# ---- mouse_cursor_tracker ----
Fig. 1: mouse_cursor_tracker, routed metal, one color a layer
Two of the layers only.
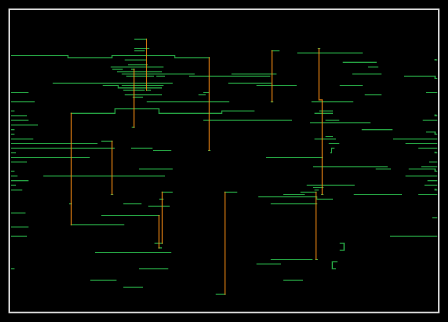

### src/rtl/mouse_cursor_tracker.sv
// Turns the PS/2 MouseState word into an absolute, clamped cursor position,
// button levels/press edges and a count of packets lost between samples.
module mouse_cursor_tracker #(
    parameter int SCREEN_W    = 640,
    parameter int SCREEN_H    = 480,
    parameter int COORD_WIDTH = 11,
    parameter int SENS_SHIFT  = 0
) (
    input  logic                   Clk,
    input  logic                   Reset,
    input  logic [31:0]            MouseState,
    output logic [COORD_WIDTH-1:0] CursorX,
    output logic [COORD_WIDTH-1:0] CursorY,
    output logic [2:0]             Buttons,
    output logic [2:0]             PressEvt,
    output logic                   Update,
    output logic [15:0]            MissedCount
);

    localparam int EW = COORD_WIDTH + 3;
    localparam logic signed [EW-1:0] MAX_X = EW'(SCREEN_W - 1);
    localparam logic signed [EW-1:0] MAX_Y = EW'(SCREEN_H - 1);

    logic                   armedQ, armedD;
    logic [7:0]             lastSeqQ, lastSeqD;
    logic [15:0]            missedQ, missedD;
    logic                   s1ValidQ, s1ValidD;
    logic [22:0]            s1WordQ, s1WordD;
    logic [COORD_WIDTH-1:0] cursorXQ, cursorXD;
    logic [COORD_WIDTH-1:0] cursorYQ, cursorYD;
    logic [2:0]             buttonsQ, buttonsD;
    logic [2:0]             pressQ, pressD;
    logic                   updateQ, updateD;

    logic [7:0]  seqIn;
    logic [7:0]  seqDiff;
    logic        newPkt;
    logic [16:0] missedSum;
    logic        unusedReserved;

    assign seqIn          = MouseState[31:24];
    assign seqDiff        = seqIn - lastSeqQ;
    assign newPkt         = armedQ && (seqIn != lastSeqQ);
    assign missedSum      = {1'b0, missedQ} + {9'b0, seqDiff} - 17'd1;
    assign unusedReserved = MouseState[23];

    // Stage 1: a changed sequence number is the only trigger; other bits may glitch freely.
    always_comb begin
        armedD   = 1'b1;
        lastSeqD = lastSeqQ;
        missedD  = missedQ;
        s1ValidD = newPkt;
        s1WordD  = s1WordQ;
        if (!armedQ) begin
            lastSeqD = seqIn;
        end else if (newPkt) begin
            lastSeqD = seqIn;
            s1WordD  = MouseState[22:0];
            if (seqDiff > 8'd1) begin
                missedD = missedSum[16] ? 16'hFFFF : missedSum[15:0];
            end
        end
    end

    logic signed [EW-1:0] dxRaw, dyRaw, dxExt, dyExt, nextX, nextY;
    logic [COORD_WIDTH-1:0] clampX, clampY;

    assign dxRaw = {{(EW-9){s1WordQ[8]}}, s1WordQ[8:0]};
    assign dyRaw = {{(EW-9){s1WordQ[17]}}, s1WordQ[17:9]};
    assign dxExt = s1WordQ[21] ? '0 : (dxRaw <<< SENS_SHIFT);
    assign dyExt = s1WordQ[22] ? '0 : (dyRaw <<< SENS_SHIFT);
    assign nextX = $signed({3'b000, cursorXQ}) + dxExt;
    // PS/2 Y is up-positive while screen Y grows downward.
    assign nextY = $signed({3'b000, cursorYQ}) - dyExt;

    always_comb begin
        clampX = nextX[COORD_WIDTH-1:0];
        clampY = nextY[COORD_WIDTH-1:0];
        if (nextX[EW-1])       clampX = '0;
        else if (nextX > MAX_X) clampX = COORD_WIDTH'(SCREEN_W - 1);
        if (nextY[EW-1])       clampY = '0;
        else if (nextY > MAX_Y) clampY = COORD_WIDTH'(SCREEN_H - 1);
    end

    // Stage 2: always builds on the freshly registered cursor so back-to-back packets chain.
    always_comb begin
        cursorXD = cursorXQ;
        cursorYD = cursorYQ;
        buttonsD = buttonsQ;
        pressD   = '0;
        updateD  = 1'b0;
        if (s1ValidQ) begin
            cursorXD = clampX;
            cursorYD = clampY;
            buttonsD = s1WordQ[20:18];
            pressD   = s1WordQ[20:18] & ~buttonsQ;
            updateD  = 1'b1;
        end
    end

    always_ff @(posedge Clk) begin
        if (Reset) begin
            armedQ   <= 1'b0;
            lastSeqQ <= '0;
            missedQ  <= '0;
            s1ValidQ <= 1'b0;
            s1WordQ  <= '0;
            cursorXQ <= COORD_WIDTH'(SCREEN_W / 2);
            cursorYQ <= COORD_WIDTH'(SCREEN_H / 2);
            buttonsQ <= '0;
            pressQ   <= '0;
            updateQ  <= 1'b0;
        end else begin
            armedQ   <= armedD;
            lastSeqQ <= lastSeqD;
            missedQ  <= missedD;
            s1ValidQ <= s1ValidD;
            s1WordQ  <= s1WordD;
            cursorXQ <= cursorXD;
            cursorYQ <= cursorYD;
            buttonsQ <= buttonsD;
            pressQ   <= pressD;
            updateQ  <= updateD;
        end
    end

    assign CursorX     = cursorXQ;
    assign CursorY     = cursorYQ;
    assign Buttons     = buttonsQ;
    assign PressEvt    = pressQ;
    assign Update      = updateQ;
    assign MissedCount = missedQ;

endmodule

### config.mk
export PLATFORM = sky130hd
export DESIGN_NAME = mouse_cursor_tracker
export DESIGN_NICKNAME = d
export VERILOG_FILES = /design/src/rtl/mouse_cursor_tracker.sv
export SDC_FILE = /design/constraint.sdc
export NUM_CORES = 1
export LEC_CHECK = 0
export CAP_MARGIN = 20
export CORE_ASPECT_RATIO = 0.7
export CORE_UTILIZATION = 50
export DETAILED_ROUTE_END_ITERATION = 10
export GPL_ROUTABILITY_DRIVEN = 0
export PLACE_DENSITY = 0.77
export SKIP_LAST_GASP = 1
export SYNTH_ARGS = -nofsm -noshare
export SYNTH_HDL_FRONTEND = slang
export SYNTH_SLANG_ARGS = --single-unit
export TNS_END_PERCENT = 10
### constraint.sdc
create_clock -name Clk -period 4.1 [get_ports Clk]
set_input_delay 0.82 -clock Clk [delete_from_list [all_inputs] [get_ports Clk]]
set_output_delay 0.82 -clock Clk [all_outputs]
set_load 0.03 [all_outputs]
# ---- dmem_arbiter ----
`src/rtl/dmem_arbiter.sv`:
```
// dmem_arbiter: two-port valid/ready arbiter for the data memory with per-port response buffers
module dmem_arbiter #(
    parameter int DEPTH     = 8,
    parameter int PRIO_MODE = 0,
    parameter int MAX_WAIT  = 4
) (
    input  logic        clk,
    input  logic        rst,
    input  logic [1:0]  req_valid,
    output logic [1:0]  req_ready,
    input  logic [1:0]  req_we,
    input  logic [15:0] req_addr0,
    input  logic [15:0] req_addr1,
    input  logic [15:0] req_wdata0,
    input  logic [15:0] req_wdata1,
    output logic [1:0]  rsp_valid,
    input  logic [1:0]  rsp_ready,
    output logic [1:0]  rsp_err,
    output logic [15:0] rsp_rdata0,
    output logic [15:0] rsp_rdata1,
    output logic        mem_wr_en,
    output logic        mem_read_en,
    output logic [15:0] mem_Addr,
    output logic [15:0] mem_wr_data,
    input  logic [15:0] mem_rd_data
);
    localparam int WW = $clog2(MAX_WAIT + 1);

    logic [1:0]    r_rsp_valid, r_rsp_err;
    logic [15:0]   r_rdata0, r_rdata1;
    logic          r_last;
    logic [WW-1:0] r_wait;
    logic [1:0]    w_elig, w_grant;
    logic          w_sel, w_we, w_oor, w_any;
    logic [15:0]   w_addr, w_wdata, w_rdata;

    always_comb begin
        w_elig  = rst ? 2'b00 : req_valid & (~r_rsp_valid | rsp_ready);
        w_sel   = (PRIO_MODE == 0) ? ~r_last : (r_wait == WW'(MAX_WAIT));
        w_grant = (&w_elig) ? (w_sel ? 2'b10 : 2'b01) : w_elig;
        w_any   = |w_grant;
        w_addr  = w_grant[1] ? req_addr1 : req_addr0;
        w_wdata = w_grant[1] ? req_wdata1 : req_wdata0;
        w_we    = w_grant[1] ? req_we[1] : req_we[0];
        w_oor   = w_addr >= 16'(DEPTH);
        w_rdata = (!w_oor && !w_we) ? mem_rd_data : 16'h0;
    end

    assign req_ready   = w_grant;
    assign mem_Addr    = w_any ? w_addr : 16'h0;
    assign mem_wr_data = w_any ? w_wdata : 16'h0;
    assign mem_wr_en   = w_any & !w_oor & w_we;
    assign mem_read_en = w_any & !w_oor & !w_we;
    assign rsp_valid   = r_rsp_valid;
    assign rsp_err     = r_rsp_err;
    assign rsp_rdata0  = r_rdata0;
    assign rsp_rdata1  = r_rdata1;

    always_ff @(posedge clk) begin
        if (rst) begin
            r_rsp_valid <= 2'b00;
            r_rsp_err   <= 2'b00;
            r_rdata0    <= 16'h0;
            r_rdata1    <= 16'h0;
            r_last      <= 1'b1;
            r_wait      <= '0;
        end else begin
            if (w_any) r_last <= w_grant[1];
            r_wait <= (w_elig[1] && !w_grant[1]) ? ((r_wait == WW'(MAX_WAIT)) ? r_wait : r_wait + WW'(1)) : '0;
            if (w_grant[0]) begin
                r_rsp_valid[0] <= 1'b1;
                r_rsp_err[0]   <= w_oor;
                r_rdata0       <= w_rdata;
            end else if (rsp_ready[0]) begin
                r_rsp_valid[0] <= 1'b0;
                r_rsp_err[0]   <= 1'b0;
            end
            if (w_grant[1]) begin
                r_rsp_valid[1] <= 1'b1;
                r_rsp_err[1]   <= w_oor;
                r_rdata1       <= w_rdata;
            end else if (rsp_ready[1]) begin
                r_rsp_valid[1] <= 1'b0;
                r_rsp_err[1]   <= 1'b0;
            end
        end
    end
endmodule

```
`config.mk`:
```
export PLATFORM = sky130hd
export DESIGN_NAME = dmem_arbiter
export DESIGN_NICKNAME = d
export VERILOG_FILES = /design/src/rtl/dmem_arbiter.sv
export SDC_FILE = /design/constraint.sdc
export NUM_CORES = 1
export LEC_CHECK = 0
export ABC_AREA = 1
export CORE_ASPECT_RATIO = 1.5
export CORE_MARGIN = 2
export CORE_UTILIZATION = 35
export CTS_CLUSTER_DIAMETER = 100
export DETAILED_ROUTE_END_ITERATION = 8
export MAX_ROUTING_LAYER = met4
export PLACE_DENSITY_LB_ADDON = 0.1
export SLEW_MARGIN = 0
export SYNTH_ARGS = -nofsm -noshare
export SYNTH_HDL_FRONTEND = slang
export SYNTH_SLANG_ARGS = --single-unit
```
`constraint.sdc`:
```
create_clock -name clk -period 3.5 [get_ports clk]
set_clock_uncertainty 0.1 [all_clocks]
set_input_delay 0.7 -clock clk [delete_from_list [all_inputs] [get_ports clk]]
set_output_delay 0.7 -clock clk [all_outputs]
set_load 0.02 [all_outputs]
```
# ---- fp32_multiplier ----
==> src/rtl/fpm_pkg.sv <==
// fpm_pkg: shared constants, operand classes and the stage-1 pipeline record
// for the fp32_multiplier datapath.
// Build option: FPM_ROUND_NEAREST_EN selects round-to-nearest-even (see fpm_norm_round).
package fpm_pkg;

    localparam int EXP_W    = 8;
    localparam int FRAC_W   = 23;
    localparam int EXPS_W   = 10;
    localparam int EXP_BIAS = 127;
    localparam int EXP_MAX  = 255;
    localparam logic [31:0] QNAN = 32'h7FFF_FFFF;

    // Operand class, also reused as the class of the final result
    typedef enum logic [1:0] {
        ZERO   = 2'd0,
        NORMAL = 2'd1,
        INF    = 2'd2,
        NAN    = 2'd3
    } opClass_e;

    // Everything stage 2 needs to finish the product
    typedef struct packed {
        opClass_e                  cls;
        logic                      sign;
        logic signed [EXPS_W-1:0]  expSum;
        logic [47:0]               mant;
    } stage1_t;

    // Denormals are treated as zero, so exp==0 alone means ZERO
    function automatic opClass_e classify(input logic [31:0] x);
        opClass_e c;
        if (x[30:23] == 8'hFF) begin
            c = (x[22:0] != 23'd0) ? NAN : INF;
        end else if (x[30:23] == 8'h00) begin
            c = ZERO;
        end else begin
            c = NORMAL;
        end
        return c;
    endfunction

endpackage

==> src/rtl/fpm_norm_round.sv <==
// fpm_norm_round: normalises the 48-bit significand product, rounds it to 24 bits
// and produces the final biased exponent with overflow/underflow indications.
// Build option: FPM_ROUND_NEAREST_EN selects round-to-nearest-even, otherwise truncation.
module fpm_norm_round
    import fpm_pkg::*;
(
    input  logic [47:0]               mant_i,
    input  logic signed [EXPS_W-1:0]  exp_i,
    output logic [FRAC_W-1:0]         frac_o,
    output logic [EXP_W-1:0]          exp_o,
    output logic                      overflow_o,
    output logic                      underflow_o
);

    logic [23:0]              sig;
    logic signed [EXPS_W-1:0] expNorm;
    logic signed [EXPS_W-1:0] expFinal;
    logic [24:0]              rounded;

    // Pick the 24 significant bits depending on whether the product reached bit 47
    always_comb begin
        if (mant_i[47]) begin
            sig     = mant_i[47:24];
            expNorm = exp_i + 10'sd1;
        end else begin
            sig     = mant_i[46:23];
            expNorm = exp_i;
        end
    end

`ifdef FPM_ROUND_NEAREST_EN
    logic [23:0] discard;
    logic        guardBit;
    logic        stickyBit;
    logic        roundUp;

    assign discard   = mant_i[47] ? mant_i[23:0] : {mant_i[22:0], 1'b0};
    assign guardBit  = discard[23];
    assign stickyBit = |discard[22:0];
    assign roundUp   = guardBit & (stickyBit | sig[0]);
    assign rounded   = {1'b0, sig} + {24'd0, roundUp};
`else
    logic unusedLowBits;

    assign unusedLowBits = ^mant_i[22:0];
    assign rounded       = {1'b0, sig};
`endif

    // A carry out of rounding means the significand became 2.0: renormalise
    always_comb begin
        if (rounded[24]) begin
            frac_o   = rounded[23:1];
            expFinal = expNorm + 10'sd1;
        end else begin
            frac_o   = rounded[22:0];
            expFinal = expNorm;
        end
        exp_o       = expFinal[EXP_W-1:0];
        overflow_o  = (expFinal >= 10'(EXP_MAX));
        underflow_o = (expFinal <= 10'sd0);
    end

endmodule

==> src/rtl/fp32_multiplier.sv <==
// fp32_multiplier: two-stage pipelined IEEE-754 single-precision multiplier.
// Stage 1 classifies operands and forms sign, exponent sum and significand product;
// stage 2 normalises/rounds and resolves special cases. Denormals flush to zero.
// Build option: FPM_ROUND_NEAREST_EN enables round-to-nearest-even (default truncates).
module fp32_multiplier
    import fpm_pkg::*;
(
    input  logic        clk,
    input  logic        rst_n,
    input  logic        in_valid,
    input  logic [31:0] a,
    input  logic [31:0] b,
    output logic        out_valid,
    output logic [31:0] product,
    output logic        overflow
);

    opClass_e clsA;
    opClass_e clsB;
    stage1_t  s1_d;
    stage1_t  s1_q;
    logic     s1Valid_q;

    logic [FRAC_W-1:0] nrFrac;
    logic [EXP_W-1:0]  nrExp;
    logic              nrOverflow;
    logic              nrUnderflow;

    logic [31:0] product_d;
    logic [31:0] product_q;
    logic        overflow_d;
    logic        overflow_q;
    logic        outValid_q;

    assign clsA = classify(a);
    assign clsB = classify(b);

    // Stage-1 next state: result class by priority, sign, exponent sum, significand product
    always_comb begin
        s1_d      = '0;
        s1_d.sign = a[31] ^ b[31];
        if (clsA == NAN || clsB == NAN ||
            (clsA == ZERO && clsB == INF) || (clsA == INF && clsB == ZERO)) begin
            s1_d.cls = NAN;
        end else if (clsA == INF || clsB == INF) begin
            s1_d.cls = INF;
        end else if (clsA == ZERO || clsB == ZERO) begin
            s1_d.cls = ZERO;
        end else begin
            s1_d.cls = NORMAL;
        end
        s1_d.expSum = $signed({2'b00, a[30:23]}) + $signed({2'b00, b[30:23]}) - 10'(EXP_BIAS);
        s1_d.mant   = {24'd0, 1'b1, a[22:0]} * {24'd0, 1'b1, b[22:0]};
    end

    // Stage-1 registers: valid bit always follows in_valid, data only loads on a valid op
    always_ff @(posedge clk or negedge rst_n) begin
        if (!rst_n) begin
            s1Valid_q <= 1'b0;
            s1_q      <= '0;
        end else begin
            s1Valid_q <= in_valid;
            if (in_valid) begin
                s1_q <= s1_d;
            end
        end
    end

    fpm_norm_round u_norm_round (
        .mant_i      (s1_q.mant),
        .exp_i       (s1_q.expSum),
        .frac_o      (nrFrac),
        .exp_o       (nrExp),
        .overflow_o  (nrOverflow),
        .underflow_o (nrUnderflow)
    );

    // Stage-2 next state: special classes bypass the normalised result entirely
    always_comb begin
        product_d  = '0;
        overflow_d = 1'b0;
        unique case (s1_q.cls)
            NAN: begin
                product_d = QNAN;
            end
            INF: begin
                product_d = {s1_q.sign, 8'hFF, 23'd0};
            end
            ZERO: begin
                product_d = {s1_q.sign, 31'd0};
            end
            default: begin
                if (nrOverflow) begin
                    product_d  = {s1_q.sign, 8'hFF, 23'd0};
                    overflow_d = 1'b1;
                end else if (nrUnderflow) begin
                    product_d = {s1_q.sign, 31'd0};
                end else begin
                    product_d = {s1_q.sign, nrExp, nrFrac};
                end
            end
        endcase
    end

    // Stage-2 registers: output valid follows stage-1 valid, data only loads on a valid op
    always_ff @(posedge clk or negedge rst_n) begin
        if (!rst_n) begin
            outValid_q <= 1'b0;
            product_q  <= '0;
            overflow_q <= 1'b0;
        end else begin
            outValid_q <= s1Valid_q;
            if (s1Valid_q) begin
                product_q  <= product_d;
                overflow_q <= overflow_d;
            end
        end
    end

    assign out_valid = outValid_q;
    assign product   = product_q;
    assign overflow  = overflow_q;

endmodule

==> config.mk <==
export PLATFORM = sky130hd
export DESIGN_NAME = fp32_multiplier
export DESIGN_NICKNAME = d
export VERILOG_FILES = /design/src/rtl/fpm_pkg.sv /design/src/rtl/fpm_norm_round.sv /design/src/rtl/fp32_multiplier.sv
export SDC_FILE = /design/constraint.sdc
export NUM_CORES = 2
export LEC_CHECK = 0
export CAP_MARGIN = 0
export CORE_MARGIN = 3
export CORE_UTILIZATION = 45
export DETAILED_ROUTE_END_ITERATION = 6
export MAX_ROUTING_LAYER = met4
export PLACE_DENSITY = 0.76
export SLEW_MARGIN = 20
export SYNTH_ARGS = -nofsm -noshare
export SYNTH_HDL_FRONTEND = slang
export SYNTH_SLANG_ARGS = --single-unit
==> constraint.sdc <==
create_clock -name clk -period 2.4 [get_ports clk]
set_input_delay 0.48 -clock clk [delete_from_list [all_inputs] [get_ports clk]]
set_output_delay 0.48 -clock clk [all_outputs]
set_load 0.01 [all_outputs]
# ---- imem_boot_seq ----
## src/rtl/imem_boot_pkg.sv

```systemverilog
// -----------------------------------------------------------------------------
// imem_boot_pkg
// Shared types and helpers for the instruction-memory boot sequencer.
//   boot_state_t : sequencer FSM states
//   boot_mode_t  : load source (word stream or generated IRMOV seed)
//   IRMOV_OP     : opcode byte placed in the top byte of a seed word
//   irmov_enc()  : builds the 32-bit IRMOV word {op, reg, imm16}
// No ports; imported by imem_boot_timer and imem_boot_seq.
// -----------------------------------------------------------------------------
package imem_boot_pkg;

    typedef enum logic [1:0] {
        ST_IDLE = 2'd0,
        ST_LOAD = 2'd1,
        ST_RUN  = 2'd2,
        ST_DONE = 2'd3
    } boot_state_t;

    typedef enum logic {
        MODE_STREAM = 1'b0,
        MODE_SEED   = 1'b1
    } boot_mode_t;

    localparam logic [7:0] IRMOV_OP = 8'h10;

    function automatic logic [31:0] irmov_enc(input logic [7:0]  reg_idx,
                                              input logic [15:0] imm16);
        return {IRMOV_OP, reg_idx, imm16};
    endfunction

endpackage

```

## src/rtl/imem_boot_timer.sv

```systemverilog
// -----------------------------------------------------------------------------
// imem_boot_timer
// Loadable down-counter that measures the RUN phase of the boot sequencer.
// Ports:
//   clock  in  : rising-edge clock
//   reset  in  : synchronous active-high reset
//   load   in  : reload the counter with RUN_CYCLES
//   en     in  : high while the sequencer is in RUN
//   expire out : combinational pulse in the last enabled cycle of the run
// RUN_CYCLES = 0 selects an endless run: expire never fires.
// -----------------------------------------------------------------------------
module imem_boot_timer
    import imem_boot_pkg::*;
#(
    parameter int unsigned RUN_CYCLES = 10
) (
    input  logic clock,
    input  logic reset,
    input  logic load,
    input  logic en,
    output logic expire
);

    localparam int unsigned CNT_W = (RUN_CYCLES < 2) ? 1 : $clog2(RUN_CYCLES + 1);
    localparam logic [CNT_W-1:0] LOAD_VAL = CNT_W'(RUN_CYCLES);
    localparam logic [CNT_W-1:0] ONE      = CNT_W'(1);

    logic [CNT_W-1:0] cnt_q;
    logic [CNT_W-1:0] cnt_d;

    always_comb begin
        cnt_d = cnt_q;
        if (load) begin
            cnt_d = LOAD_VAL;
        end else if (en && (cnt_q != '0)) begin
            cnt_d = cnt_q - ONE;
        end
    end

    always_ff @(posedge clock) begin
        if (reset) begin
            cnt_q <= '0;
        end else begin
            cnt_q <= cnt_d;
        end
    end

    // Count value 1 marks the final cycle; the loaded value itself counts as
    // the first RUN cycle, so RUN lasts exactly RUN_CYCLES cycles.
    assign expire = (RUN_CYCLES != 0) && en && (cnt_q == ONE);

endmodule

```

## src/rtl/imem_boot_seq.sv

```systemverilog
// -----------------------------------------------------------------------------
// imem_boot_seq
// Boot sequencer in front of the processor's instruction-memory write port.
// Fills imem from a valid/ready stream or from generated IRMOV seed words,
// then raises `working` for RUN_CYCLES cycles (0 = until abort), then pulses
// `done` and returns to IDLE.
// Ports:
//   clock, reset              : clock, synchronous active-high reset
//   start, mode, base,        : sequence request; mode/base/load_count are
//   load_count                  latched when start is taken in IDLE
//   abort                     : return to IDLE from any state
//   in_valid/in_data/in_ready : stream input handshake (in_ready is a
//                               combinational decode, all else registered)
//   addr/wEn/wDat             : imem write port
//   working                   : processor enable
//   busy                      : high while in LOAD or RUN
//   done                      : one-cycle pulse after RUN
//   loaded_count              : words written in the current/last sequence
//   checksum                  : (IMEM_BOOT_CHECKSUM_EN only) running XOR of
//                               the words written in the current sequence
// Optional feature macro: IMEM_BOOT_CHECKSUM_EN.
// -----------------------------------------------------------------------------
module imem_boot_seq
    import imem_boot_pkg::*;
#(
    parameter int unsigned DATA_W     = 32,
    parameter int unsigned ADDR_W     = 9,
    parameter int unsigned NUM_REGS   = 4,
    parameter int unsigned RUN_CYCLES = 10
) (
    input  logic              clock,
    input  logic              reset,
    input  logic              start,
    input  logic              mode,
    input  logic [15:0]       base,
    input  logic [ADDR_W:0]   load_count,
    input  logic              abort,
    input  logic              in_valid,
    input  logic [DATA_W-1:0] in_data,
    output logic              in_ready,
    output logic [ADDR_W-1:0] addr,
    output logic              wEn,
    output logic [DATA_W-1:0] wDat,
    output logic              working,
    output logic              busy,
    output logic              done,
    output logic [ADDR_W:0]   loaded_count
`ifdef IMEM_BOOT_CHECKSUM_EN
    ,
    output logic [DATA_W-1:0] checksum
`endif
);

    localparam int unsigned    CNT_W      = ADDR_W + 1;
    localparam logic [CNT_W-1:0] CNT_ONE  = CNT_W'(1);
    localparam logic [CNT_W-1:0] MAX_WORDS  = {1'b1, {ADDR_W{1'b0}}};
    localparam logic [CNT_W-1:0] SEED_WORDS = CNT_W'(NUM_REGS);

    boot_state_t       state_q, state_d;
    boot_mode_t        mode_q, mode_d;
    logic [15:0]       base_q, base_d;
    logic [CNT_W-1:0]  lc_q, lc_d;
    logic [CNT_W-1:0]  acc_cnt_q, acc_cnt_d;
    logic [CNT_W-1:0]  wr_cnt_q, wr_cnt_d;
    logic              pend_vld_q, pend_vld_d;
    logic [DATA_W-1:0] pend_dat_q, pend_dat_d;
    logic [ADDR_W-1:0] addr_q, addr_d;
    logic              wen_q, wen_d;
    logic [DATA_W-1:0] wdat_q, wdat_d;
    logic              working_q, working_d;
    logic              busy_q, busy_d;
    logic              done_q, done_d;
`ifdef IMEM_BOOT_CHECKSUM_EN
    logic [DATA_W-1:0] csum_q, csum_d;
`endif

    logic accept;
    logic timer_load;
    logic timer_en;
    logic timer_expire;

    // Stream words are accepted while fewer than load_count have been taken;
    // the accept counter runs one word ahead of the write counter.
    assign in_ready = (state_q == ST_LOAD) && (mode_q == MODE_STREAM) &&
                      (acc_cnt_q < lc_q);
    assign accept   = in_ready && in_valid;

    assign timer_load = (state_d == ST_RUN) && (state_q != ST_RUN);
    assign timer_en   = (state_q == ST_RUN);

    imem_boot_timer #(
        .RUN_CYCLES (RUN_CYCLES)
    ) u_timer (
        .clock  (clock),
        .reset  (reset),
        .load   (timer_load),
        .en     (timer_en),
        .expire (timer_expire)
    );

    always_comb begin
        state_d    = state_q;
        mode_d     = mode_q;
        base_d     = base_q;
        lc_d       = lc_q;
        acc_cnt_d  = acc_cnt_q;
        wr_cnt_d   = wr_cnt_q;
        pend_vld_d = 1'b0;
        pend_dat_d = pend_dat_q;
        addr_d     = addr_q;
        wen_d      = 1'b0;
        wdat_d     = wdat_q;
        working_d  = 1'b0;
        done_d     = 1'b0;
`ifdef IMEM_BOOT_CHECKSUM_EN
        csum_d     = csum_q;
`endif

        case (state_q)
            ST_IDLE: begin
                if (start && !abort) begin
                    state_d   = ST_LOAD;
                    mode_d    = boot_mode_t'(mode);
                    base_d    = base;
                    lc_d      = (load_count > MAX_WORDS) ? MAX_WORDS : load_count;
                    acc_cnt_d = '0;
                    wr_cnt_d  = '0;
`ifdef IMEM_BOOT_CHECKSUM_EN
                    csum_d    = '0;
`endif
                end
            end

            ST_LOAD: begin
                if (mode_q == MODE_SEED) begin
                    wen_d    = 1'b1;
                    addr_d   = wr_cnt_q[ADDR_W-1:0];
                    wdat_d   = DATA_W'(irmov_enc(8'(wr_cnt_q),
                                                 base_q + 16'(wr_cnt_q)));
                    wr_cnt_d = wr_cnt_q + CNT_ONE;
                    if (wr_cnt_d == SEED_WORDS) begin
                        state_d = ST_RUN;
                    end
                end else begin
                    // Word accepted last cycle is written now, in order.
                    if (pend_vld_q) begin
                        wen_d    = 1'b1;
                        addr_d   = wr_cnt_q[ADDR_W-1:0];
                        wdat_d   = pend_dat_q;
                        wr_cnt_d = wr_cnt_q + CNT_ONE;
                    end
                    if (accept) begin
                        pend_vld_d = 1'b1;
                        pend_dat_d = in_data;
                        acc_cnt_d  = acc_cnt_q + CNT_ONE;
                    end
                    // Also covers load_count = 0: nothing to write, go to RUN.
                    if (wr_cnt_d == lc_q) begin
                        state_d = ST_RUN;
                    end
                end
            end

            ST_RUN: begin
                working_d = 1'b1;
                if (timer_expire) begin
                    state_d = ST_DONE;
                end
            end

            ST_DONE: begin
                done_d  = 1'b1;
                state_d = ST_IDLE;
            end

            default: begin
                state_d = ST_IDLE;
            end
        endcase

        if (abort) begin
            state_d    = ST_IDLE;
            wen_d      = 1'b0;
            working_d  = 1'b0;
            done_d     = 1'b0;
            pend_vld_d = 1'b0;
        end

`ifdef IMEM_BOOT_CHECKSUM_EN
        if (wen_d) begin
            csum_d = csum_d ^ wdat_d;
        end
`endif

        busy_d = (state_d == ST_LOAD) || (state_d == ST_RUN);
    end

    // Control and output registers
    always_ff @(posedge clock) begin
        if (reset) begin
            state_q    <= ST_IDLE;
            mode_q     <= MODE_STREAM;
            lc_q       <= '0;
            acc_cnt_q  <= '0;
            wr_cnt_q   <= '0;
            pend_vld_q <= 1'b0;
            addr_q     <= '0;
            wen_q      <= 1'b0;
            wdat_q     <= '0;
            working_q  <= 1'b0;
            busy_q     <= 1'b0;
            done_q     <= 1'b0;
`ifdef IMEM_BOOT_CHECKSUM_EN
            csum_q     <= '0;
`endif
        end else begin
            state_q    <= state_d;
            mode_q     <= mode_d;
            lc_q       <= lc_d;
            acc_cnt_q  <= acc_cnt_d;
            wr_cnt_q   <= wr_cnt_d;
            pend_vld_q <= pend_vld_d;
            addr_q     <= addr_d;
            wen_q      <= wen_d;
            wdat_q     <= wdat_d;
            working_q  <= working_d;
            busy_q     <= busy_d;
            done_q     <= done_d;
`ifdef IMEM_BOOT_CHECKSUM_EN
            csum_q     <= csum_d;
`endif
        end
    end

    // Datapath holding registers; only meaningful under their valid/state
    always_ff @(posedge clock) begin
        base_q     <= base_d;
        pend_dat_q <= pend_dat_d;
    end

    assign addr         = addr_q;
    assign wEn          = wen_q;
    assign wDat         = wdat_q;
    assign working      = working_q;
    assign busy         = busy_q;
    assign done         = done_q;
    assign loaded_count = wr_cnt_q;
`ifdef IMEM_BOOT_CHECKSUM_EN
    assign checksum     = csum_q;
`endif

endmodule

```

## config.mk

```make
export PLATFORM = sky130hd
export DESIGN_NAME = imem_boot_seq
export DESIGN_NICKNAME = d
export VERILOG_FILES = /design/src/rtl/imem_boot_pkg.sv /design/src/rtl/imem_boot_timer.sv /design/src/rtl/imem_boot_seq.sv
export SDC_FILE = /design/constraint.sdc
export NUM_CORES = 1
export LEC_CHECK = 0
export CORE_UTILIZATION = 34
export DETAILED_ROUTE_END_ITERATION = 16
export PLACE_DENSITY = 0.55
export SYNTH_ARGS = -nofsm -noshare
export SYNTH_HDL_FRONTEND = slang
export SYNTH_SLANG_ARGS = --single-unit
```

## constraint.sdc

```tcl
create_clock -name clock -period 6.3 [get_ports clock]
set_input_delay 0.945 -clock clock [delete_from_list [all_inputs] [get_ports clock]]
set_output_delay 0.945 -clock clock [all_outputs]
set_load 0.1 [all_outputs]
```


## Gallery

Routed clock nets over the placement.
(a)
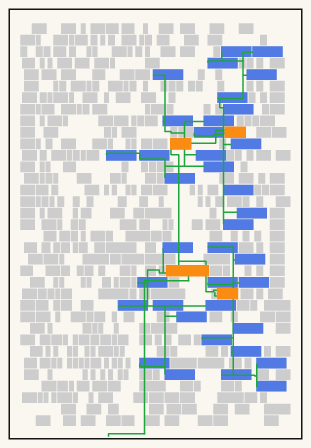
(b)
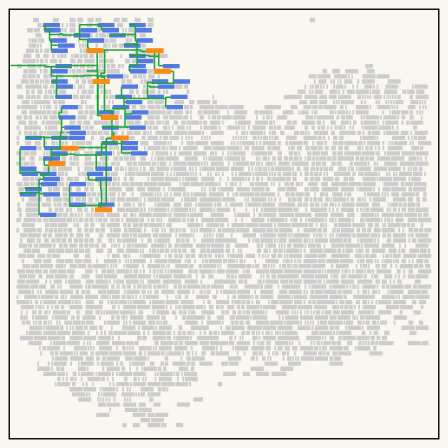
(c)
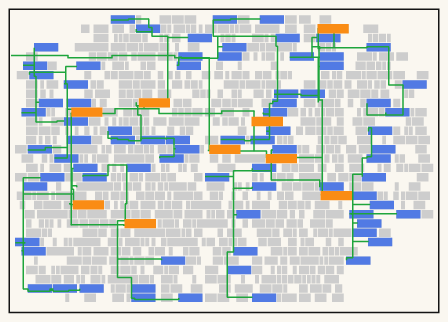
(d)
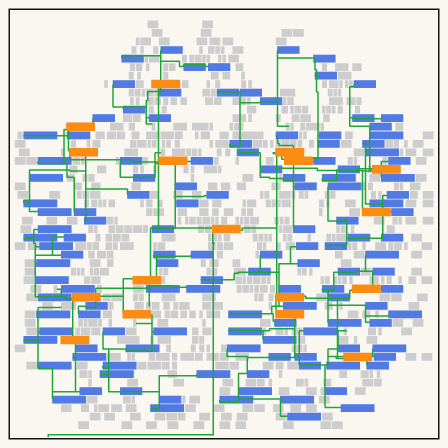
- fewest sequential cells: (a)
- most sequential cells: (d)
dmem_arbiter -> (a)
fp32_multiplier -> (b)
mouse_cursor_tracker -> (c)
imem_boot_seq -> (d)

Fig. 2: dmem_arbiter, cells colored by class
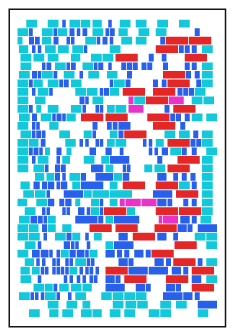
- magenta: clock drivers and dummy loads (cells 8)
- blue: all other logic (cells 244)
- red: flops (cells 37)
- cyan: other buffers and delay cells (cells 190)

==> flow_summary.toml, dmem_arbiter <==
# yosys + openroad results
[outcome]
status = "complete, no violations"

[route]
finalWirelength_mm = 6.94
dr.pass1.iters = 7
drt_iter0_drc = 134

[global_routing]
grt_max_degree = 40
grt_pass1_wl_mm = 10.9
overflow = 0

[job]
max-cap-violations = 0

[yosys]
top_cell_area_share_pct = 33.8
ys_cells = 301
netlist_top_cells_count = "nand2_1 (76), o21ai_0 (42), dfxtp_1 (37)"
synth_nets = 389
ys.flop_type = "dfxtp_1"
edf_count = 0

[worst_setup_path]
r2r-start = "rsp_valid[1]$_SDFFE_PP0P_"
crit_slowest_cell = "clkdlybuf4s50_1"
r2r_cells = 14
crit_required_ns = 2.70
path_class = "input pin to primary output"
cp.arrival_ns = 2.59
endpoint = "mem_read_en"

[final_timing]
worstMarginPinSlew_ns = 0.354
clock.fmax_mhz = 295
max-slew-margin-rel_pct = 76.4

[floorplanning]
core_um2 = 6090
rows = 35

[clock_network]
cts_hold_buf = 0

[worst_hold_path]
hp-class = "register to register"

[placed_design]
detailedPlace.worstSlack_ns = -0.418
Fig. 3: fp32_multiplier, congestion heat map
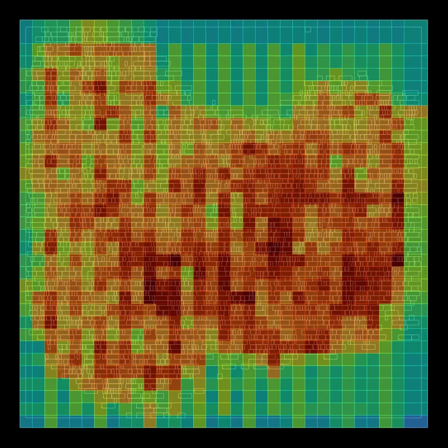
Routed WL per cell: 20.8 µm
Total GRT Usage: 30.0%
met3 usage: 7.29%
met1 GRT Util: 34.0%
fin util: 61.4%

==> flow_summary.toml, fp32_multiplier <==
# yosys + openroad results
[outcome]
status = "complete, but fails checks"
violations = "setup timing"

[cells_and_area]
nets = 3615
clk_share_pct = 1.10
seq_share_pct = 6.20
n_all_buffers = 568
clock_buffers = 9
top_register = "s1_q"

[final_timing]
finalSetupViolations = 41
setup_ws_ns = -4.19
finalHoldViolations = 0
fin_crit_ns = 6.59
slew_violations = 0
clock.fmax_mhz = 152

[floorplanning]
die_area_um2 = 51500
fp_util_pct = 45.8

[yosys]
ys_cells = 2414
top_cells_by_area = "fa_1 (44%), ha_1 (11%), inv_1 (10%)"
ys_sh_aoi_pct = 5.80
synth_seq_share_pct = 8.31
top_logic_kind = "adder cells"

[worst_setup_path]
reg2reg_slack_ns = -0.06
slowest_delay_ns = 0.53
end_kind = "register"
cp_common_cell = "fa_1"

[clock_network]
h-tree-depth = 3
Fig. 4: mouse_cursor_tracker, cells colored by class
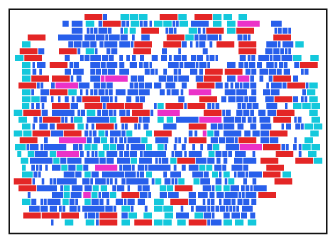
- red: flops (cells 78)
- cyan: other buffers and delay cells (cells 129)
- magenta: clock drivers and dummy loads (cells 14)
- blue: all other logic (cells 556)
sequential cell area share: 21.8%
row cnt: 31
fin area: 7150 µm²
fin util: 69.0%

Notes on Fig. 1 above:
- green: met3 (wire length 1070 µm)
- orange: met4 (wire length 240 µm)

==> flow_summary.toml, mouse_cursor_tracker <==
# yosys + openroad results
[outcome]
status = "complete, but fails checks"
violations = "DRC"

[route]
post-route-drc-count = 7
met1Wirelength_mm = 6.98

[placed_design]
port_buffers = 77

[floorplanning]
die_h_um = 88.5

[clock_network]
cts-resized-gates = 36
clock_latency_ns = 0.34

[final_timing]
min_period_over_period_pct = 98.6

[yosys]
async_reset_ff_share_pct = 0
netlist_top_cells_count = "dfxtp_1 (78), nand2_1 (73), a21oi_1 (67)"

[cells_and_area]
n_antenna_cell = 0

[global_routing]
grt_max_degree = 58

[worst_setup_path]
reg2reg_slack_ns = 0.37
Fig. 5: imem_boot_seq, routed metal, one color a layer
Two of the layers only.
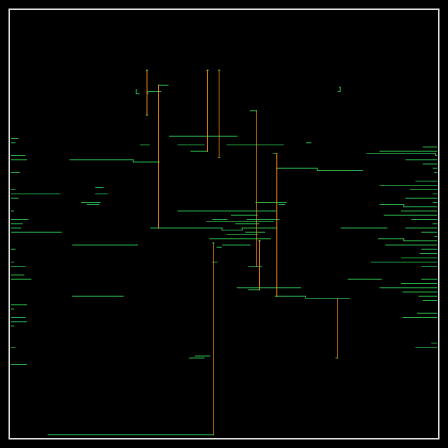
- green: met3 (wire length 946 µm)
- orange: met4 (wire length 305 µm)
final WL: 16.7 mm
detailed-route via count: 5082
Routed WL per cell: 17.1 µm
Total GRT Usage: 18.7%

==> flow_summary.toml, imem_boot_seq <==
# yosys + openroad results
[outcome]
status = "complete, no violations"

[worst_setup_path]
crit_family = "buffers and inverters"
cp_cell_sequence = "inv_1 -> ha_1 -> a2111oi_4 -> o21ai_2 -> a21o_4 -> inv_1 -> clkdlybuf4s50_1"
crit_cells = 7
reg2reg_slack_ns = 3.03
r2r-start = "loaded_count[0]$_SDFFE_PP0P_"
slowest_delay_ns = 1.13
startpoint = "lc_q[9]$_SDFFE_PP0P_"

[cells_and_area]
final_common_cell = "clkdlybuf4s50_1"
fin_util_pct = 45.8
regArea_um2 = 3100
nets = 824
ff_count = 131
n_antenna_cell = 0

[yosys]
ys.warnings.count = 0
synth_seq_share_pct = 50.4
synthCells = 629
top_logic_kind = "simple AND/OR/NAND/NOR gates"
top_cell = "dfxtp_1"
synth_nets = 719
netlist_top_cells_count = "dfxtp_1 (83), nand2_1 (68), a21oi_1 (56)"
simple_gate_share_pct = 17.0

[global_routing]
use_met3_pct = 3.78
grt.met1_usage_pct = 23.4
overflow = 0
grt_max_degree = 48

[final_timing]
clock.fmax_mhz = 248
min_period_over_period_pct = 64.1
whs_ns = 0.453
setup_ws_ns = 2.26

[floorplanning]
rows = 48
die_h_um = 137
die_w_um = 137

[route]
met1Wirelength_mm = 7.46
dr.pass1.iters = 5
drt_iter0_drc = 235
antenna_left = 0
dr.max_layer_used = "met4"

[clock_network]
clock_sinks = 131
cts-resized-gates = 0
clk_path_buf_depth = 2
cts_hold_buf = 0

[worst_hold_path]
holdPathEnd = "wDat[29]$_SDFFE_PP0P_"

[job]
max-cap-violations = 0

[placed_design]
dp_hpwl_mm = 11.3

# ---- prog_sequencer ----
Fig. 6: prog_sequencer, cells colored by class
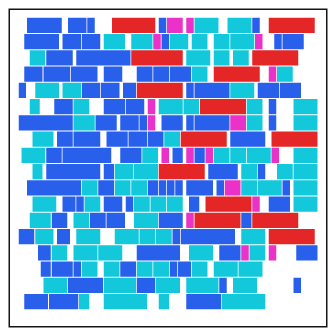

--- config.mk ---
export PLATFORM = sky130hd
export DESIGN_NAME = prog_sequencer
export DESIGN_NICKNAME = d
export VERILOG_FILES = /design/src/rtl/pseq_pkg.sv /design/src/rtl/pseq_ras.sv /design/src/rtl/prog_sequencer.sv
export SDC_FILE = /design/constraint.sdc
export NUM_CORES = 1
export LEC_CHECK = 0
export CORE_UTILIZATION = 40
export CTS_CLUSTER_SIZE = 30
export DETAILED_ROUTE_END_ITERATION = 16
export GPL_TIMING_DRIVEN = 1
export HOLD_SLACK_MARGIN = 0.02
export PLACE_DENSITY = 0.74
export SLEW_MARGIN = 20
export SYNTH_ARGS = -nofsm -noshare
export SYNTH_HDL_FRONTEND = slang
export SYNTH_HIERARCHICAL = 1
export SYNTH_SLANG_ARGS = --single-unit
--- constraint.sdc ---
create_clock -name clk -period 1.7 [get_ports clk]
set_input_delay 0.34 -clock clk [delete_from_list [all_inputs] [get_ports clk]]
set_output_delay 0.34 -clock clk [all_outputs]
set_load 0.03 [all_outputs]
--- src/rtl/pseq_pkg.sv ---
// Shared encodings and default parameters for the program sequencer.
package pseq_pkg;

  localparam int PSEQ_PC_W      = 6;
  localparam int PSEQ_OFS_W     = 6;
  localparam int PSEQ_RAS_DEPTH = 4;

  typedef enum logic [2:0] {
    PS_HOLD   = 3'b000,
    PS_INC    = 3'b001,
    PS_BRANCH = 3'b010,
    PS_JUMP   = 3'b011,
    PS_CALL   = 3'b100,
    PS_RET    = 3'b101
  } ps_e;

endpackage

--- src/rtl/pseq_ras.sv ---
// Circular return-address stack; a push while full overwrites the oldest entry.
module pseq_ras #(
  parameter int W     = 6,
  parameter int DEPTH = 4
) (
  input  logic         clk,
  input  logic         reset,
  input  logic         push,
  input  logic         pop,
  input  logic [W-1:0] push_data,
  output logic [W-1:0] top,
  output logic         full,
  output logic         empty,
  output logic         ovf,
  output logic         unf
);

  localparam int AW = $clog2(DEPTH);

  logic [W-1:0]  mem_q [DEPTH];
  logic [AW-1:0] sp_q;
  logic [AW:0]   cnt_q;
  logic          ovf_q, unf_q;

  assign full  = (cnt_q == (AW+1)'(DEPTH));
  assign empty = (cnt_q == '0);
  assign ovf   = ovf_q;
  assign unf   = unf_q;
  // sp points at the next free slot; when full that slot is also the oldest
  assign top   = mem_q[sp_q - AW'(1)];

  always_ff @(negedge clk) begin
    if (reset) begin
      sp_q  <= '0;
      cnt_q <= '0;
      ovf_q <= 1'b0;
      unf_q <= 1'b0;
    end else if (push) begin
      mem_q[sp_q] <= push_data;
      sp_q        <= sp_q + AW'(1);
      if (full) ovf_q <= 1'b1;
      else      cnt_q <= cnt_q + (AW+1)'(1);
    end else if (pop) begin
      if (empty) begin
        unf_q <= 1'b1;
      end else begin
        sp_q  <= sp_q - AW'(1);
        cnt_q <= cnt_q - (AW+1)'(1);
      end
    end
  end

endmodule

--- src/rtl/prog_sequencer.sv ---
// Instruction fetch address sequencer; falling-edge state, synchronous reset.
// Define PSEQ_RAS_EN to build the return-address stack for CALL/RET.
module prog_sequencer
  import pseq_pkg::*;
#(
  parameter int PC_W      = PSEQ_PC_W,
  parameter int OFS_W     = PSEQ_OFS_W,
  parameter int RAS_DEPTH = PSEQ_RAS_DEPTH
) (
  input  logic             clk,
  input  logic             reset,
  input  logic             stall,
  input  logic [2:0]       ps,
  input  logic [PC_W-1:0]  target,
  input  logic [OFS_W-1:0] offset,
  output logic [PC_W-1:0]  pc,
  output logic [PC_W-1:0]  pc_prev,
  output logic             ras_full,
  output logic             ras_empty,
  output logic             ras_ovf,
  output logic             ras_unf,
  output logic             ps_illegal
);

  logic [PC_W-1:0] pc_q, pc_d, prev_q, prev_d, pc_inc, ofs_ext, ret_addr;
  logic            ill_q, ill_d, ret_ok, do_ret;

  assign pc_inc = pc_q + PC_W'(1);
  assign do_ret = !stall && (ps == PS_RET);

  always_comb begin
    ofs_ext = {PC_W{offset[OFS_W-1]}};
    ofs_ext[OFS_W-1:0] = offset;
  end

`ifdef PSEQ_RAS_EN
  logic do_call;
  assign do_call = !stall && (ps == PS_CALL);

  pseq_ras #(.W(PC_W), .DEPTH(RAS_DEPTH)) u_ras (
    .clk       (clk),
    .reset     (reset),
    .push      (do_call),
    .pop       (do_ret),
    .push_data (pc_inc),
    .top       (ret_addr),
    .full      (ras_full),
    .empty     (ras_empty),
    .ovf       (ras_ovf),
    .unf       (ras_unf)
  );
  assign ret_ok = !ras_empty;
`else
  // Without a stack every RET is an underflow and falls through to pc+1.
  logic unf_q;
  always_ff @(negedge clk) begin
    if (reset)       unf_q <= 1'b0;
    else if (do_ret) unf_q <= 1'b1;
  end
  assign ret_addr  = '0;
  assign ret_ok    = 1'b0;
  assign ras_full  = 1'b0;
  assign ras_empty = 1'b1;
  assign ras_ovf   = 1'b0;
  assign ras_unf   = unf_q;
`endif

  always_comb begin
    pc_d   = pc_q;
    prev_d = prev_q;
    ill_d  = ill_q;
    if (!stall) begin
      ill_d  = 1'b0;
      prev_d = pc_q;
      case (ps)
        PS_HOLD:          prev_d = prev_q;
        PS_INC:           pc_d   = pc_inc;
        PS_BRANCH:        pc_d   = pc_inc + ofs_ext;
        PS_JUMP, PS_CALL: pc_d   = target;
        PS_RET:           pc_d   = ret_ok ? ret_addr : pc_inc;
        default: begin
          prev_d = prev_q;
          ill_d  = 1'b1;
        end
      endcase
    end
  end

  always_ff @(negedge clk) begin
    if (reset) begin
      pc_q   <= '0;
      prev_q <= '0;
      ill_q  <= 1'b0;
    end else begin
      pc_q   <= pc_d;
      prev_q <= prev_d;
      ill_q  <= ill_d;
    end
  end

  assign pc         = pc_q;
  assign pc_prev    = prev_q;
  assign ps_illegal = ill_q;

endmodule

# ---- rif_rd_arbiter ----
File: src/rtl/rif_rd_arbiter.sv
// rif_rd_arbiter
//   Shares the LMAC register-read port between N requesters on the fmac_clk
//   side. One pending request is chosen round-robin, its address and a start
//   pulse go to the LMAC, and the read data (or ERR_DATA when the watchdog
//   expires) is returned to the winner with a one-cycle response pulse.
//
// Ports
//   fmac_clk          block clock
//   reset             asynchronous, active-high reset
//   req[N]            per-requester read request level, held until rsp_valid
//   req_addr[N*AW]    packed addresses, requester i uses [i*AW +: AW]
//   gnt[N]            one-hot grant pulse
//   rsp_valid[N]      one-hot response pulse
//   rsp_data[DW]      read data, valid with rsp_valid, held until next response
//   rsp_err           timeout flag, valid with rsp_valid
//   host_addr_out     LMAC address, held from grant through response
//   reg_rd_start_out  one-cycle LMAC start pulse
//   mac_regdout_in    LMAC read data, sampled with reg_rd_done_in
//   reg_rd_done_in    LMAC read-complete pulse
//   busy              high whenever a transaction is in progress
module rif_rd_arbiter #(
  parameter int N       = 3,
  parameter int AW      = 16,
  parameter int DW      = 32,
  parameter int TIMEOUT = 64,
  parameter logic [DW-1:0] ERR_DATA = DW'(32'hDEAD_DEAD)
) (
  input  logic            fmac_clk,
  input  logic            reset,
  input  logic [N-1:0]    req,
  input  logic [N*AW-1:0] req_addr,
  output logic [N-1:0]    gnt,
  output logic [N-1:0]    rsp_valid,
  output logic [DW-1:0]   rsp_data,
  output logic            rsp_err,
  output logic [AW-1:0]   host_addr_out,
  output logic            reg_rd_start_out,
  input  logic [DW-1:0]   mac_regdout_in,
  input  logic            reg_rd_done_in,
  output logic            busy
);

  localparam int PW = (N > 1) ? $clog2(N) : 1;
  // Timer only has to reach TIMEOUT-1
  localparam int TW = (TIMEOUT > 1) ? $clog2(TIMEOUT) : 1;

  typedef enum logic [1:0] {
    IDLE  = 2'd0,
    ISSUE = 2'd1,
    WAIT  = 2'd2,
    RESP  = 2'd3
  } state_t;

  state_t          state_q, state_d;
  logic [PW-1:0]   rr_ptr_q, rr_ptr_d;
  logic [PW-1:0]   win_q, win_d;
  logic [TW-1:0]   timer_q, timer_d;
  logic [N-1:0]    gnt_q, gnt_d;
  logic [N-1:0]    rsp_valid_q, rsp_valid_d;
  logic [DW-1:0]   rsp_data_q, rsp_data_d;
  logic            rsp_err_q, rsp_err_d;
  logic [AW-1:0]   addr_q, addr_d;
  logic            start_q, start_d;
  logic            busy_q, busy_d;

  logic            pick_found;
  logic [PW-1:0]   pick_idx;
  logic [PW-1:0]   cand;

  // Index base+off modulo N, without relying on N being a power of two
  function automatic logic [PW-1:0] wrap_add(input logic [PW-1:0] base, input int off);
    int s;
    s = int'(base) + off;
    if (s >= N) s = s - N;
    return PW'(s);
  endfunction

  function automatic logic [N-1:0] one_hot(input logic [PW-1:0] idx);
    return N'(1) << idx;
  endfunction

  // Round-robin pick: first asserted request scanning upward from rr_ptr
  always_comb begin
    pick_found = 1'b0;
    pick_idx   = '0;
    cand       = '0;
    for (int off = 0; off < N; off++) begin
      cand = wrap_add(rr_ptr_q, off);
      if (!pick_found && req[cand]) begin
        pick_found = 1'b1;
        pick_idx   = cand;
      end
    end
  end

  // Next-state and next-output logic; every output is registered below, so
  // the pulses here land one cycle after the edge that decides them.
  always_comb begin
    state_d     = state_q;
    rr_ptr_d    = rr_ptr_q;
    win_d       = win_q;
    timer_d     = timer_q;
    gnt_d       = '0;
    rsp_valid_d = '0;
    rsp_data_d  = rsp_data_q;
    rsp_err_d   = rsp_err_q;
    addr_d      = addr_q;
    start_d     = 1'b0;

    case (state_q)
      IDLE: begin
        if (pick_found) begin
          win_d   = pick_idx;
          gnt_d   = one_hot(pick_idx);
          addr_d  = req_addr[int'(pick_idx)*AW +: AW];
          start_d = 1'b1;
          timer_d = '0;
          state_d = ISSUE;
        end
      end
      ISSUE: begin
        state_d = WAIT;
      end
      WAIT: begin
        // A done on the timeout edge still returns real data
        if (reg_rd_done_in) begin
          rsp_data_d  = mac_regdout_in;
          rsp_err_d   = 1'b0;
          rsp_valid_d = one_hot(win_q);
          state_d     = RESP;
        end else if (TIMEOUT != 0 && timer_q == TW'(TIMEOUT - 1)) begin
          rsp_data_d  = ERR_DATA;
          rsp_err_d   = 1'b1;
          rsp_valid_d = one_hot(win_q);
          state_d     = RESP;
        end else if (TIMEOUT != 0) begin
          timer_d = timer_q + TW'(1);
        end
      end
      RESP: begin
        rr_ptr_d = (win_q == PW'(N - 1)) ? '0 : win_q + PW'(1);
        state_d  = IDLE;
      end
      default: begin
        state_d = IDLE;
      end
    endcase
  end

  always_comb begin
    busy_d = (state_d != IDLE);
  end

  // State and output registers
  always_ff @(posedge fmac_clk or posedge reset) begin
    if (reset) begin
      state_q     <= IDLE;
      rr_ptr_q    <= '0;
      win_q       <= '0;
      timer_q     <= '0;
      gnt_q       <= '0;
      rsp_valid_q <= '0;
      rsp_data_q  <= '0;
      rsp_err_q   <= 1'b0;
      addr_q      <= '0;
      start_q     <= 1'b0;
      busy_q      <= 1'b0;
    end else begin
      state_q     <= state_d;
      rr_ptr_q    <= rr_ptr_d;
      win_q       <= win_d;
      timer_q     <= timer_d;
      gnt_q       <= gnt_d;
      rsp_valid_q <= rsp_valid_d;
      rsp_data_q  <= rsp_data_d;
      rsp_err_q   <= rsp_err_d;
      addr_q      <= addr_d;
      start_q     <= start_d;
      busy_q      <= busy_d;
    end
  end

  assign gnt              = gnt_q;
  assign rsp_valid        = rsp_valid_q;
  assign rsp_data         = rsp_data_q;
  assign rsp_err          = rsp_err_q;
  assign host_addr_out    = addr_q;
  assign reg_rd_start_out = start_q;
  assign busy             = busy_q;

endmodule

File: config.mk
export PLATFORM = sky130hd
export DESIGN_NAME = rif_rd_arbiter
export DESIGN_NICKNAME = d
export VERILOG_FILES = /design/src/rtl/rif_rd_arbiter.sv
export SDC_FILE = /design/constraint.sdc
export NUM_CORES = 1
export LEC_CHECK = 0
export CORE_MARGIN = 2
export CORE_UTILIZATION = 39
export DETAILED_ROUTE_END_ITERATION = 16
export HOLD_SLACK_MARGIN = 0.08
export PLACE_DENSITY = 0.77
export SKIP_CTS_REPAIR_TIMING = 1
export SYNTH_ARGS = -nofsm -noshare
export SYNTH_HDL_FRONTEND = slang
export SYNTH_SLANG_ARGS = --single-unit
File: constraint.sdc
create_clock -name fmac_clk -period 2.1 [get_ports fmac_clk]
set_input_delay 0.525 -clock fmac_clk [delete_from_list [all_inputs] [get_ports fmac_clk]]
set_output_delay 0.525 -clock fmac_clk [all_outputs]
set_load 0.02 [all_outputs]
# ---- conv_window_reader ----
<file path="config.mk">
export PLATFORM = sky130hd
export DESIGN_NAME = conv_window_reader
export DESIGN_NICKNAME = d
export VERILOG_FILES = /design/src/rtl/lenet_pkg.sv /design/src/rtl/window_addr_gen.sv /design/src/rtl/conv_window_reader.sv
export SDC_FILE = /design/constraint.sdc
export NUM_CORES = 1
export LEC_CHECK = 0
export ABC_AREA = 1
export CORE_MARGIN = 2
export CORE_UTILIZATION = 53
export CTS_CLUSTER_SIZE = 8
export DETAILED_ROUTE_END_ITERATION = 8
export PLACE_DENSITY = 0.81
export SYNTH_ARGS = -nofsm -noshare
export SYNTH_HDL_FRONTEND = slang
export SYNTH_SLANG_ARGS = --single-unit
</file>
<file path="constraint.sdc">
create_clock -name clk -period 3 [get_ports clk]
set_clock_uncertainty 0.05 [all_clocks]
set_input_delay 0.6 -clock clk [delete_from_list [all_inputs] [get_ports clk]]
set_output_delay 0.6 -clock clk [all_outputs]
set_load 0.01 [all_outputs]
</file>
<file path="src/rtl/lenet_pkg.sv">
// Shared constants, FSM encoding and sizing helper for the LeNet feature-map sequencers.
package lenet_pkg;
  localparam int IMG_W_DEF = 28;
  localparam int IMG_H_DEF = 28;
  localparam int K_DEF     = 5;

  typedef enum logic [1:0] {IDLE, RUN, DRAIN, DONE} state_e;

  function automatic int addr_width(input int depth);
    return (depth > 1) ? $clog2(depth) : 1;
  endfunction
endpackage

</file>
<file path="src/rtl/window_addr_gen.sv">
// Raster walk over every KxK stride-1 window; address built from window base + row offset + kx.
module window_addr_gen
  import lenet_pkg::*;
#(
  parameter int IMG_W  = IMG_W_DEF,
  parameter int IMG_H  = IMG_H_DEF,
  parameter int K      = K_DEF,
  parameter int ADDR_W = addr_width(IMG_W * IMG_H)
) (
  input  logic              clk,
  input  logic              rst,
  input  logic              clear,
  input  logic              advance,
  output logic [ADDR_W-1:0] addr,
  output logic              last_tap,
  output logic              last_win
);
  localparam int OUT_W = IMG_W - K + 1;
  localparam int OUT_H = IMG_H - K + 1;
  localparam logic [ADDR_W-1:0] K_M1     = ADDR_W'(K - 1);
  localparam logic [ADDR_W-1:0] OW_M1    = ADDR_W'(OUT_W - 1);
  localparam logic [ADDR_W-1:0] OH_M1    = ADDR_W'(OUT_H - 1);
  localparam logic [ADDR_W-1:0] ROW_STEP = ADDR_W'(IMG_W);
  localparam logic [ADDR_W-1:0] ONE      = ADDR_W'(1);
  // Base sits at oy*IMG_W + IMG_W-K when ox wraps, so +K lands on the next row start.
  localparam logic [ADDR_W-1:0] WRAP_STEP = ADDR_W'(K);

  logic [ADDR_W-1:0] kx_q, kx_d, ky_q, ky_d, ox_q, ox_d, oy_q, oy_d;
  logic [ADDR_W-1:0] base_q, base_d, row_q, row_d;

  always_comb begin
    kx_d   = kx_q;
    ky_d   = ky_q;
    ox_d   = ox_q;
    oy_d   = oy_q;
    base_d = base_q;
    row_d  = row_q;
    if (clear) begin
      kx_d   = '0;
      ky_d   = '0;
      ox_d   = '0;
      oy_d   = '0;
      base_d = '0;
      row_d  = '0;
    end else if (advance) begin
      if (kx_q != K_M1) begin
        kx_d = kx_q + ONE;
      end else begin
        kx_d = '0;
        if (ky_q != K_M1) begin
          ky_d  = ky_q + ONE;
          row_d = row_q + ROW_STEP;
        end else begin
          ky_d  = '0;
          row_d = '0;
          if (ox_q != OW_M1) begin
            ox_d   = ox_q + ONE;
            base_d = base_q + ONE;
          end else begin
            ox_d = '0;
            if (oy_q != OH_M1) begin
              oy_d   = oy_q + ONE;
              base_d = base_q + WRAP_STEP;
            end else begin
              oy_d   = '0;
              base_d = '0;
            end
          end
        end
      end
    end
  end

  always_ff @(posedge clk) begin
    if (rst) begin
      kx_q   <= '0;
      ky_q   <= '0;
      ox_q   <= '0;
      oy_q   <= '0;
      base_q <= '0;
      row_q  <= '0;
    end else begin
      kx_q   <= kx_d;
      ky_q   <= ky_d;
      ox_q   <= ox_d;
      oy_q   <= oy_d;
      base_q <= base_d;
      row_q  <= row_d;
    end
  end

  assign addr     = base_q + row_q + kx_q;
  assign last_tap = (kx_q == K_M1) && (ky_q == K_M1);
  assign last_win = last_tap && (ox_q == OW_M1) && (oy_q == OH_M1);
endmodule

</file>
<file path="src/rtl/conv_window_reader.sv">
// Streams all KxK windows of a stored image from a 1-cycle-latency memory onto a valid/ready port.
module conv_window_reader
  import lenet_pkg::*;
#(
  parameter int DATA_WIDTH = 32,
  parameter int IMG_W      = IMG_W_DEF,
  parameter int IMG_H      = IMG_H_DEF,
  parameter int K          = K_DEF,
  parameter int MEM_SIZE   = IMG_W * IMG_H,
  localparam int ADDR_W    = addr_width(MEM_SIZE)
) (
  input  logic                  clk,
  input  logic                  rst,
  input  logic                  start,
  output logic                  busy,
  output logic                  done,
  output logic                  mem_rd_en,
  output logic                  mem_wr_en,
  output logic [ADDR_W-1:0]     mem_addr,
  input  logic [DATA_WIDTH-1:0] mem_rdata,
  output logic [DATA_WIDTH-1:0] out_data,
  output logic                  out_valid,
  input  logic                  out_ready,
  output logic                  out_last_tap,
  output logic                  out_last_win
);
  state_e state_q, state_d;
  logic   out_valid_q, out_valid_d;
  logic   last_tap_q, last_tap_d, last_win_q, last_win_d;
  logic   gen_last_tap, gen_last_win, start_ok;

  // A read is only launched when the beat it replaces is gone, so the memory
  // output register doubles as the output stage.
  assign mem_rd_en = (state_q == RUN) && (!out_valid_q || out_ready);
  assign start_ok  = (state_q == IDLE) && start;

  window_addr_gen #(
    .IMG_W (IMG_W),
    .IMG_H (IMG_H),
    .K     (K),
    .ADDR_W(ADDR_W)
  ) u_addr_gen (
    .clk     (clk),
    .rst     (rst),
    .clear   (start_ok),
    .advance (mem_rd_en),
    .addr    (mem_addr),
    .last_tap(gen_last_tap),
    .last_win(gen_last_win)
  );

  always_comb begin
    state_d     = state_q;
    out_valid_d = out_valid_q;
    last_tap_d  = last_tap_q;
    last_win_d  = last_win_q;
    case (state_q)
      IDLE:    if (start) state_d = RUN;
      RUN:     if (mem_rd_en && gen_last_win) state_d = DRAIN;
      DRAIN:   if (out_valid_q && out_ready) state_d = DONE;
      DONE:    state_d = IDLE;
      default: state_d = IDLE;
    endcase
    if (mem_rd_en) begin
      out_valid_d = 1'b1;
      last_tap_d  = gen_last_tap;
      last_win_d  = gen_last_win;
    end else if (out_ready) begin
      out_valid_d = 1'b0;
    end
  end

  always_ff @(posedge clk) begin
    if (rst) begin
      state_q     <= IDLE;
      out_valid_q <= 1'b0;
      last_tap_q  <= 1'b0;
      last_win_q  <= 1'b0;
    end else begin
      state_q     <= state_d;
      out_valid_q <= out_valid_d;
      last_tap_q  <= last_tap_d;
      last_win_q  <= last_win_d;
    end
  end

  assign busy         = (state_q == RUN) || (state_q == DRAIN);
  assign done         = (state_q == DONE);
  assign mem_wr_en    = 1'b0;
  assign out_data     = mem_rdata;
  assign out_valid    = out_valid_q;
  assign out_last_tap = last_tap_q;
  assign out_last_win = last_win_q;
endmodule
</file>
Fig. 7: prog_sequencer, congestion heat map
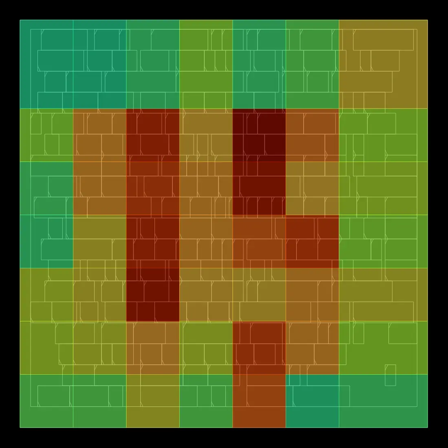
met2 Track Usage GR: 50.0%
met3 usage: 5.75%
GRT Max-Usage Layer: met2
fin util: 84.1%
Total GRT Usage: 26.6%

Fig. 8: prog_sequencer, routed metal, one color a layer
Two of the layers only.
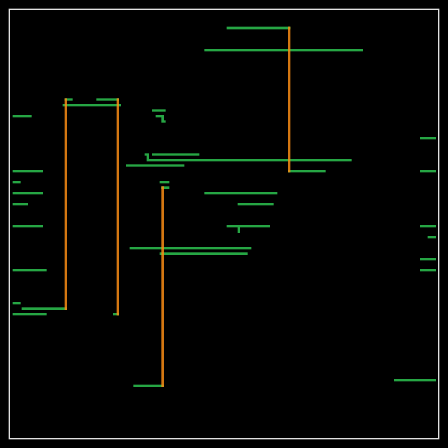
- orange: met4 (wire length 94.5 µm)
- green: met3 (wire length 174 µm)
detailed-route via count: 1290
final WL: 3.82 mm
Routed WL per cell: 16.0 µm

Notes on Fig. 6 above:
- cyan: other buffers and delay cells (cells 82)
- magenta: cells driving clock nets (cells 17)
- blue: all other logic (cells 96)
- red: flops (cells 14)
fin area: 2070 µm²
sequential cell area share: 14.5%
row cnt: 18
CORE AREA: 2450 µm²

==> flow_summary.toml, prog_sequencer <==
# yosys + openroad results
[outcome]
status = "complete, but fails checks"
violations = "setup timing"

[clock_network]
clock_latency_ns = 0.36
clock_sinks = 14
numCtsBuffers = 3
cts_setup_buffers = 14
h-tree-depth = 1
clk_path_buf_depth = 2

[worst_setup_path]
crit_family = "adder cells"
crit_required_ns = 1.11
startpoint_type = "input pin"
endpoint = "pc[2]$_SDFFE_NP0P_"
cp.arrival_ns = 1.60
r2r-end = "pc[2]$_SDFFE_NP0P_"
end_kind = "register"

[final_timing]
setup_ws_ns = -0.488
rsz0062_at_grt = "yes"
finalSetupViolations = 27
slew_violations = 0

[yosys]
ys_sh_aoi_pct = 25.4
async_reset_ff_share_pct = 0
fa_ha_area_share_pct = 11.6
ys.flop_type = "dfxtp_1"
yosys.area.top_type = "dfxtp_1"
synth_flop_count = 14
synth_seq_share_pct = 27.1
yosysUniqueCellTypes = 37
netlist_top_cells_count = "dfxtp_1 (14), nor2_1 (14), ha_1 (8), mux2i_1 (8), a21oi_1 (7)"
mux_share_pct = 7.73

[global_routing]
grt_pass1_wl_mm = 5.37
antenna_found_initial = 0
grt_max_degree = 8
grt.met1_usage_pct = 26.6

[route]
viasPerCell = 5.40
route.met2.wl_mm = 2.10
met1Wirelength_mm = 1.45

[cells_and_area]
clock_buffers = 3
n_all_buffers = 82
bufAreaShareNonClock_pct = 37.6
ff_count = 14
nets = 238

[floorplanning]
fp_util_pct = 42.2
die_h_um = 52.9

[power]
p_comb_share_pct = 48.2
seqPwrFrac_pct = 27.2
clockPowerShare_pct = 24.6
powerComb_uw = 653
p_per_area_nw_per_um2 = 656
netSwitchingPower_uw = 529

[placed_design]
dp_hpwl_mm = 2.22
place_inst = 203

[worst_hold_path]
hold_depth = 2
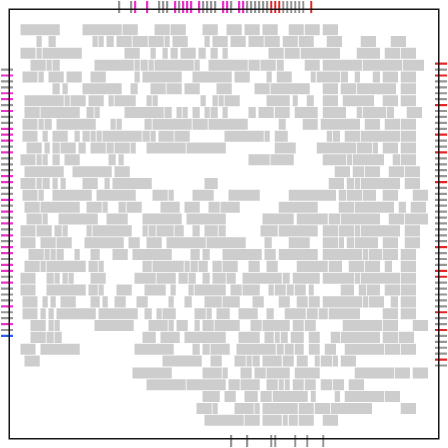
Fig. 9. Ports around the boundary (rif_rd_arbiter).
Pins as bars across the die edge, other pins in gray.
- magenta: rsp_data (pins 32; direction output; edge 21 left, 11 top)
- blue: fmac_clk (pins 1; direction input; edge left)
- red: host_addr_out (pins 16; direction output; edge 12 right, 4 top)

Fig. 10: rif_rd_arbiter, routed metal, one color a layer
Two of the layers only.
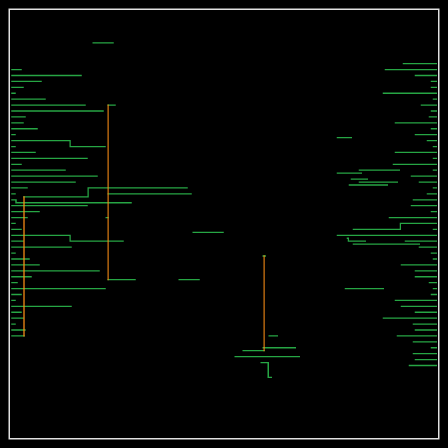
- green: met3 (wire length 829 µm)
- orange: met4 (wire length 93.8 µm)
Routed WL per cell: 16.5 µm
final WL: 10.5 mm

==> flow_summary.toml, rif_rd_arbiter <==
# yosys + openroad results
[placed_design]
place_inst = 611
gp_congestion = 0.904

[power]
swShare_pct = 40.7
p_leak_uw = 0.00256

[job]
max-cap-violations = 0
warnings = 32

[cells_and_area]
nets = 620
comb_share_pct = 30.1
area_growth_pct = 64.1
final_cell_area_um2 = 5700
layoutNonFillerInstCount = 639
seq_share_pct = 30.3
bufAreaShareNonClock_pct = 32.8

[worst_setup_path]
worst-path-max-fanout = 8
crit_slowest_cell = "dfrtp_1"
crit_cells = 9
cp.arrival_ns = 2.39
slowest_delay_ns = 0.40

[final_timing]
finalSetupTns_ns = -0.106
max-slew-margin-rel_pct = 63.1
setup_ws_ns = -0.0507
finalSetupViolations = 7

[yosys]
ys_sh_aoi_pct = 19.6
synth_flop_count = 69
synth_seq_share_pct = 49.7
ys.flop_type = "dfrtp_1"
ys_cells = 351

[route]
post-route-drc-count = 0
dr.pass1.iters = 4
viasPerCell = 5.25

[global_routing]
grt.met1_usage_pct = 24.7

[outcome]
violations = "setup timing"
status = "complete, but fails checks"

[floorplanning]
ioPinCount = 143
Fig. 11: conv_window_reader, routed clock nets over the placement
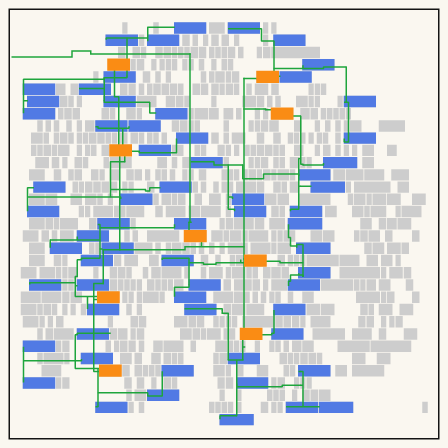
- blue: flip-flops (count 63)
- green: clock wires (length 873 µm)
- orange: cells driving clock nets (count 9)
- routed clock nets: 10
worst skew pair latency: 0.34 ns
Clk. pwr: 731 µW
clock power share: 36.1%

==> flow_summary.toml, conv_window_reader <==
# yosys + openroad results
[yosys]
netlist_top_cells_count = "nand2_1 (125), inv_1 (87), nor2_1 (75)"
simple_gate_share_pct = 31.8
avgSynthCellArea_um2 = 6.85
top_cell_area_share_pct = 28.7
ys_chip_area_um2 = 4400
synth_nets = 710
synth_area_um2 = 4400
synthCells = 642
ys_sh_aoi_pct = 10.6
fa_ha_area_share_pct = 10.5
synth_flop_count = 63
edf_count = 0

[outcome]
status = "complete, but fails checks"
violations = "setup timing"

[worst_setup_path]
timing.critical_path.buf_inv = 3
reg2reg_slack_ns = 0.78
r2r-end = "u_addr_gen.oy_q[4]$_SDFFE_PP0P_"
crit_cells = 9
startpoint_type = "register"
end_kind = "primary output"
crit_required_ns = 2.35
crit_family = "adder cells"

[worst_hold_path]
hold_depth = 2
hp-class = "register to register"

[floorplanning]
die_area_um2 = 9050
core_um2 = 8130

[global_routing]
gr-usage-met2_pct = 40.9
antenna_found_initial = 0
grt_max_degree = 19
grt_pass1_wl_mm = 17.6
use_met3_pct = 3.24
grt_pass1_vias = 3983

[power]
p_leak_uw = 0.00213
maxPowerGroup = "sequential cells"
p_total_uw = 2020

[cells_and_area]
logic_area_um2 = 2560
final_cell_area_um2 = 4920
layout-drive-gt1-share_pct = 14.2
nets = 734
top_area_cell_class = "combinational gates"
area_growth_pct = 11.7
ff_count = 63
lay_top_cells = "nand2_1 (124), inv_1 (87), nor2_1 (75)"
n_antenna_cell = 0
regArea_um2 = 1270

[final_timing]
finalSetupViolations = 3
slew_violations = 0
setup_ws_ns = -0.0329
rsz0062_at_grt = "yes"
min_period_over_period_pct = 101
max-slew-margin-rel_pct = 59.9
finalHoldViolations = 0

[clock_network]
numCtsBuffers = 9
clock_sinks = 63
h-tree-depth = 3
cts_hold_buf = 0
clk_path_buf_depth = 2
cts-resized-gates = 34
cts_tree = "built"

[route]
dr.max_layer_used = "met4"
met1Wirelength_mm = 4.67
route.met2.wl_mm = 5.11
wl_met3_um = 511
viasPerCell = 5.36
post-route-drc-count = 0

[placed_design]
dp_hpwl_mm = 8.11

[job]
warnings = 36

# ---- disp_lr_check ----
Fig. 12: disp_lr_check, cells colored by class
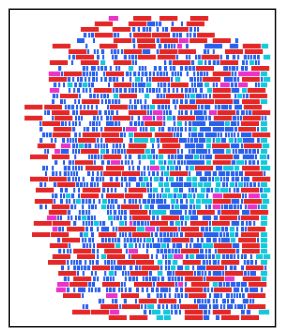

[config.mk]
export PLATFORM = sky130hd
export DESIGN_NAME = disp_lr_check
export DESIGN_NICKNAME = d
export VERILOG_FILES = /design/src/rtl/disp_lr_check.sv
export SDC_FILE = /design/constraint.sdc
export NUM_CORES = 1
export LEC_CHECK = 0
export ABC_AREA = 1
export CORE_ASPECT_RATIO = 1.2
export CORE_MARGIN = 2
export CORE_UTILIZATION = 57
export CTS_BUF_LIST = sky130_fd_sc_hd__clkbuf_2 sky130_fd_sc_hd__clkbuf_4 sky130_fd_sc_hd__clkbuf_8
export CTS_CLUSTER_DIAMETER = 50
export CTS_CLUSTER_SIZE = 25
export DETAILED_ROUTE_END_ITERATION = 12
export PLACE_DENSITY = 0.85
export SLEW_MARGIN = 0
export SYNTH_ARGS = -nofsm -noshare
export SYNTH_HDL_FRONTEND = slang
export SYNTH_SLANG_ARGS = --single-unit
[constraint.sdc]
create_clock -name clk_p -period 5.1 [get_ports clk_p]
set_input_delay 1.02 -clock clk_p [delete_from_list [all_inputs] [get_ports clk_p]]
set_output_delay 1.02 -clock clk_p [all_outputs]
set_load 0.005 [all_outputs]
[src/rtl/disp_lr_check.sv]
// disp_lr_check -- left/right consistency check for the SGM disparity stream.
//
// Each enabled pixel carries a left-reference disparity (dispL_i) and a
// right-reference disparity (dispR_i = d). The left disparity of the pixel
// d positions back on the same line is the partner. The pixel is accepted
// when that partner exists and agrees with d to within DiffThresh.
// A rejected pixel is hole-filled, and a per-frame reject count is kept.
//
// Ports
//   clk_p     in   pixel clock
//   rst_p     in   asynchronous reset, active low
//   en_p      in   pixel enable; one disparity pair per high cycle
//   sof_i     in   start of frame, qualified by en_p (pixel is x=0, line 0)
//   dispL_i   in   left-reference disparity
//   dispR_i   in   right-reference disparity
//   disp_o    out  checked / filled disparity
//   en_o      out  one-cycle strobe, disp_o/occl_o updated
//   occl_o    out  1 = pixel rejected
//   rejCnt_o  out  reject count of the last completed frame
module disp_lr_check #(
  parameter int dispLevel  = 32,
  parameter int DispW      = 5,
  parameter int ImageW     = 640,
  parameter int DiffThresh = 4,
  parameter int FillMode   = 1,
  parameter int CntW       = 20
) (
  input  logic             clk_p,
  input  logic             rst_p,
  input  logic             en_p,
  input  logic             sof_i,
  input  logic [DispW-1:0] dispL_i,
  input  logic [DispW-1:0] dispR_i,
  output logic [DispW-1:0] disp_o,
  output logic             en_o,
  output logic             occl_o,
  output logic [CntW-1:0]  rejCnt_o
);

  localparam int XW = (ImageW > 1) ? $clog2(ImageW) : 1;
  // An accepted d is at most dispLevel-1, so it reads at most H[dispLevel-2].
  // The deepest entry can never be selected and is not stored.
  localparam int HD = (dispLevel > 2) ? dispLevel - 1 : 1;

  logic [HD-1:0][DispW-1:0] r_hist;
  logic [XW-1:0]            r_x;
  logic [DispW-1:0]         r_last;
  logic [DispW-1:0]         r_disp;
  logic                     r_en;
  logic                     r_occl;
  logic [CntW-1:0]          r_cnt;
  logic [CntW-1:0]          r_cntOut;

  logic [XW-1:0]            w_xEff;
  logic [XW-1:0]            w_xNext;
  logic [DispW-1:0]         w_lastEff;
  logic [DispW-1:0]         w_partner;
  logic [DispW-1:0]         w_fill;
  logic signed [DispW:0]    w_diff;
  logic [DispW:0]           w_abs;
  logic                     w_range;
  logic                     w_noPart;
  logic                     w_far;
  logic                     w_rej;
  logic                     w_wrap;
  logic [CntW-1:0]          w_cntInc;

  always_comb begin
    // An sof pixel is x=0 and starts with no fill value, whatever came before.
    w_xEff    = sof_i ? '0 : r_x;
    w_lastEff = sof_i ? '0 : r_last;

    // d == 0 pairs the pixel with itself; otherwise use pre-shift H[d-1].
    w_partner = dispL_i;
    for (int j = 0; j < HD; j++) begin
      if (32'(dispR_i) == 32'(j + 1)) w_partner = r_hist[j];
    end

    w_range  = 32'(dispR_i) >= 32'(dispLevel);
    // Stale history from the previous line is masked here, so no clear at wrap.
    w_noPart = 32'(dispR_i) > 32'(w_xEff);
    w_diff   = $signed({1'b0, w_partner}) - $signed({1'b0, dispR_i});
    w_abs    = w_diff[DispW] ? DispW'(-w_diff) : w_diff;
    w_far    = 32'(w_abs) >= 32'(DiffThresh);
    w_rej    = w_range | w_noPart | w_far;

    // sof wins over a natural wrap in the same cycle.
    w_wrap   = !sof_i && (r_x == XW'(ImageW - 1));
    w_xNext  = sof_i ? XW'(1) : (w_wrap ? '0 : r_x + 1'b1);

    w_fill   = (FillMode != 0) ? w_lastEff : '0;
    w_cntInc = (&r_cnt) ? r_cnt : r_cnt + 1'b1;
  end

  always_ff @(posedge clk_p or negedge rst_p) begin
    if (!rst_p) begin
      r_hist   <= '0;
      r_x      <= '0;
      r_last   <= '0;
      r_disp   <= '0;
      r_en     <= 1'b0;
      r_occl   <= 1'b0;
      r_cnt    <= '0;
      r_cntOut <= '0;
    end else begin
      r_en <= en_p;
      if (en_p) begin
        r_hist[0] <= dispL_i;
        for (int j = 1; j < HD; j++) r_hist[j] <= r_hist[j-1];
        r_x    <= w_xNext;
        r_occl <= w_rej;
        r_disp <= w_rej ? w_fill : dispR_i;
        // Fill state never crosses a line boundary.
        if (w_wrap)      r_last <= '0;
        else if (!w_rej) r_last <= dispR_i;
        else             r_last <= w_lastEff;
        if (sof_i) begin
          r_cntOut <= r_cnt;
          r_cnt    <= CntW'(w_rej);
        end else if (w_rej) begin
          r_cnt <= w_cntInc;
        end
      end
    end
  end

  assign disp_o   = r_disp;
  assign en_o     = r_en;
  assign occl_o   = r_occl;
  assign rejCnt_o = r_cntOut;

endmodule

# ---- mem_port_arbiter_flat ----
==> src/rtl/mem_port_arbiter_if.sv <==
// Request, grant, read-return and BRAM signals shared by the CPU port, the
// debug port and the memory behind the arbiter.
interface mem_port_arbiter_if #(
    parameter int ADDR_W = 16,
    parameter int DATA_W = 32
);
    logic              cpu_req;
    logic              cpu_we;
    logic [ADDR_W-1:0] cpu_addr;
    logic [DATA_W-1:0] cpu_wdata;
    logic              cpu_gnt;
    logic              cpu_stall;
    logic              cpu_rvalid;
    logic [DATA_W-1:0] cpu_rdata;

    logic              dbg_req;
    logic [ADDR_W-1:0] dbg_addr;
    logic              dbg_gnt;
    logic              dbg_rvalid;
    logic [DATA_W-1:0] dbg_rdata;

    logic              mem_en;
    logic              mem_we;
    logic [ADDR_W-1:0] mem_addr;
    logic [DATA_W-1:0] mem_wdata;
    logic [DATA_W-1:0] mem_rdata;

    // Arbiter side.
    modport slave (
        input  cpu_req, cpu_we, cpu_addr, cpu_wdata,
        output cpu_gnt, cpu_stall, cpu_rvalid, cpu_rdata,
        input  dbg_req, dbg_addr,
        output dbg_gnt, dbg_rvalid, dbg_rdata,
        output mem_en, mem_we, mem_addr, mem_wdata,
        input  mem_rdata
    );

    // Requesters plus the memory.
    modport master (
        output cpu_req, cpu_we, cpu_addr, cpu_wdata,
        input  cpu_gnt, cpu_stall, cpu_rvalid, cpu_rdata,
        output dbg_req, dbg_addr,
        input  dbg_gnt, dbg_rvalid, dbg_rdata,
        input  mem_en, mem_we, mem_addr, mem_wdata,
        output mem_rdata
    );
endinterface

==> src/rtl/mem_port_arbiter.sv <==
// Single-port BRAM arbiter between the CPU control unit and the debug/readout
// port, with bounded debug starvation and owner-tagged read returns.
module mem_port_arbiter #(
    parameter int ADDR_W     = 16,
    parameter int DATA_W     = 32,
    parameter int RD_LAT     = 1,
    parameter int STARVE_MAX = 4
) (
    input  logic clk,
    input  logic rst,
    input  logic top_en,
    mem_port_arbiter_if.slave bus
);
    logic [3:0]        starve_cnt;
    logic              starved;
    logic              dbg_wins;
    logic              cpu_gnt;
    logic              dbg_gnt;
    logic              rd_gnt;
    logic [RD_LAT-1:0] tag_vld_p;
    logic [RD_LAT-1:0] tag_dbg_p;
    logic              ret_vld;
    logic              ret_dbg;
    logic [ADDR_W-1:0] addr_hold;
    logic [DATA_W-1:0] wdata_hold;
    logic [DATA_W-1:0] cpu_rdata_hold;
    logic [DATA_W-1:0] dbg_rdata_hold;

    // Arbitration: debug owns the port while the CPU is halted or once it has starved.
    assign starved  = (starve_cnt == 4'(STARVE_MAX));
    assign dbg_wins = bus.dbg_req & (~top_en | starved);
    assign cpu_gnt  = ~rst & top_en & bus.cpu_req & ~dbg_wins;
    assign dbg_gnt  = ~rst & bus.dbg_req & ~cpu_gnt;
    assign rd_gnt   = dbg_gnt | (cpu_gnt & ~bus.cpu_we);

    assign bus.cpu_gnt   = cpu_gnt;
    assign bus.dbg_gnt   = dbg_gnt;
    assign bus.cpu_stall = bus.cpu_req & ~cpu_gnt;

    always_ff @(posedge clk) begin
        if (rst) begin
            starve_cnt <= 4'd0;
        end else if (bus.dbg_req & ~dbg_gnt) begin
            starve_cnt <= starved ? starve_cnt : starve_cnt + 4'd1;
        end else begin
            starve_cnt <= 4'd0;
        end
    end

    // Memory request stage: address/data hold their last value when idle.
    assign bus.mem_en    = cpu_gnt | dbg_gnt;
    assign bus.mem_we    = cpu_gnt & bus.cpu_we;
    assign bus.mem_addr  = cpu_gnt ? bus.cpu_addr : (dbg_gnt ? bus.dbg_addr : addr_hold);
    assign bus.mem_wdata = cpu_gnt ? bus.cpu_wdata : wdata_hold;

    always_ff @(posedge clk) begin
        addr_hold  <= bus.mem_addr;
        wdata_hold <= bus.mem_wdata;
    end

    // Tag pipeline stages _p0.._p(RD_LAT-1): tracks reads in flight inside the BRAM.
    always_ff @(posedge clk) begin
        if (rst) begin
            tag_vld_p <= '0;
        end else begin
            tag_vld_p[0] <= rd_gnt;
            for (int i = 1; i < RD_LAT; i++) tag_vld_p[i] <= tag_vld_p[i-1];
        end
    end

    always_ff @(posedge clk) begin
        tag_dbg_p[0] <= dbg_gnt;
        for (int i = 1; i < RD_LAT; i++) tag_dbg_p[i] <= tag_dbg_p[i-1];
    end

    // Return stage: the owner's rdata passes mem_rdata on its pulse, otherwise holds.
    assign ret_vld = tag_vld_p[RD_LAT-1] & ~rst;
    assign ret_dbg = tag_dbg_p[RD_LAT-1];

    assign bus.cpu_rvalid = ret_vld & ~ret_dbg;
    assign bus.dbg_rvalid = ret_vld & ret_dbg;
    assign bus.cpu_rdata  = bus.cpu_rvalid ? bus.mem_rdata : cpu_rdata_hold;
    assign bus.dbg_rdata  = bus.dbg_rvalid ? bus.mem_rdata : dbg_rdata_hold;

    always_ff @(posedge clk) begin
        if (rst) begin
            cpu_rdata_hold <= '0;
            dbg_rdata_hold <= '0;
        end else begin
            if (bus.cpu_rvalid) cpu_rdata_hold <= bus.mem_rdata;
            if (bus.dbg_rvalid) dbg_rdata_hold <= bus.mem_rdata;
        end
    end
endmodule

==> src/flat_wrapper.sv <==
// flat-port wrapper written by rule: the top's interface ports become plain ports
module mem_port_arbiter_flat 
#(
    parameter int ADDR_W     = 16,
    parameter int DATA_W     = 32,
    parameter int RD_LAT     = 1,
    parameter int STARVE_MAX = 4
)
  (clk, rst, top_en, bus_cpu_req, bus_cpu_we, bus_cpu_addr, bus_cpu_wdata, bus_cpu_gnt, bus_cpu_stall, bus_cpu_rvalid, bus_cpu_rdata, bus_dbg_req, bus_dbg_addr, bus_dbg_gnt, bus_dbg_rvalid, bus_dbg_rdata, bus_mem_en, bus_mem_we, bus_mem_addr, bus_mem_wdata, bus_mem_rdata);
  mem_port_arbiter_if #(.ADDR_W(ADDR_W), .DATA_W(DATA_W)) bus_i ();
  input  logic clk;
  input  logic rst;
  input  logic top_en;
  input wire logic [$bits(bus_i.cpu_req)-1:0] bus_cpu_req;
  input wire logic [$bits(bus_i.cpu_we)-1:0] bus_cpu_we;
  input wire logic [$bits(bus_i.cpu_addr)-1:0] bus_cpu_addr;
  input wire logic [$bits(bus_i.cpu_wdata)-1:0] bus_cpu_wdata;
  output wire logic [$bits(bus_i.cpu_gnt)-1:0] bus_cpu_gnt;
  output wire logic [$bits(bus_i.cpu_stall)-1:0] bus_cpu_stall;
  output wire logic [$bits(bus_i.cpu_rvalid)-1:0] bus_cpu_rvalid;
  output wire logic [$bits(bus_i.cpu_rdata)-1:0] bus_cpu_rdata;
  input wire logic [$bits(bus_i.dbg_req)-1:0] bus_dbg_req;
  input wire logic [$bits(bus_i.dbg_addr)-1:0] bus_dbg_addr;
  output wire logic [$bits(bus_i.dbg_gnt)-1:0] bus_dbg_gnt;
  output wire logic [$bits(bus_i.dbg_rvalid)-1:0] bus_dbg_rvalid;
  output wire logic [$bits(bus_i.dbg_rdata)-1:0] bus_dbg_rdata;
  output wire logic [$bits(bus_i.mem_en)-1:0] bus_mem_en;
  output wire logic [$bits(bus_i.mem_we)-1:0] bus_mem_we;
  output wire logic [$bits(bus_i.mem_addr)-1:0] bus_mem_addr;
  output wire logic [$bits(bus_i.mem_wdata)-1:0] bus_mem_wdata;
  input wire logic [$bits(bus_i.mem_rdata)-1:0] bus_mem_rdata;
  assign bus_i.cpu_req = bus_cpu_req;
  assign bus_i.cpu_we = bus_cpu_we;
  assign bus_i.cpu_addr = bus_cpu_addr;
  assign bus_i.cpu_wdata = bus_cpu_wdata;
  assign bus_cpu_gnt = bus_i.cpu_gnt;
  assign bus_cpu_stall = bus_i.cpu_stall;
  assign bus_cpu_rvalid = bus_i.cpu_rvalid;
  assign bus_cpu_rdata = bus_i.cpu_rdata;
  assign bus_i.dbg_req = bus_dbg_req;
  assign bus_i.dbg_addr = bus_dbg_addr;
  assign bus_dbg_gnt = bus_i.dbg_gnt;
  assign bus_dbg_rvalid = bus_i.dbg_rvalid;
  assign bus_dbg_rdata = bus_i.dbg_rdata;
  assign bus_mem_en = bus_i.mem_en;
  assign bus_mem_we = bus_i.mem_we;
  assign bus_mem_addr = bus_i.mem_addr;
  assign bus_mem_wdata = bus_i.mem_wdata;
  assign bus_i.mem_rdata = bus_mem_rdata;
  mem_port_arbiter #(.ADDR_W(ADDR_W), .DATA_W(DATA_W), .RD_LAT(RD_LAT), .STARVE_MAX(STARVE_MAX)) u_core (.clk(clk), .rst(rst), .top_en(top_en), .bus(bus_i));
endmodule
==> config.mk <==
export PLATFORM = sky130hd
export DESIGN_NAME = mem_port_arbiter_flat
export DESIGN_NICKNAME = d
export VERILOG_FILES = /design/src/rtl/mem_port_arbiter_if.sv /design/src/rtl/mem_port_arbiter.sv /design/src/flat_wrapper.sv
export SDC_FILE = /design/constraint.sdc
export NUM_CORES = 1
export LEC_CHECK = 0
export CAP_MARGIN = 20
export CORE_MARGIN = 5
export CORE_UTILIZATION = 40
export CTS_BUF_LIST = sky130_fd_sc_hd__clkbuf_16
export CTS_CLUSTER_DIAMETER = 200
export DETAILED_ROUTE_END_ITERATION = 10
export GPL_TIMING_DRIVEN = 0
export PLACE_DENSITY_LB_ADDON = 0.2
export SYNTH_ARGS = -nofsm -noshare
export SYNTH_HDL_FRONTEND = slang
export SYNTH_SLANG_ARGS = --single-unit
==> constraint.sdc <==
create_clock -name clk -period 1.9 [get_ports clk]
set_input_delay 0.285 -clock clk [delete_from_list [all_inputs] [get_ports clk]]
set_output_delay 0.285 -clock clk [all_outputs]
set_load 0.005 [all_outputs]

==> gallery <==
Routed metal, one color a layer.
Two of the layers only.
picture 1
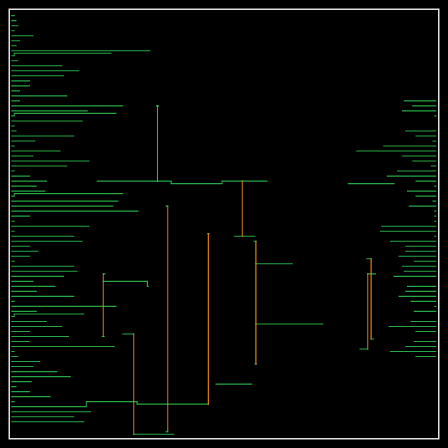
picture 2
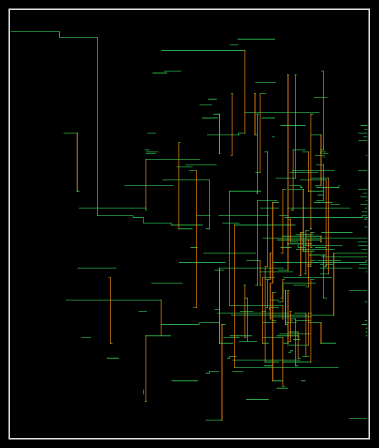
mem_port_arbiter_flat -> picture 1
disp_lr_check -> picture 2
- most wire: picture 2

Key to picture 1:
- orange: met4 (wire length 263 µm)
- green: met3 (wire length 1440 µm)

Fig. 13: mem_port_arbiter_flat, routed clock nets over the placement
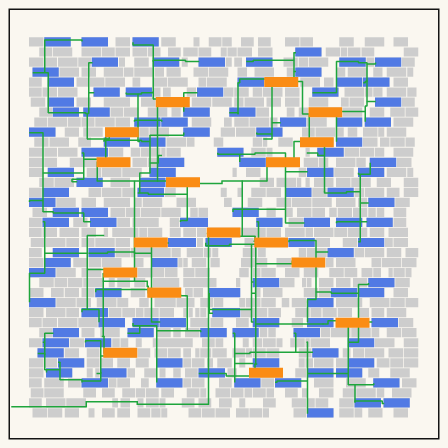
- orange: cells driving clock nets (count 17)
- green: clock wires (length 1510 µm)
- blue: flip-flops (count 118)
- flops lie: all over the die
- routed clock nets: 18
worst skew pair latency: 0.40 ns
Final Skew: 0.00456 ns
clock power share: 39.6%

==> flow_summary.toml, mem_port_arbiter_flat <==
# yosys + openroad results
[outcome]
status = "complete, but fails checks"
violations = "setup timing"

[global_routing]
grt_pass1_vias = 4474
top_usage_layer = "met2"
use_met3_pct = 9.79
antenna_found_initial = 1
grt_pass1_wl_mm = 23.2
grt_max_degree = 17

[final_timing]
finalSetupViolations = 115
setup_ws_ns = -0.396
min_period_over_period_pct = 121
finalSetupTns_ns = -25.07

[clock_network]
cts-root-buf = "clkbuf_16"
numCtsBuffers = 17
clock_sinks = 118
cts_setup_buffers = 67
cts_tree = "built"
clkTransAtPathRegs_ns = 0.05

[worst_setup_path]
crit_slowest_cell = "dfxtp_2"
crit_cells = 9
cp_common_cell = "buf_6"
r2r-start = "u_core.ret_dbg$_DFF_P_"
path_class = "register to primary output"
r2r-end = "u_core.cpu_rdata_hold[25]$_SDFF_PP0_"

[cells_and_area]
bufAreaShareNonClock_pct = 38.0
regArea_um2 = 2370
lay_top_cells = "buf_6 (145), dfxtp_1 (114), clkdlybuf4s50_1 (99)"
final_cell_area_um2 = 8850
seq_share_pct = 26.8
clock_buffers = 17

[yosys]
yosys.area.top_type = "dfxtp_1"
fa_ha_area_share_pct = 0.556
synth_seq_share_pct = 52.4
ys_chip_area_um2 = 4500
edf_count = 0
top_cells_by_area = "dfxtp_1 (52%), mux2_2 (23%), nor2b_1 (4.9%)"
ys.warnings.count = 0
async_reset_ff_share_pct = 0

[floorplanning]
die_area_um2 = 13500
fp_util_pct = 41.2

[power]
p_total_uw = 7300
powerComb_uw = 1640
p_comb_share_pct = 22.4

[route]
post_drt_wl_per_cell_um = 18.3
wl_met3_mm = 1.44
finalWirelength_mm = 15.4
antenna_left = 0
dr.pass1.iters = 4
dr.max_layer_used = "met4"
viasPerCell = 4.76
route.met2.wl_mm = 8.13

[placed_design]
place_inst = 722
dpl_cell_area_um2 = 6880

[worst_hold_path]
holdPathEnd = "u_core.starve_cnt[1]$_SDFFE_PP0N_"
hold_depth = 2
hp-start = "bus_dbg_req"
hp-class = "input pin to register"
Fig. 14: disp_lr_check, routed clock nets over the placement
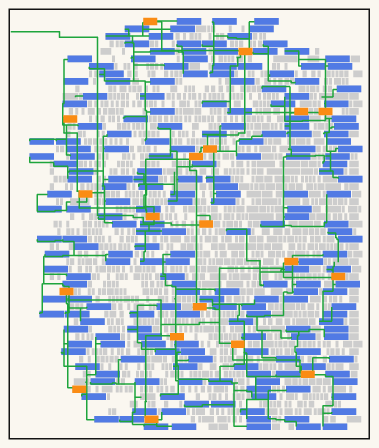
- blue: flip-flops (count 217)
- green: clock wires (length 2580 µm)
- orange: cells driving clock nets (count 19)
- flops lie: all over the die
- routed clock nets: 20
Clk. pwr: 1140 µW
worst skew pair latency: 0.55 ns
clock power share: 27.3%
Final Skew: 0.0314 ns

## Picture notes: Fig. 12
- red: flops (cells 217)
- magenta: clock drivers and dummy loads (cells 33)
- cyan: other buffers and delay cells (cells 151)
- blue: all other logic (cells 1136)

==> flow_summary.toml, disp_lr_check <==
# yosys + openroad results
[route]
post-route-drc-count = 0

[yosys]
yosys.area.top_type = "dfrtp_1"
async_reset_ff_share_pct = 100

[final_timing]
finalSetupViolations = 31
max-slew-margin-rel_pct = 19.0
setup_ws_ns = -1.03

[cells_and_area]
top_area_cell_class = "flip-flops and latches"
clk_share_pct = 3.37
area_growth_pct = 20.4

[power]
powerComb_uw = 920
intPower_uw = 2780
max-vdd-ir-drop_uv = 201

[worst_setup_path]
cp_common_cell = "nand2_1"
r2r-start = "r_hist[2]$_DFFE_PN0P_"
cp.arrival_ns = 6.58

[floorplanning]
die_h_um = 155
core_um2 = 18800

[outcome]
status = "complete, but fails checks"
violations = "setup timing"

[clock_network]
clkTransAtPathRegs_ns = 0.12

[worst_hold_path]
hp-class = "register to register"

# ---- coin_acceptor ----
Fig. 15: coin_acceptor, congestion heat map
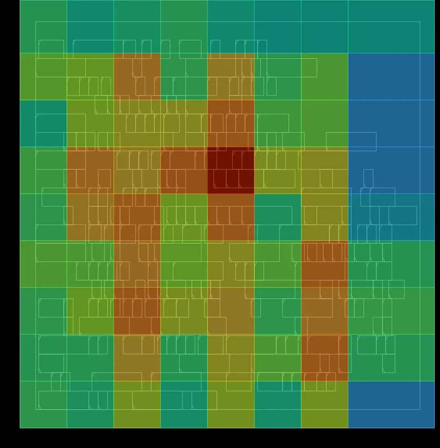

$ cat config.mk
export PLATFORM = sky130hd
export DESIGN_NAME = coin_acceptor
export DESIGN_NICKNAME = d
export VERILOG_FILES = /design/src/rtl/coin_pkg.sv /design/src/rtl/coin_sync.sv /design/src/rtl/coin_acceptor.sv
export SDC_FILE = /design/constraint.sdc
export NUM_CORES = 1
export LEC_CHECK = 0
export ABC_AREA = 1
export CORE_AREA = 2 2 59 61
export DETAILED_ROUTE_END_ITERATION = 10
export DIE_AREA = 0 0 61 63
export GPL_TIMING_DRIVEN = 0
export PLACE_DENSITY = 0.68
export REMOVE_ABC_BUFFERS = 1
export SYNTH_ARGS = -nofsm -noshare
export SYNTH_HDL_FRONTEND = slang
export SYNTH_HIERARCHICAL = 1
export SYNTH_SLANG_ARGS = --single-unit
export TNS_END_PERCENT = 30
$ cat constraint.sdc
create_clock -name clk -period 4 [get_ports clk]
set_clock_uncertainty 0.15 [all_clocks]
set_input_delay 1.2 -clock clk [delete_from_list [all_inputs] [get_ports clk]]
set_output_delay 1.2 -clock clk [all_outputs]
set_load 0.01 [all_outputs]
$ cat src/rtl/coin_pkg.sv
// ============================================================================
// Module : coin_pkg
// Brief  : Coin codes, acceptor state encoding and coin values, shared by
//          coin_acceptor and the downstream vending FSM.
// Rev    : 1.0  initial release
// ============================================================================
`default_nettype none

package coin_pkg;

    localparam logic [1:0] COIN_NONE = 2'b00;
    localparam logic [1:0] COIN_5    = 2'b01;
    localparam logic [1:0] COIN_10   = 2'b10;

    localparam logic [15:0] COIN_5_CENTS  = 16'd5;
    localparam logic [15:0] COIN_10_CENTS = 16'd10;

    typedef enum logic [1:0] {
        IDLE     = 2'd0,
        QUAL     = 2'd1,
        WAIT_REL = 2'd2,
        JAM      = 2'd3
    } coin_state_e;

    function automatic logic [15:0] coin_cents(input logic [1:0] code);
        case (code)
            COIN_5:  coin_cents = COIN_5_CENTS;
            COIN_10: coin_cents = COIN_10_CENTS;
            default: coin_cents = 16'd0;
        endcase
    endfunction

endpackage

`default_nettype wire

$ cat src/rtl/coin_sync.sv
// ============================================================================
// Module : coin_sync
// Brief  : Two-flop synchroniser for one raw coin-sensor line, resets to 0.
// Rev    : 1.0  initial release
// ============================================================================
`default_nettype none

module coin_sync (
    input  logic clk,
    input  logic rstn,
    input  logic i_async,
    output logic o_sync
);

    logic r_meta;
    logic r_sync;

    always_ff @(posedge clk) begin
        if (rstn) begin
            r_meta <= 1'b0;
            r_sync <= 1'b0;
        end else begin
            r_meta <= i_async;
            r_sync <= r_meta;
        end
    end

    assign o_sync = r_sync;

endmodule

`default_nettype wire

$ cat src/rtl/coin_acceptor.sv
// ============================================================================
// Module : coin_acceptor
// Brief  : Debounces the 5c/10c coin sensors, rejects glitches, double-sensed
//          and jammed coins, and emits a one-cycle coin code.
//          Optional build macro COIN_TALLY_EN adds a saturating cents tally.
// Rev    : 1.0  initial release
// ============================================================================
`default_nettype none

module coin_acceptor
    import coin_pkg::*;
#(
    parameter int DEBOUNCE_CYCLES = 4,
    parameter int JAM_CYCLES      = 64,
    parameter int CNT_W           = 8
) (
    input  logic        clk,
    input  logic        rstn,
    input  logic        sense_5,
    input  logic        sense_10,
    input  logic        accept_en,
    output logic [1:0]  coin,
    output logic        reject,
    output logic        jam
`ifdef COIN_TALLY_EN
    ,
    input  logic        tally_clr,
    output logic [15:0] total_cents
`endif
);

    localparam logic [CNT_W-1:0] c_DEB_CNT = CNT_W'(DEBOUNCE_CYCLES);
    localparam logic [CNT_W-1:0] c_JAM_CNT = CNT_W'(JAM_CYCLES);

    logic w_s5;
    logic w_s10;

    coin_sync u_sync_5 (
        .clk     (clk),
        .rstn    (rstn),
        .i_async (sense_5),
        .o_sync  (w_s5)
    );

    coin_sync u_sync_10 (
        .clk     (clk),
        .rstn    (rstn),
        .i_async (sense_10),
        .o_sync  (w_s10)
    );

    coin_state_e      r_state, w_state_nxt;
    logic [CNT_W-1:0] r_cnt, w_cnt_nxt;
    logic [CNT_W-1:0] r_low, w_low_nxt;
    logic             r_is10, w_is10_nxt;
    logic             r_dbl, w_dbl_nxt;
    logic [1:0]       r_coin, w_coin_nxt;
    logic             r_rej, w_rej_nxt;

    logic [CNT_W-1:0] w_cnt_inc;
    logic [CNT_W-1:0] w_low_inc;
    logic             w_lat;
    logic             w_oth;
    logic             w_any;

    // Both counters hold at all-ones rather than wrapping
    assign w_cnt_inc = (r_cnt == {CNT_W{1'b1}}) ? r_cnt : r_cnt + 1'b1;
    assign w_low_inc = (r_low == {CNT_W{1'b1}}) ? r_low : r_low + 1'b1;
    assign w_lat     = r_is10 ? w_s10 : w_s5;
    assign w_oth     = r_is10 ? w_s5 : w_s10;
    assign w_any     = w_s5 | w_s10;

    always_ff @(posedge clk) begin
        if (rstn) begin
            r_state <= IDLE;
            r_cnt   <= '0;
            r_low   <= '0;
            r_is10  <= 1'b0;
            r_dbl   <= 1'b0;
            r_coin  <= COIN_NONE;
            r_rej   <= 1'b0;
        end else begin
            r_state <= w_state_nxt;
            r_cnt   <= w_cnt_nxt;
            r_low   <= w_low_nxt;
            r_is10  <= w_is10_nxt;
            r_dbl   <= w_dbl_nxt;
            r_coin  <= w_coin_nxt;
            r_rej   <= w_rej_nxt;
        end
    end

    always_comb begin
        w_state_nxt = r_state;
        w_cnt_nxt   = r_cnt;
        w_low_nxt   = r_low;
        w_is10_nxt  = r_is10;
        w_dbl_nxt   = r_dbl;
        w_coin_nxt  = COIN_NONE;
        w_rej_nxt   = 1'b0;
        case (r_state)
            IDLE: begin
                w_cnt_nxt = '0;
                w_low_nxt = '0;
                w_dbl_nxt = 1'b0;
                if (w_any) begin
                    w_state_nxt = QUAL;
                    w_cnt_nxt   = CNT_W'(1);
                    w_is10_nxt  = w_s10 & ~w_s5;
                    w_dbl_nxt   = w_s5 & w_s10;
                end
            end
            QUAL: begin
                // cnt already holds DEBOUNCE_CYCLES high samples: decide now
                if (r_cnt >= c_DEB_CNT) begin
                    w_state_nxt = WAIT_REL;
                    w_cnt_nxt   = '0;
                    w_low_nxt   = '0;
                    if (r_dbl || !accept_en) begin
                        w_rej_nxt = 1'b1;
                    end else begin
                        w_coin_nxt = r_is10 ? COIN_10 : COIN_5;
                    end
                end else if (w_lat) begin
                    w_cnt_nxt = w_cnt_inc;
                    if (w_oth) begin
                        w_dbl_nxt = 1'b1;
                    end
                end else begin
                    w_state_nxt = IDLE;
                    w_cnt_nxt   = '0;
                end
            end
            WAIT_REL: begin
                if (w_any) begin
                    w_low_nxt = '0;
                    w_cnt_nxt = w_cnt_inc;
                    if (w_cnt_inc >= c_JAM_CNT) begin
                        w_state_nxt = JAM;
                    end
                end else if (w_low_inc >= c_DEB_CNT) begin
                    w_state_nxt = IDLE;
                    w_cnt_nxt   = '0;
                    w_low_nxt   = '0;
                end else begin
                    w_low_nxt = w_low_inc;
                end
            end
            JAM: begin
                if (w_any) begin
                    w_low_nxt = '0;
                end else if (w_low_inc >= c_DEB_CNT) begin
                    w_state_nxt = IDLE;
                    w_cnt_nxt   = '0;
                    w_low_nxt   = '0;
                end else begin
                    w_low_nxt = w_low_inc;
                end
            end
            default: begin
                w_state_nxt = IDLE;
                w_cnt_nxt   = '0;
                w_low_nxt   = '0;
            end
        endcase
    end

    always_comb begin
        coin   = r_coin;
        reject = r_rej;
        jam    = (r_state == JAM);
    end

`ifdef COIN_TALLY_EN
    logic [15:0] r_total;
    logic [16:0] w_sum;

    // Added alongside the coin register so the tally moves with the coin pulse
    assign w_sum = {1'b0, r_total} + {1'b0, coin_cents(w_coin_nxt)};

    always_ff @(posedge clk) begin
        if (rstn) begin
            r_total <= 16'd0;
        end else if (tally_clr) begin
            r_total <= 16'd0;
        end else if (w_sum[16]) begin
            r_total <= 16'hFFFF;
        end else begin
            r_total <= w_sum[15:0];
        end
    end

    assign total_cents = r_total;
`endif

endmodule

`default_nettype wire

# ---- booth_mul_arbiter ----
File: src/rtl/booth_mul_arbiter.sv
// ---------------------------------------------------------------------------
// booth_mul_arbiter
//
// Shares one external WIDTH-bit sequential Booth multiplier between two
// requesters. A round-robin grant picks one requester, its operands are
// latched, the multiplier is loaded for one cycle and then allowed WIDTH
// Booth steps. The product is captured and returned with a one-cycle ack
// to the owning requester.
//
// Ports:
//   clk        clock, all state changes on the rising edge
//   rst        synchronous active-high reset (also forwarded as mul_rst)
//   req0/req1  level requests from requester 0 / 1
//   a0,b0      signed multiplicand / multiplier of requester 0
//   a1,b1      signed multiplicand / multiplier of requester 1
//   ack        one-cycle completion pulse, bit i belongs to requester i
//   res_p      signed product of the last completed operation
//   busy       high from the cycle after grant until the ack cycle
//   mul_a      multiplicand driven to the multiplier
//   mul_b      multiplier operand driven to the multiplier
//   mul_load   one-cycle load strobe to the multiplier
//   mul_rst    multiplier reset, combinational copy of rst
//   mul_p      product register of the multiplier
//   err        sticky self-check flag
//
// Optional feature macro: BOOTH_ARB_CHECK_EN
//   When defined, the captured multiplier product is compared against a
//   behavioural product of the latched operands and a mismatch sets err
//   until reset. When undefined, err is tied low.
// ---------------------------------------------------------------------------
module booth_mul_arbiter #(
   parameter int WIDTH = 8
) (
   input  logic                 clk,
   input  logic                 rst,
   input  logic                 req0,
   input  logic                 req1,
   input  logic [WIDTH-1:0]     a0,
   input  logic [WIDTH-1:0]     b0,
   input  logic [WIDTH-1:0]     a1,
   input  logic [WIDTH-1:0]     b1,
   output logic [1:0]           ack,
   output logic [2*WIDTH-1:0]   res_p,
   output logic                 busy,
   output logic [WIDTH-1:0]     mul_a,
   output logic [WIDTH-1:0]     mul_b,
   output logic                 mul_load,
   output logic                 mul_rst,
   input  logic [2*WIDTH-1:0]   mul_p,
   output logic                 err
);

   localparam int CW = (WIDTH > 1) ? $clog2(WIDTH) : 1;

   typedef enum logic [1:0] {IDLE, LOAD, RUN, DONE} state_t;

   state_t               state_q, state_d;
   logic [CW-1:0]        count_q, count_d;
   logic                 owner_q, owner_d;
   logic                 lastGrant_q, lastGrant_d;
   logic [WIDTH-1:0]     opA_q, opA_d;
   logic [WIDTH-1:0]     opB_q, opB_d;
   logic [1:0]           ack_q, ack_d;
   logic [2*WIDTH-1:0]   resP_q, resP_d;
   logic                 busy_q, busy_d;

   logic                 elig0, elig1, anyElig, pick1;

   // A requester that is being acked this cycle is not eligible, so a
   // request still held high from the finished job is not granted again.
   // On a tie the requester that did not win last time is picked.
   always_comb begin
      elig0   = req0 & ~ack_q[0];
      elig1   = req1 & ~ack_q[1];
      anyElig = elig0 | elig1;
      pick1   = elig1 & (~elig0 | ~lastGrant_q);
   end

   // Next-state and datapath update for the grant/load/run/done sequence.
   // The step counter runs from 0 to WIDTH-1 in RUN, giving the multiplier
   // exactly WIDTH steps before the product is captured in DONE.
   always_comb begin
      state_d     = state_q;
      count_d     = count_q;
      owner_d     = owner_q;
      lastGrant_d = lastGrant_q;
      opA_d       = opA_q;
      opB_d       = opB_q;
      ack_d       = 2'b00;
      resP_d      = resP_q;
      busy_d      = busy_q;
      case (state_q)
         IDLE: begin
            if (anyElig) begin
               owner_d = pick1;
               opA_d   = pick1 ? a1 : a0;
               opB_d   = pick1 ? b1 : b0;
               busy_d  = 1'b1;
               state_d = LOAD;
            end
         end
         LOAD: begin
            count_d = '0;
            state_d = RUN;
         end
         RUN: begin
            count_d = count_q + CW'(1);
            if (count_q == CW'(WIDTH - 1)) begin
               state_d = DONE;
            end
         end
         DONE: begin
            resP_d         = mul_p;
            ack_d[owner_q] = 1'b1;
            lastGrant_d    = owner_q;
            busy_d         = 1'b0;
            state_d        = IDLE;
         end
         default: begin
            state_d = IDLE;
         end
      endcase
   end

   // State register; reset drops any in-flight job without an ack.
   always_ff @(posedge clk) begin
      if (rst) begin
         state_q     <= IDLE;
         count_q     <= '0;
         owner_q     <= 1'b0;
         lastGrant_q <= 1'b1;
         opA_q       <= '0;
         opB_q       <= '0;
         ack_q       <= 2'b00;
         resP_q      <= '0;
         busy_q      <= 1'b0;
      end else begin
         state_q     <= state_d;
         count_q     <= count_d;
         owner_q     <= owner_d;
         lastGrant_q <= lastGrant_d;
         opA_q       <= opA_d;
         opB_q       <= opB_d;
         ack_q       <= ack_d;
         resP_q      <= resP_d;
         busy_q      <= busy_d;
      end
   end

`ifdef BOOTH_ARB_CHECK_EN
   logic                 err_q, err_d;
   logic [2*WIDTH-1:0]   refProd;
   logic                 opAIsMin;

   // Sign-extended operands multiplied at full width; the low 2*WIDTH bits
   // are the exact signed product. The most negative multiplicand is known
   // to overflow the Booth accumulator, so it is excluded from the check.
   always_comb begin
      refProd  = {{WIDTH{opA_q[WIDTH-1]}}, opA_q} * {{WIDTH{opB_q[WIDTH-1]}}, opB_q};
      opAIsMin = (opA_q == {1'b1, {(WIDTH-1){1'b0}}});
      err_d    = err_q | ((state_q == DONE) & ~opAIsMin & (mul_p != refProd));
   end

   // Sticky error flag, cleared only by reset.
   always_ff @(posedge clk) begin
      if (rst) begin
         err_q <= 1'b0;
      end else begin
         err_q <= err_d;
      end
   end

   assign err = err_q;
`else
   assign err = 1'b0;
`endif

   assign mul_load = (state_q == LOAD);
   assign mul_a    = opA_q;
   assign mul_b    = opB_q;
   assign mul_rst  = rst;
   assign ack      = ack_q;
   assign res_p    = resP_q;
   assign busy     = busy_q;

endmodule

File: config.mk
export PLATFORM = sky130hd
export DESIGN_NAME = booth_mul_arbiter
export DESIGN_NICKNAME = d
export VERILOG_FILES = /design/src/rtl/booth_mul_arbiter.sv
export SDC_FILE = /design/constraint.sdc
export NUM_CORES = 1
export LEC_CHECK = 0
export CAP_MARGIN = 30
export CORE_ASPECT_RATIO = 1.5
export CORE_MARGIN = 2
export CORE_UTILIZATION = 50
export CTS_CLUSTER_SIZE = 16
export DETAILED_ROUTE_END_ITERATION = 16
export DONT_BUFFER_PORTS = 1
export GPL_TIMING_DRIVEN = 0
export PLACE_DENSITY = 0.68
export SYNTH_ARGS = -nofsm -noshare
export SYNTH_HDL_FRONTEND = slang
export SYNTH_SLANG_ARGS = --single-unit
File: constraint.sdc
create_clock -name clk -period 1.5 [get_ports clk]
set_clock_uncertainty 0.15 [all_clocks]
set_input_delay 0.15 -clock clk [delete_from_list [all_inputs] [get_ports clk]]
set_output_delay 0.15 -clock clk [all_outputs]
set_load 0.05 [all_outputs]
Fig. 16: coin_acceptor, cells colored by class
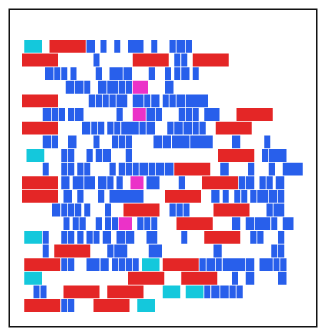
- magenta: clock drivers and dummy loads (cells 4)
- blue: all other logic (cells 205)
- red: flops (cells 27)
- cyan: other buffers and delay cells (cells 8)
CORE AREA: 3230 µm²
row cnt: 21

## Picture notes: Fig. 15
fin util: 51.6%
Routed WL per cell: 10.2 µm
met2 Track Usage GR: 29.8%
met1 GRT Util: 23.2%

==> flow_summary.toml, coin_acceptor <==
# yosys + openroad results
[outcome]
status = "complete, no violations"

[worst_hold_path]
hp-class = "register to register"

[global_routing]
top_usage_layer = "met2"
overflow = 0

[cells_and_area]
comb_cells = 171
nonClockInverterCount = 34
seq_share_pct = 32.4
top_area_cell_class = "combinational gates"
n_antenna_cell = 0
ff_count = 27
final_common_cell = "nand2_1"

[worst_setup_path]
crit_slowest_cell = "clkdlybuf4s50_1"
r2r-end = "r_cnt[5]$_SDFFE_PP0N_"
reg2reg_slack_ns = 2.02
worst-path-max-fanout = 6
end_kind = "primary output"
crit_cells = 3

[final_timing]
finalSetupTns_ns = 0
clock.fmax_mhz = 350
worstMarginPinSlew_ns = 0.865

[power]
clockPowerShare_pct = 28.7
powerComb_uw = 36.3
p_comb_share_pct = 8.2
maxPowerGroup = "sequential cells"
p_total_uw = 443
powerClk_uw = 127
max-vdd-ir-drop_uv = 153

[clock_network]
cts-resized-gates = 0

[floorplanning]
die_w_um = 61
fp_util_pct = 47.0
die_area_um2 = 3840
die_h_um = 63

[yosys]
edf_count = 0
mux_share_pct = 0
top_cell = "nand2_1"
ys.warnings.count = 6
ys_cells = 235
fa_ha_area_share_pct = 2.47

[placed_design]
port_buffers = 8
place_inst = 286
dpl_cell_area_um2 = 1640

[job]
max-cap-violations = 0

[route]
antenna_left = 0
vias = 1412
Fig. 17: booth_mul_arbiter, routed metal, one color a layer
Two of the layers only.
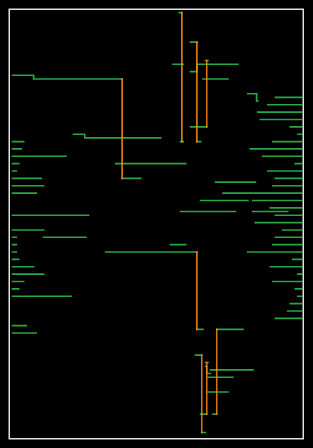
- orange: met4 (wire length 127 µm)
- green: met3 (wire length 411 µm)
Routed WL per cell: 17.9 µm
Total GRT Usage: 25.8%
detailed-route via count: 1699
final WL: 5.45 mm

==> flow_summary.toml, booth_mul_arbiter <==
# yosys + openroad results
[floorplanning]
tap_cells = 43
fp_util_pct = 51.4

[worst_setup_path]
slowest_delay_ns = 0.41
crit_required_ns = 1.54
cp.arrival_ns = 1.68
cp_common_cell = "buf_12"

[final_timing]
fin_crit_ns = 1.64
whs_ns = -0.0168
clock.fmax_mhz = 609
finalHoldViolations = 1
slew_violations = 0
finalSetupViolations = 17
worstMarginPinSlew_ns = 0.711
setup_ws_ns = -0.142

[cells_and_area]
final_cell_area_um2 = 2770
ff_count = 42

[route]
antenna_left = 0
met1Wirelength_mm = 1.78

[clock_network]
numCtsBuffers = 5
cts-resized-gates = 20

[yosys]
simple_gate_share_pct = 21.3
ys_chip_area_um2 = 1880
avgSynthCellArea_um2 = 9.58

[power]
powerClk_uw = 1040
swShare_pct = 42.1

[outcome]
status = "complete, but fails checks"
violations = "hold timing, setup timing"

[global_routing]
grt.met1_usage_pct = 22.4

[placed_design]
port_buffers = 0

# ---- vga_scan_generator ----
Fig. 18: vga_scan_generator, routed metal, one color a layer
Two of the layers only.
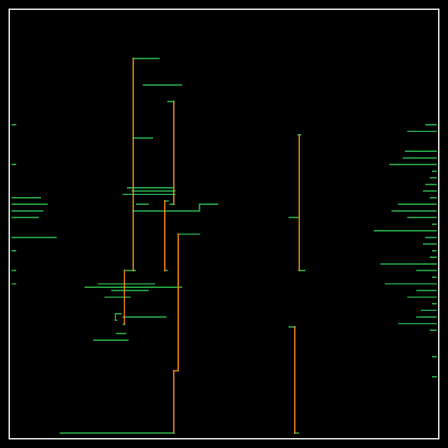
Fig. 19: vga_scan_generator, congestion heat map
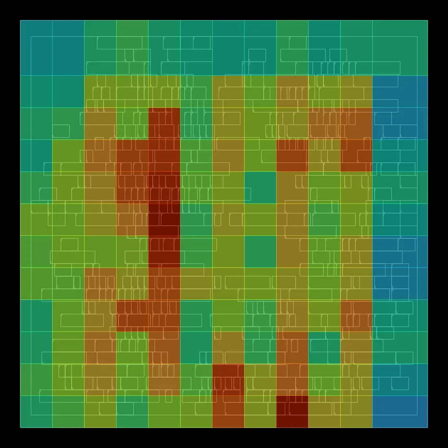
Fig. 20: vga_scan_generator, cells colored by class
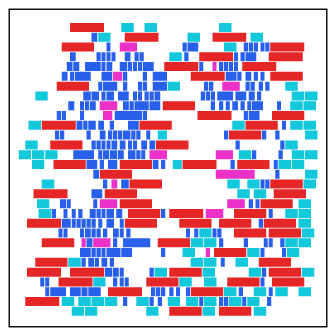
$ cat src/rtl/vga_scan_generator.sv
// vga_scan_generator: raster counters, sync/blank decode, and a latency-matched colour output stage.
// Revision: 1.0
`default_nettype none

module vga_scan_generator #(
  parameter int H_ACTIVE    = 640,
  parameter int H_FP        = 16,
  parameter int H_SYNC      = 96,
  parameter int H_BP        = 48,
  parameter int V_ACTIVE    = 480,
  parameter int V_FP        = 10,
  parameter int V_SYNC      = 2,
  parameter int V_BP        = 33,
  parameter int RGB_LATENCY = 1
) (
  input  logic        clk,
  input  logic        reset,
  input  logic [7:0]  redIn,
  input  logic [7:0]  greenIn,
  input  logic [7:0]  blueIn,
  output logic [10:0] pixelX,
  output logic [10:0] pixelY,
  output logic        startOfFrame,
  output logic [7:0]  frameCount,
  output logic        hSyncN,
  output logic        vSyncN,
  output logic        blankN,
  output logic [7:0]  redOut,
  output logic [7:0]  greenOut,
  output logic [7:0]  blueOut
);

  localparam logic [10:0] H_TOTAL  = 11'(H_ACTIVE + H_FP + H_SYNC + H_BP);
  localparam logic [10:0] V_TOTAL  = 11'(V_ACTIVE + V_FP + V_SYNC + V_BP);
  localparam logic [10:0] H_VIS    = 11'(H_ACTIVE);
  localparam logic [10:0] V_VIS    = 11'(V_ACTIVE);
  localparam logic [10:0] HS_START = 11'(H_ACTIVE + H_FP);
  localparam logic [10:0] HS_END   = 11'(H_ACTIVE + H_FP + H_SYNC);
  localparam logic [10:0] VS_START = 11'(V_ACTIVE + V_FP);
  localparam logic [10:0] VS_END   = 11'(V_ACTIVE + V_FP + V_SYNC);

  logic [10:0] h_count;
  logic [10:0] v_count;
  logic        h_end;
  logic        v_end;

  assign h_end  = (h_count == H_TOTAL - 11'd1);
  assign v_end  = (v_count == V_TOTAL - 11'd1);
  assign pixelX = h_count;
  assign pixelY = v_count;

  // Reset parks the counters on the last pixel so the first edge lands on (0,0).
  always_ff @(posedge clk or posedge reset) begin
    if (reset) begin
      h_count      <= H_TOTAL - 11'd1;
      v_count      <= V_TOTAL - 11'd1;
      startOfFrame <= 1'b0;
      frameCount   <= 8'hFF;
    end else begin
      startOfFrame <= h_end && v_end;
      if (h_end) begin
        h_count <= 11'd0;
        if (v_end) begin
          v_count    <= 11'd0;
          frameCount <= frameCount + 8'd1;
        end else begin
          v_count <= v_count + 11'd1;
        end
      end else begin
        h_count <= h_count + 11'd1;
      end
    end
  end

  logic       active_now;
  logic       hsync_now;
  logic       vsync_now;
  logic [2:0] flags_now;

  assign active_now = (h_count < H_VIS) && (v_count < V_VIS);
  assign hsync_now  = (h_count >= HS_START) && (h_count < HS_END);
  assign vsync_now  = (v_count >= VS_START) && (v_count < VS_END);
  assign flags_now  = {active_now, hsync_now, vsync_now};

  // Flag delay line; its depth matches the object mux's colour latency.
  logic [RGB_LATENCY-1:0][2:0] flag_pipe;
  logic [2:0]                  flags_dly;

  always_ff @(posedge clk or posedge reset) begin
    if (reset) begin
      flag_pipe <= '0;
    end else begin
      flag_pipe[0] <= flags_now;
      for (int i = 1; i < RGB_LATENCY; i++) begin
        flag_pipe[i] <= flag_pipe[i-1];
      end
    end
  end

  assign flags_dly = flag_pipe[RGB_LATENCY-1];

  always_ff @(posedge clk or posedge reset) begin
    if (reset) begin
      blankN   <= 1'b0;
      hSyncN   <= 1'b1;
      vSyncN   <= 1'b1;
      redOut   <= 8'h00;
      greenOut <= 8'h00;
      blueOut  <= 8'h00;
    end else begin
      blankN   <= flags_dly[2];
      hSyncN   <= ~flags_dly[1];
      vSyncN   <= ~flags_dly[0];
      redOut   <= flags_dly[2] ? redIn   : 8'h00;
      greenOut <= flags_dly[2] ? greenIn : 8'h00;
      blueOut  <= flags_dly[2] ? blueIn  : 8'h00;
    end
  end

endmodule

`default_nettype wire

$ cat config.mk
export PLATFORM = sky130hd
export DESIGN_NAME = vga_scan_generator
export DESIGN_NICKNAME = d
export VERILOG_FILES = /design/src/rtl/vga_scan_generator.sv
export SDC_FILE = /design/constraint.sdc
export NUM_CORES = 1
export LEC_CHECK = 0
export ABC_AREA = 1
export CAP_MARGIN = 20
export CORE_MARGIN = 2
export CORE_UTILIZATION = 40
export DETAILED_ROUTE_END_ITERATION = 10
export GPL_ROUTABILITY_DRIVEN = 0
export PLACE_DENSITY = 0.7
export SYNTH_ARGS = -nofsm -noshare
export SYNTH_HDL_FRONTEND = slang
export SYNTH_SLANG_ARGS = --single-unit
$ cat constraint.sdc
create_clock -name clk -period 4.02 [get_ports clk]
set_clock_uncertainty 0.05 [all_clocks]
set_input_delay 0.804 -clock clk [delete_from_list [all_inputs] [get_ports clk]]
set_output_delay 0.804 -clock clk [all_outputs]
set_load 0.02 [all_outputs]
==> flow_summary.toml <==
# yosys + openroad results
[worst_hold_path]
hold_depth = 1
holdPathEnd = "hSyncN$_DFF_PP1_"

[placed_design]
detailedPlace.worstSlack_ns = 1.96

[cells_and_area]
layout-drive-gt1-share_pct = 11.8
n_antenna_cell = 0
logic_area_um2 = 1020
final_common_cell = "nand2_1"
comb_cells = 196
seq_share_pct = 39.4
nets = 439
layoutNonFillerInstCount = 510
lay_top_cells = "nand2_1 (89), clkdlybuf4s50_1 (83), inv_1 (53)"

[yosys]
netlist_top_cells_count = "nand2_1 (89), inv_1 (54), dfrtp_1 (41)"
ys.warnings.count = 0
top_cell_area_share_pct = 36.5
top_logic_kind = "simple AND/OR/NAND/NOR gates"
synth_xor_xnor_area_share_pct = 4.68
top_cells_by_area = "dfrtp_1 (37%), dfstp_2 (19%), nand2_1 (12%)"
yosysUniqueCellTypes = 28
ys_sh_aoi_pct = 1.96

[final_timing]
slew_violations = 0
clock.fmax_mhz = 414
fin_crit_ns = 2.42
finalHoldViolations = 0
worstMarginPinSlew_ns = 0.775
finalSetupTns_ns = 0

[worst_setup_path]
path_class = "register to primary output"
crit_slowest_cell = "clkdlybuf4s50_1"
r2r_cells = 7
worst-path-max-fanout = 7
cp_cell_sequence = "clkdlybuf4s50_1"
endpoint = "pixelX[4]"
crit_required_ns = 3.17

[clock_network]
cts_hold_buf = 0
clkTransAtPathRegs_ns = 0.07
clock_latency_ns = 0.33
numCtsBuffers = 9

[route]
post_drt_wl_per_cell_um = 12.2
post-route-drc-count = 0
antenna_left = 0

[power]
p_total_uw = 1240
p_leak_uw = 0.00186
powerSeq_uw = 630
max-vdd-ir-drop_uv = 142
powerClk_uw = 523
swShare_pct = 22.7

[floorplanning]
die_w_um = 87.8

[outcome]
status = "complete, no violations"

[global_routing]
grt.met1_usage_pct = 22.9
Notes on Fig. 18 above:
- green: met3 (wire length 339 µm)
- orange: met4 (wire length 181 µm)

Notes on Fig. 19 above:
met2 Track Usage GR: 28.4%
met3 usage: 3.77%

Notes on Fig. 20 above:
- red: flops (cells 61)
- blue: all other logic (cells 252)
- magenta: clock drivers and dummy loads (cells 16)
- cyan: other buffers and delay cells (cells 85)
CORE AREA: 6790 µm²
row cnt: 30
fin area: 3940 µm²



==> gallery <==
Cells colored by class.
Plate I
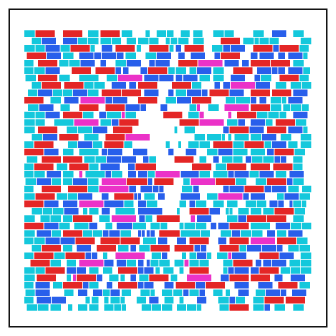
Plate II
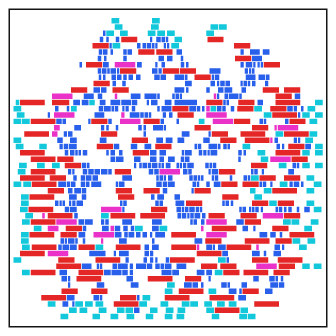
Plate III
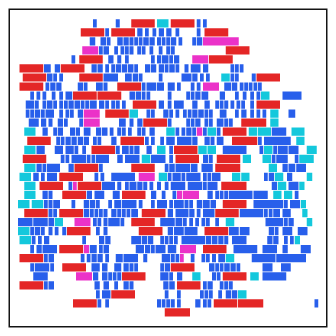
Plate IV
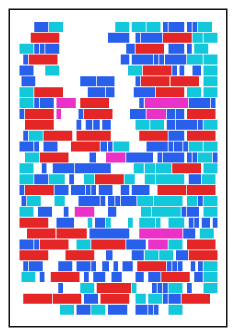
Plate V
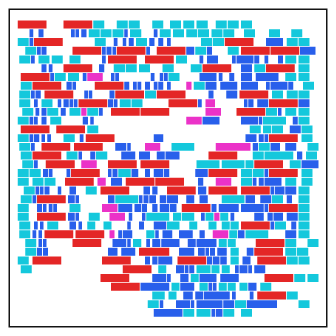
Plate VI
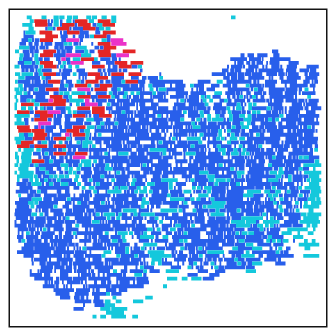
imem_boot_seq is Plate II.
booth_mul_arbiter is Plate IV.
mem_port_arbiter_flat is Plate I.
conv_window_reader is Plate III.
fp32_multiplier is Plate VI.
rif_rd_arbiter is Plate V.
Of these, fewest cells: Plate IV
Of these, fewest sequential cells: Plate IV

Key to Plate VI:
- cyan: other buffers and delay cells (cells 568)
- red: flops (cells 73)
- magenta: clock drivers and dummy loads (cells 16)
- blue: all other logic (cells 2229)


==> gallery <==
Congestion heat map.
image #1
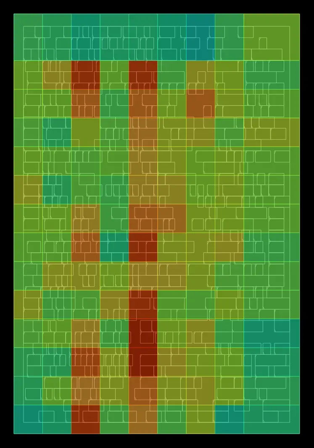
image #2
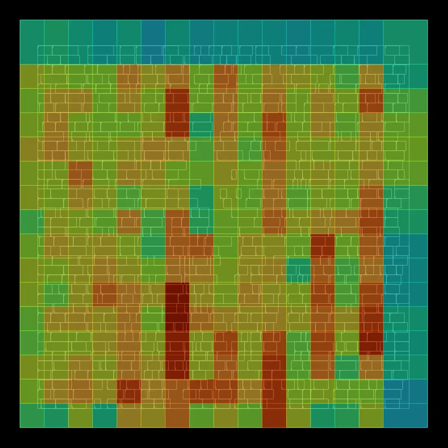
image #3
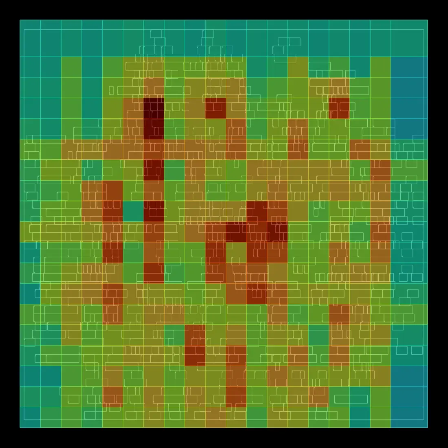
image #4
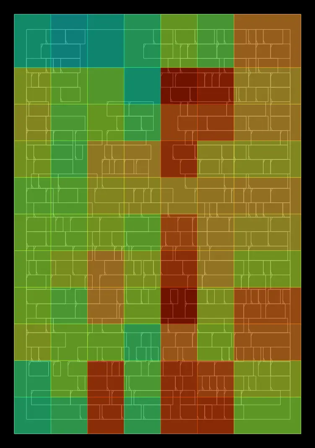
image #5
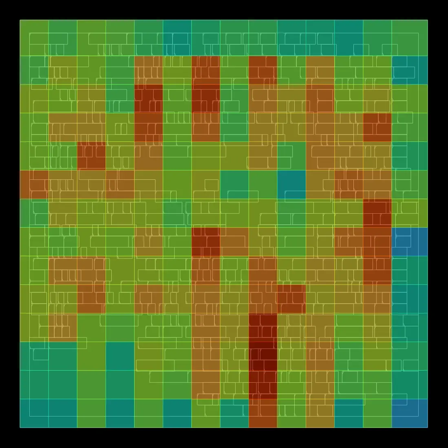
image #6
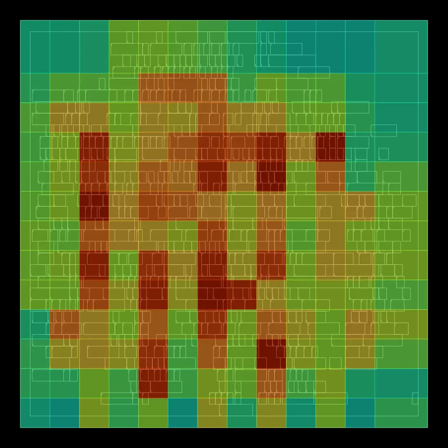
Of these, lowest utilization: image #3
conv_window_reader: image #6
imem_boot_seq: image #3
booth_mul_arbiter: image #4
dmem_arbiter: image #1
rif_rd_arbiter: image #5
mem_port_arbiter_flat: image #2

No activity file was given, so power comes from the tool's default toggle rates.
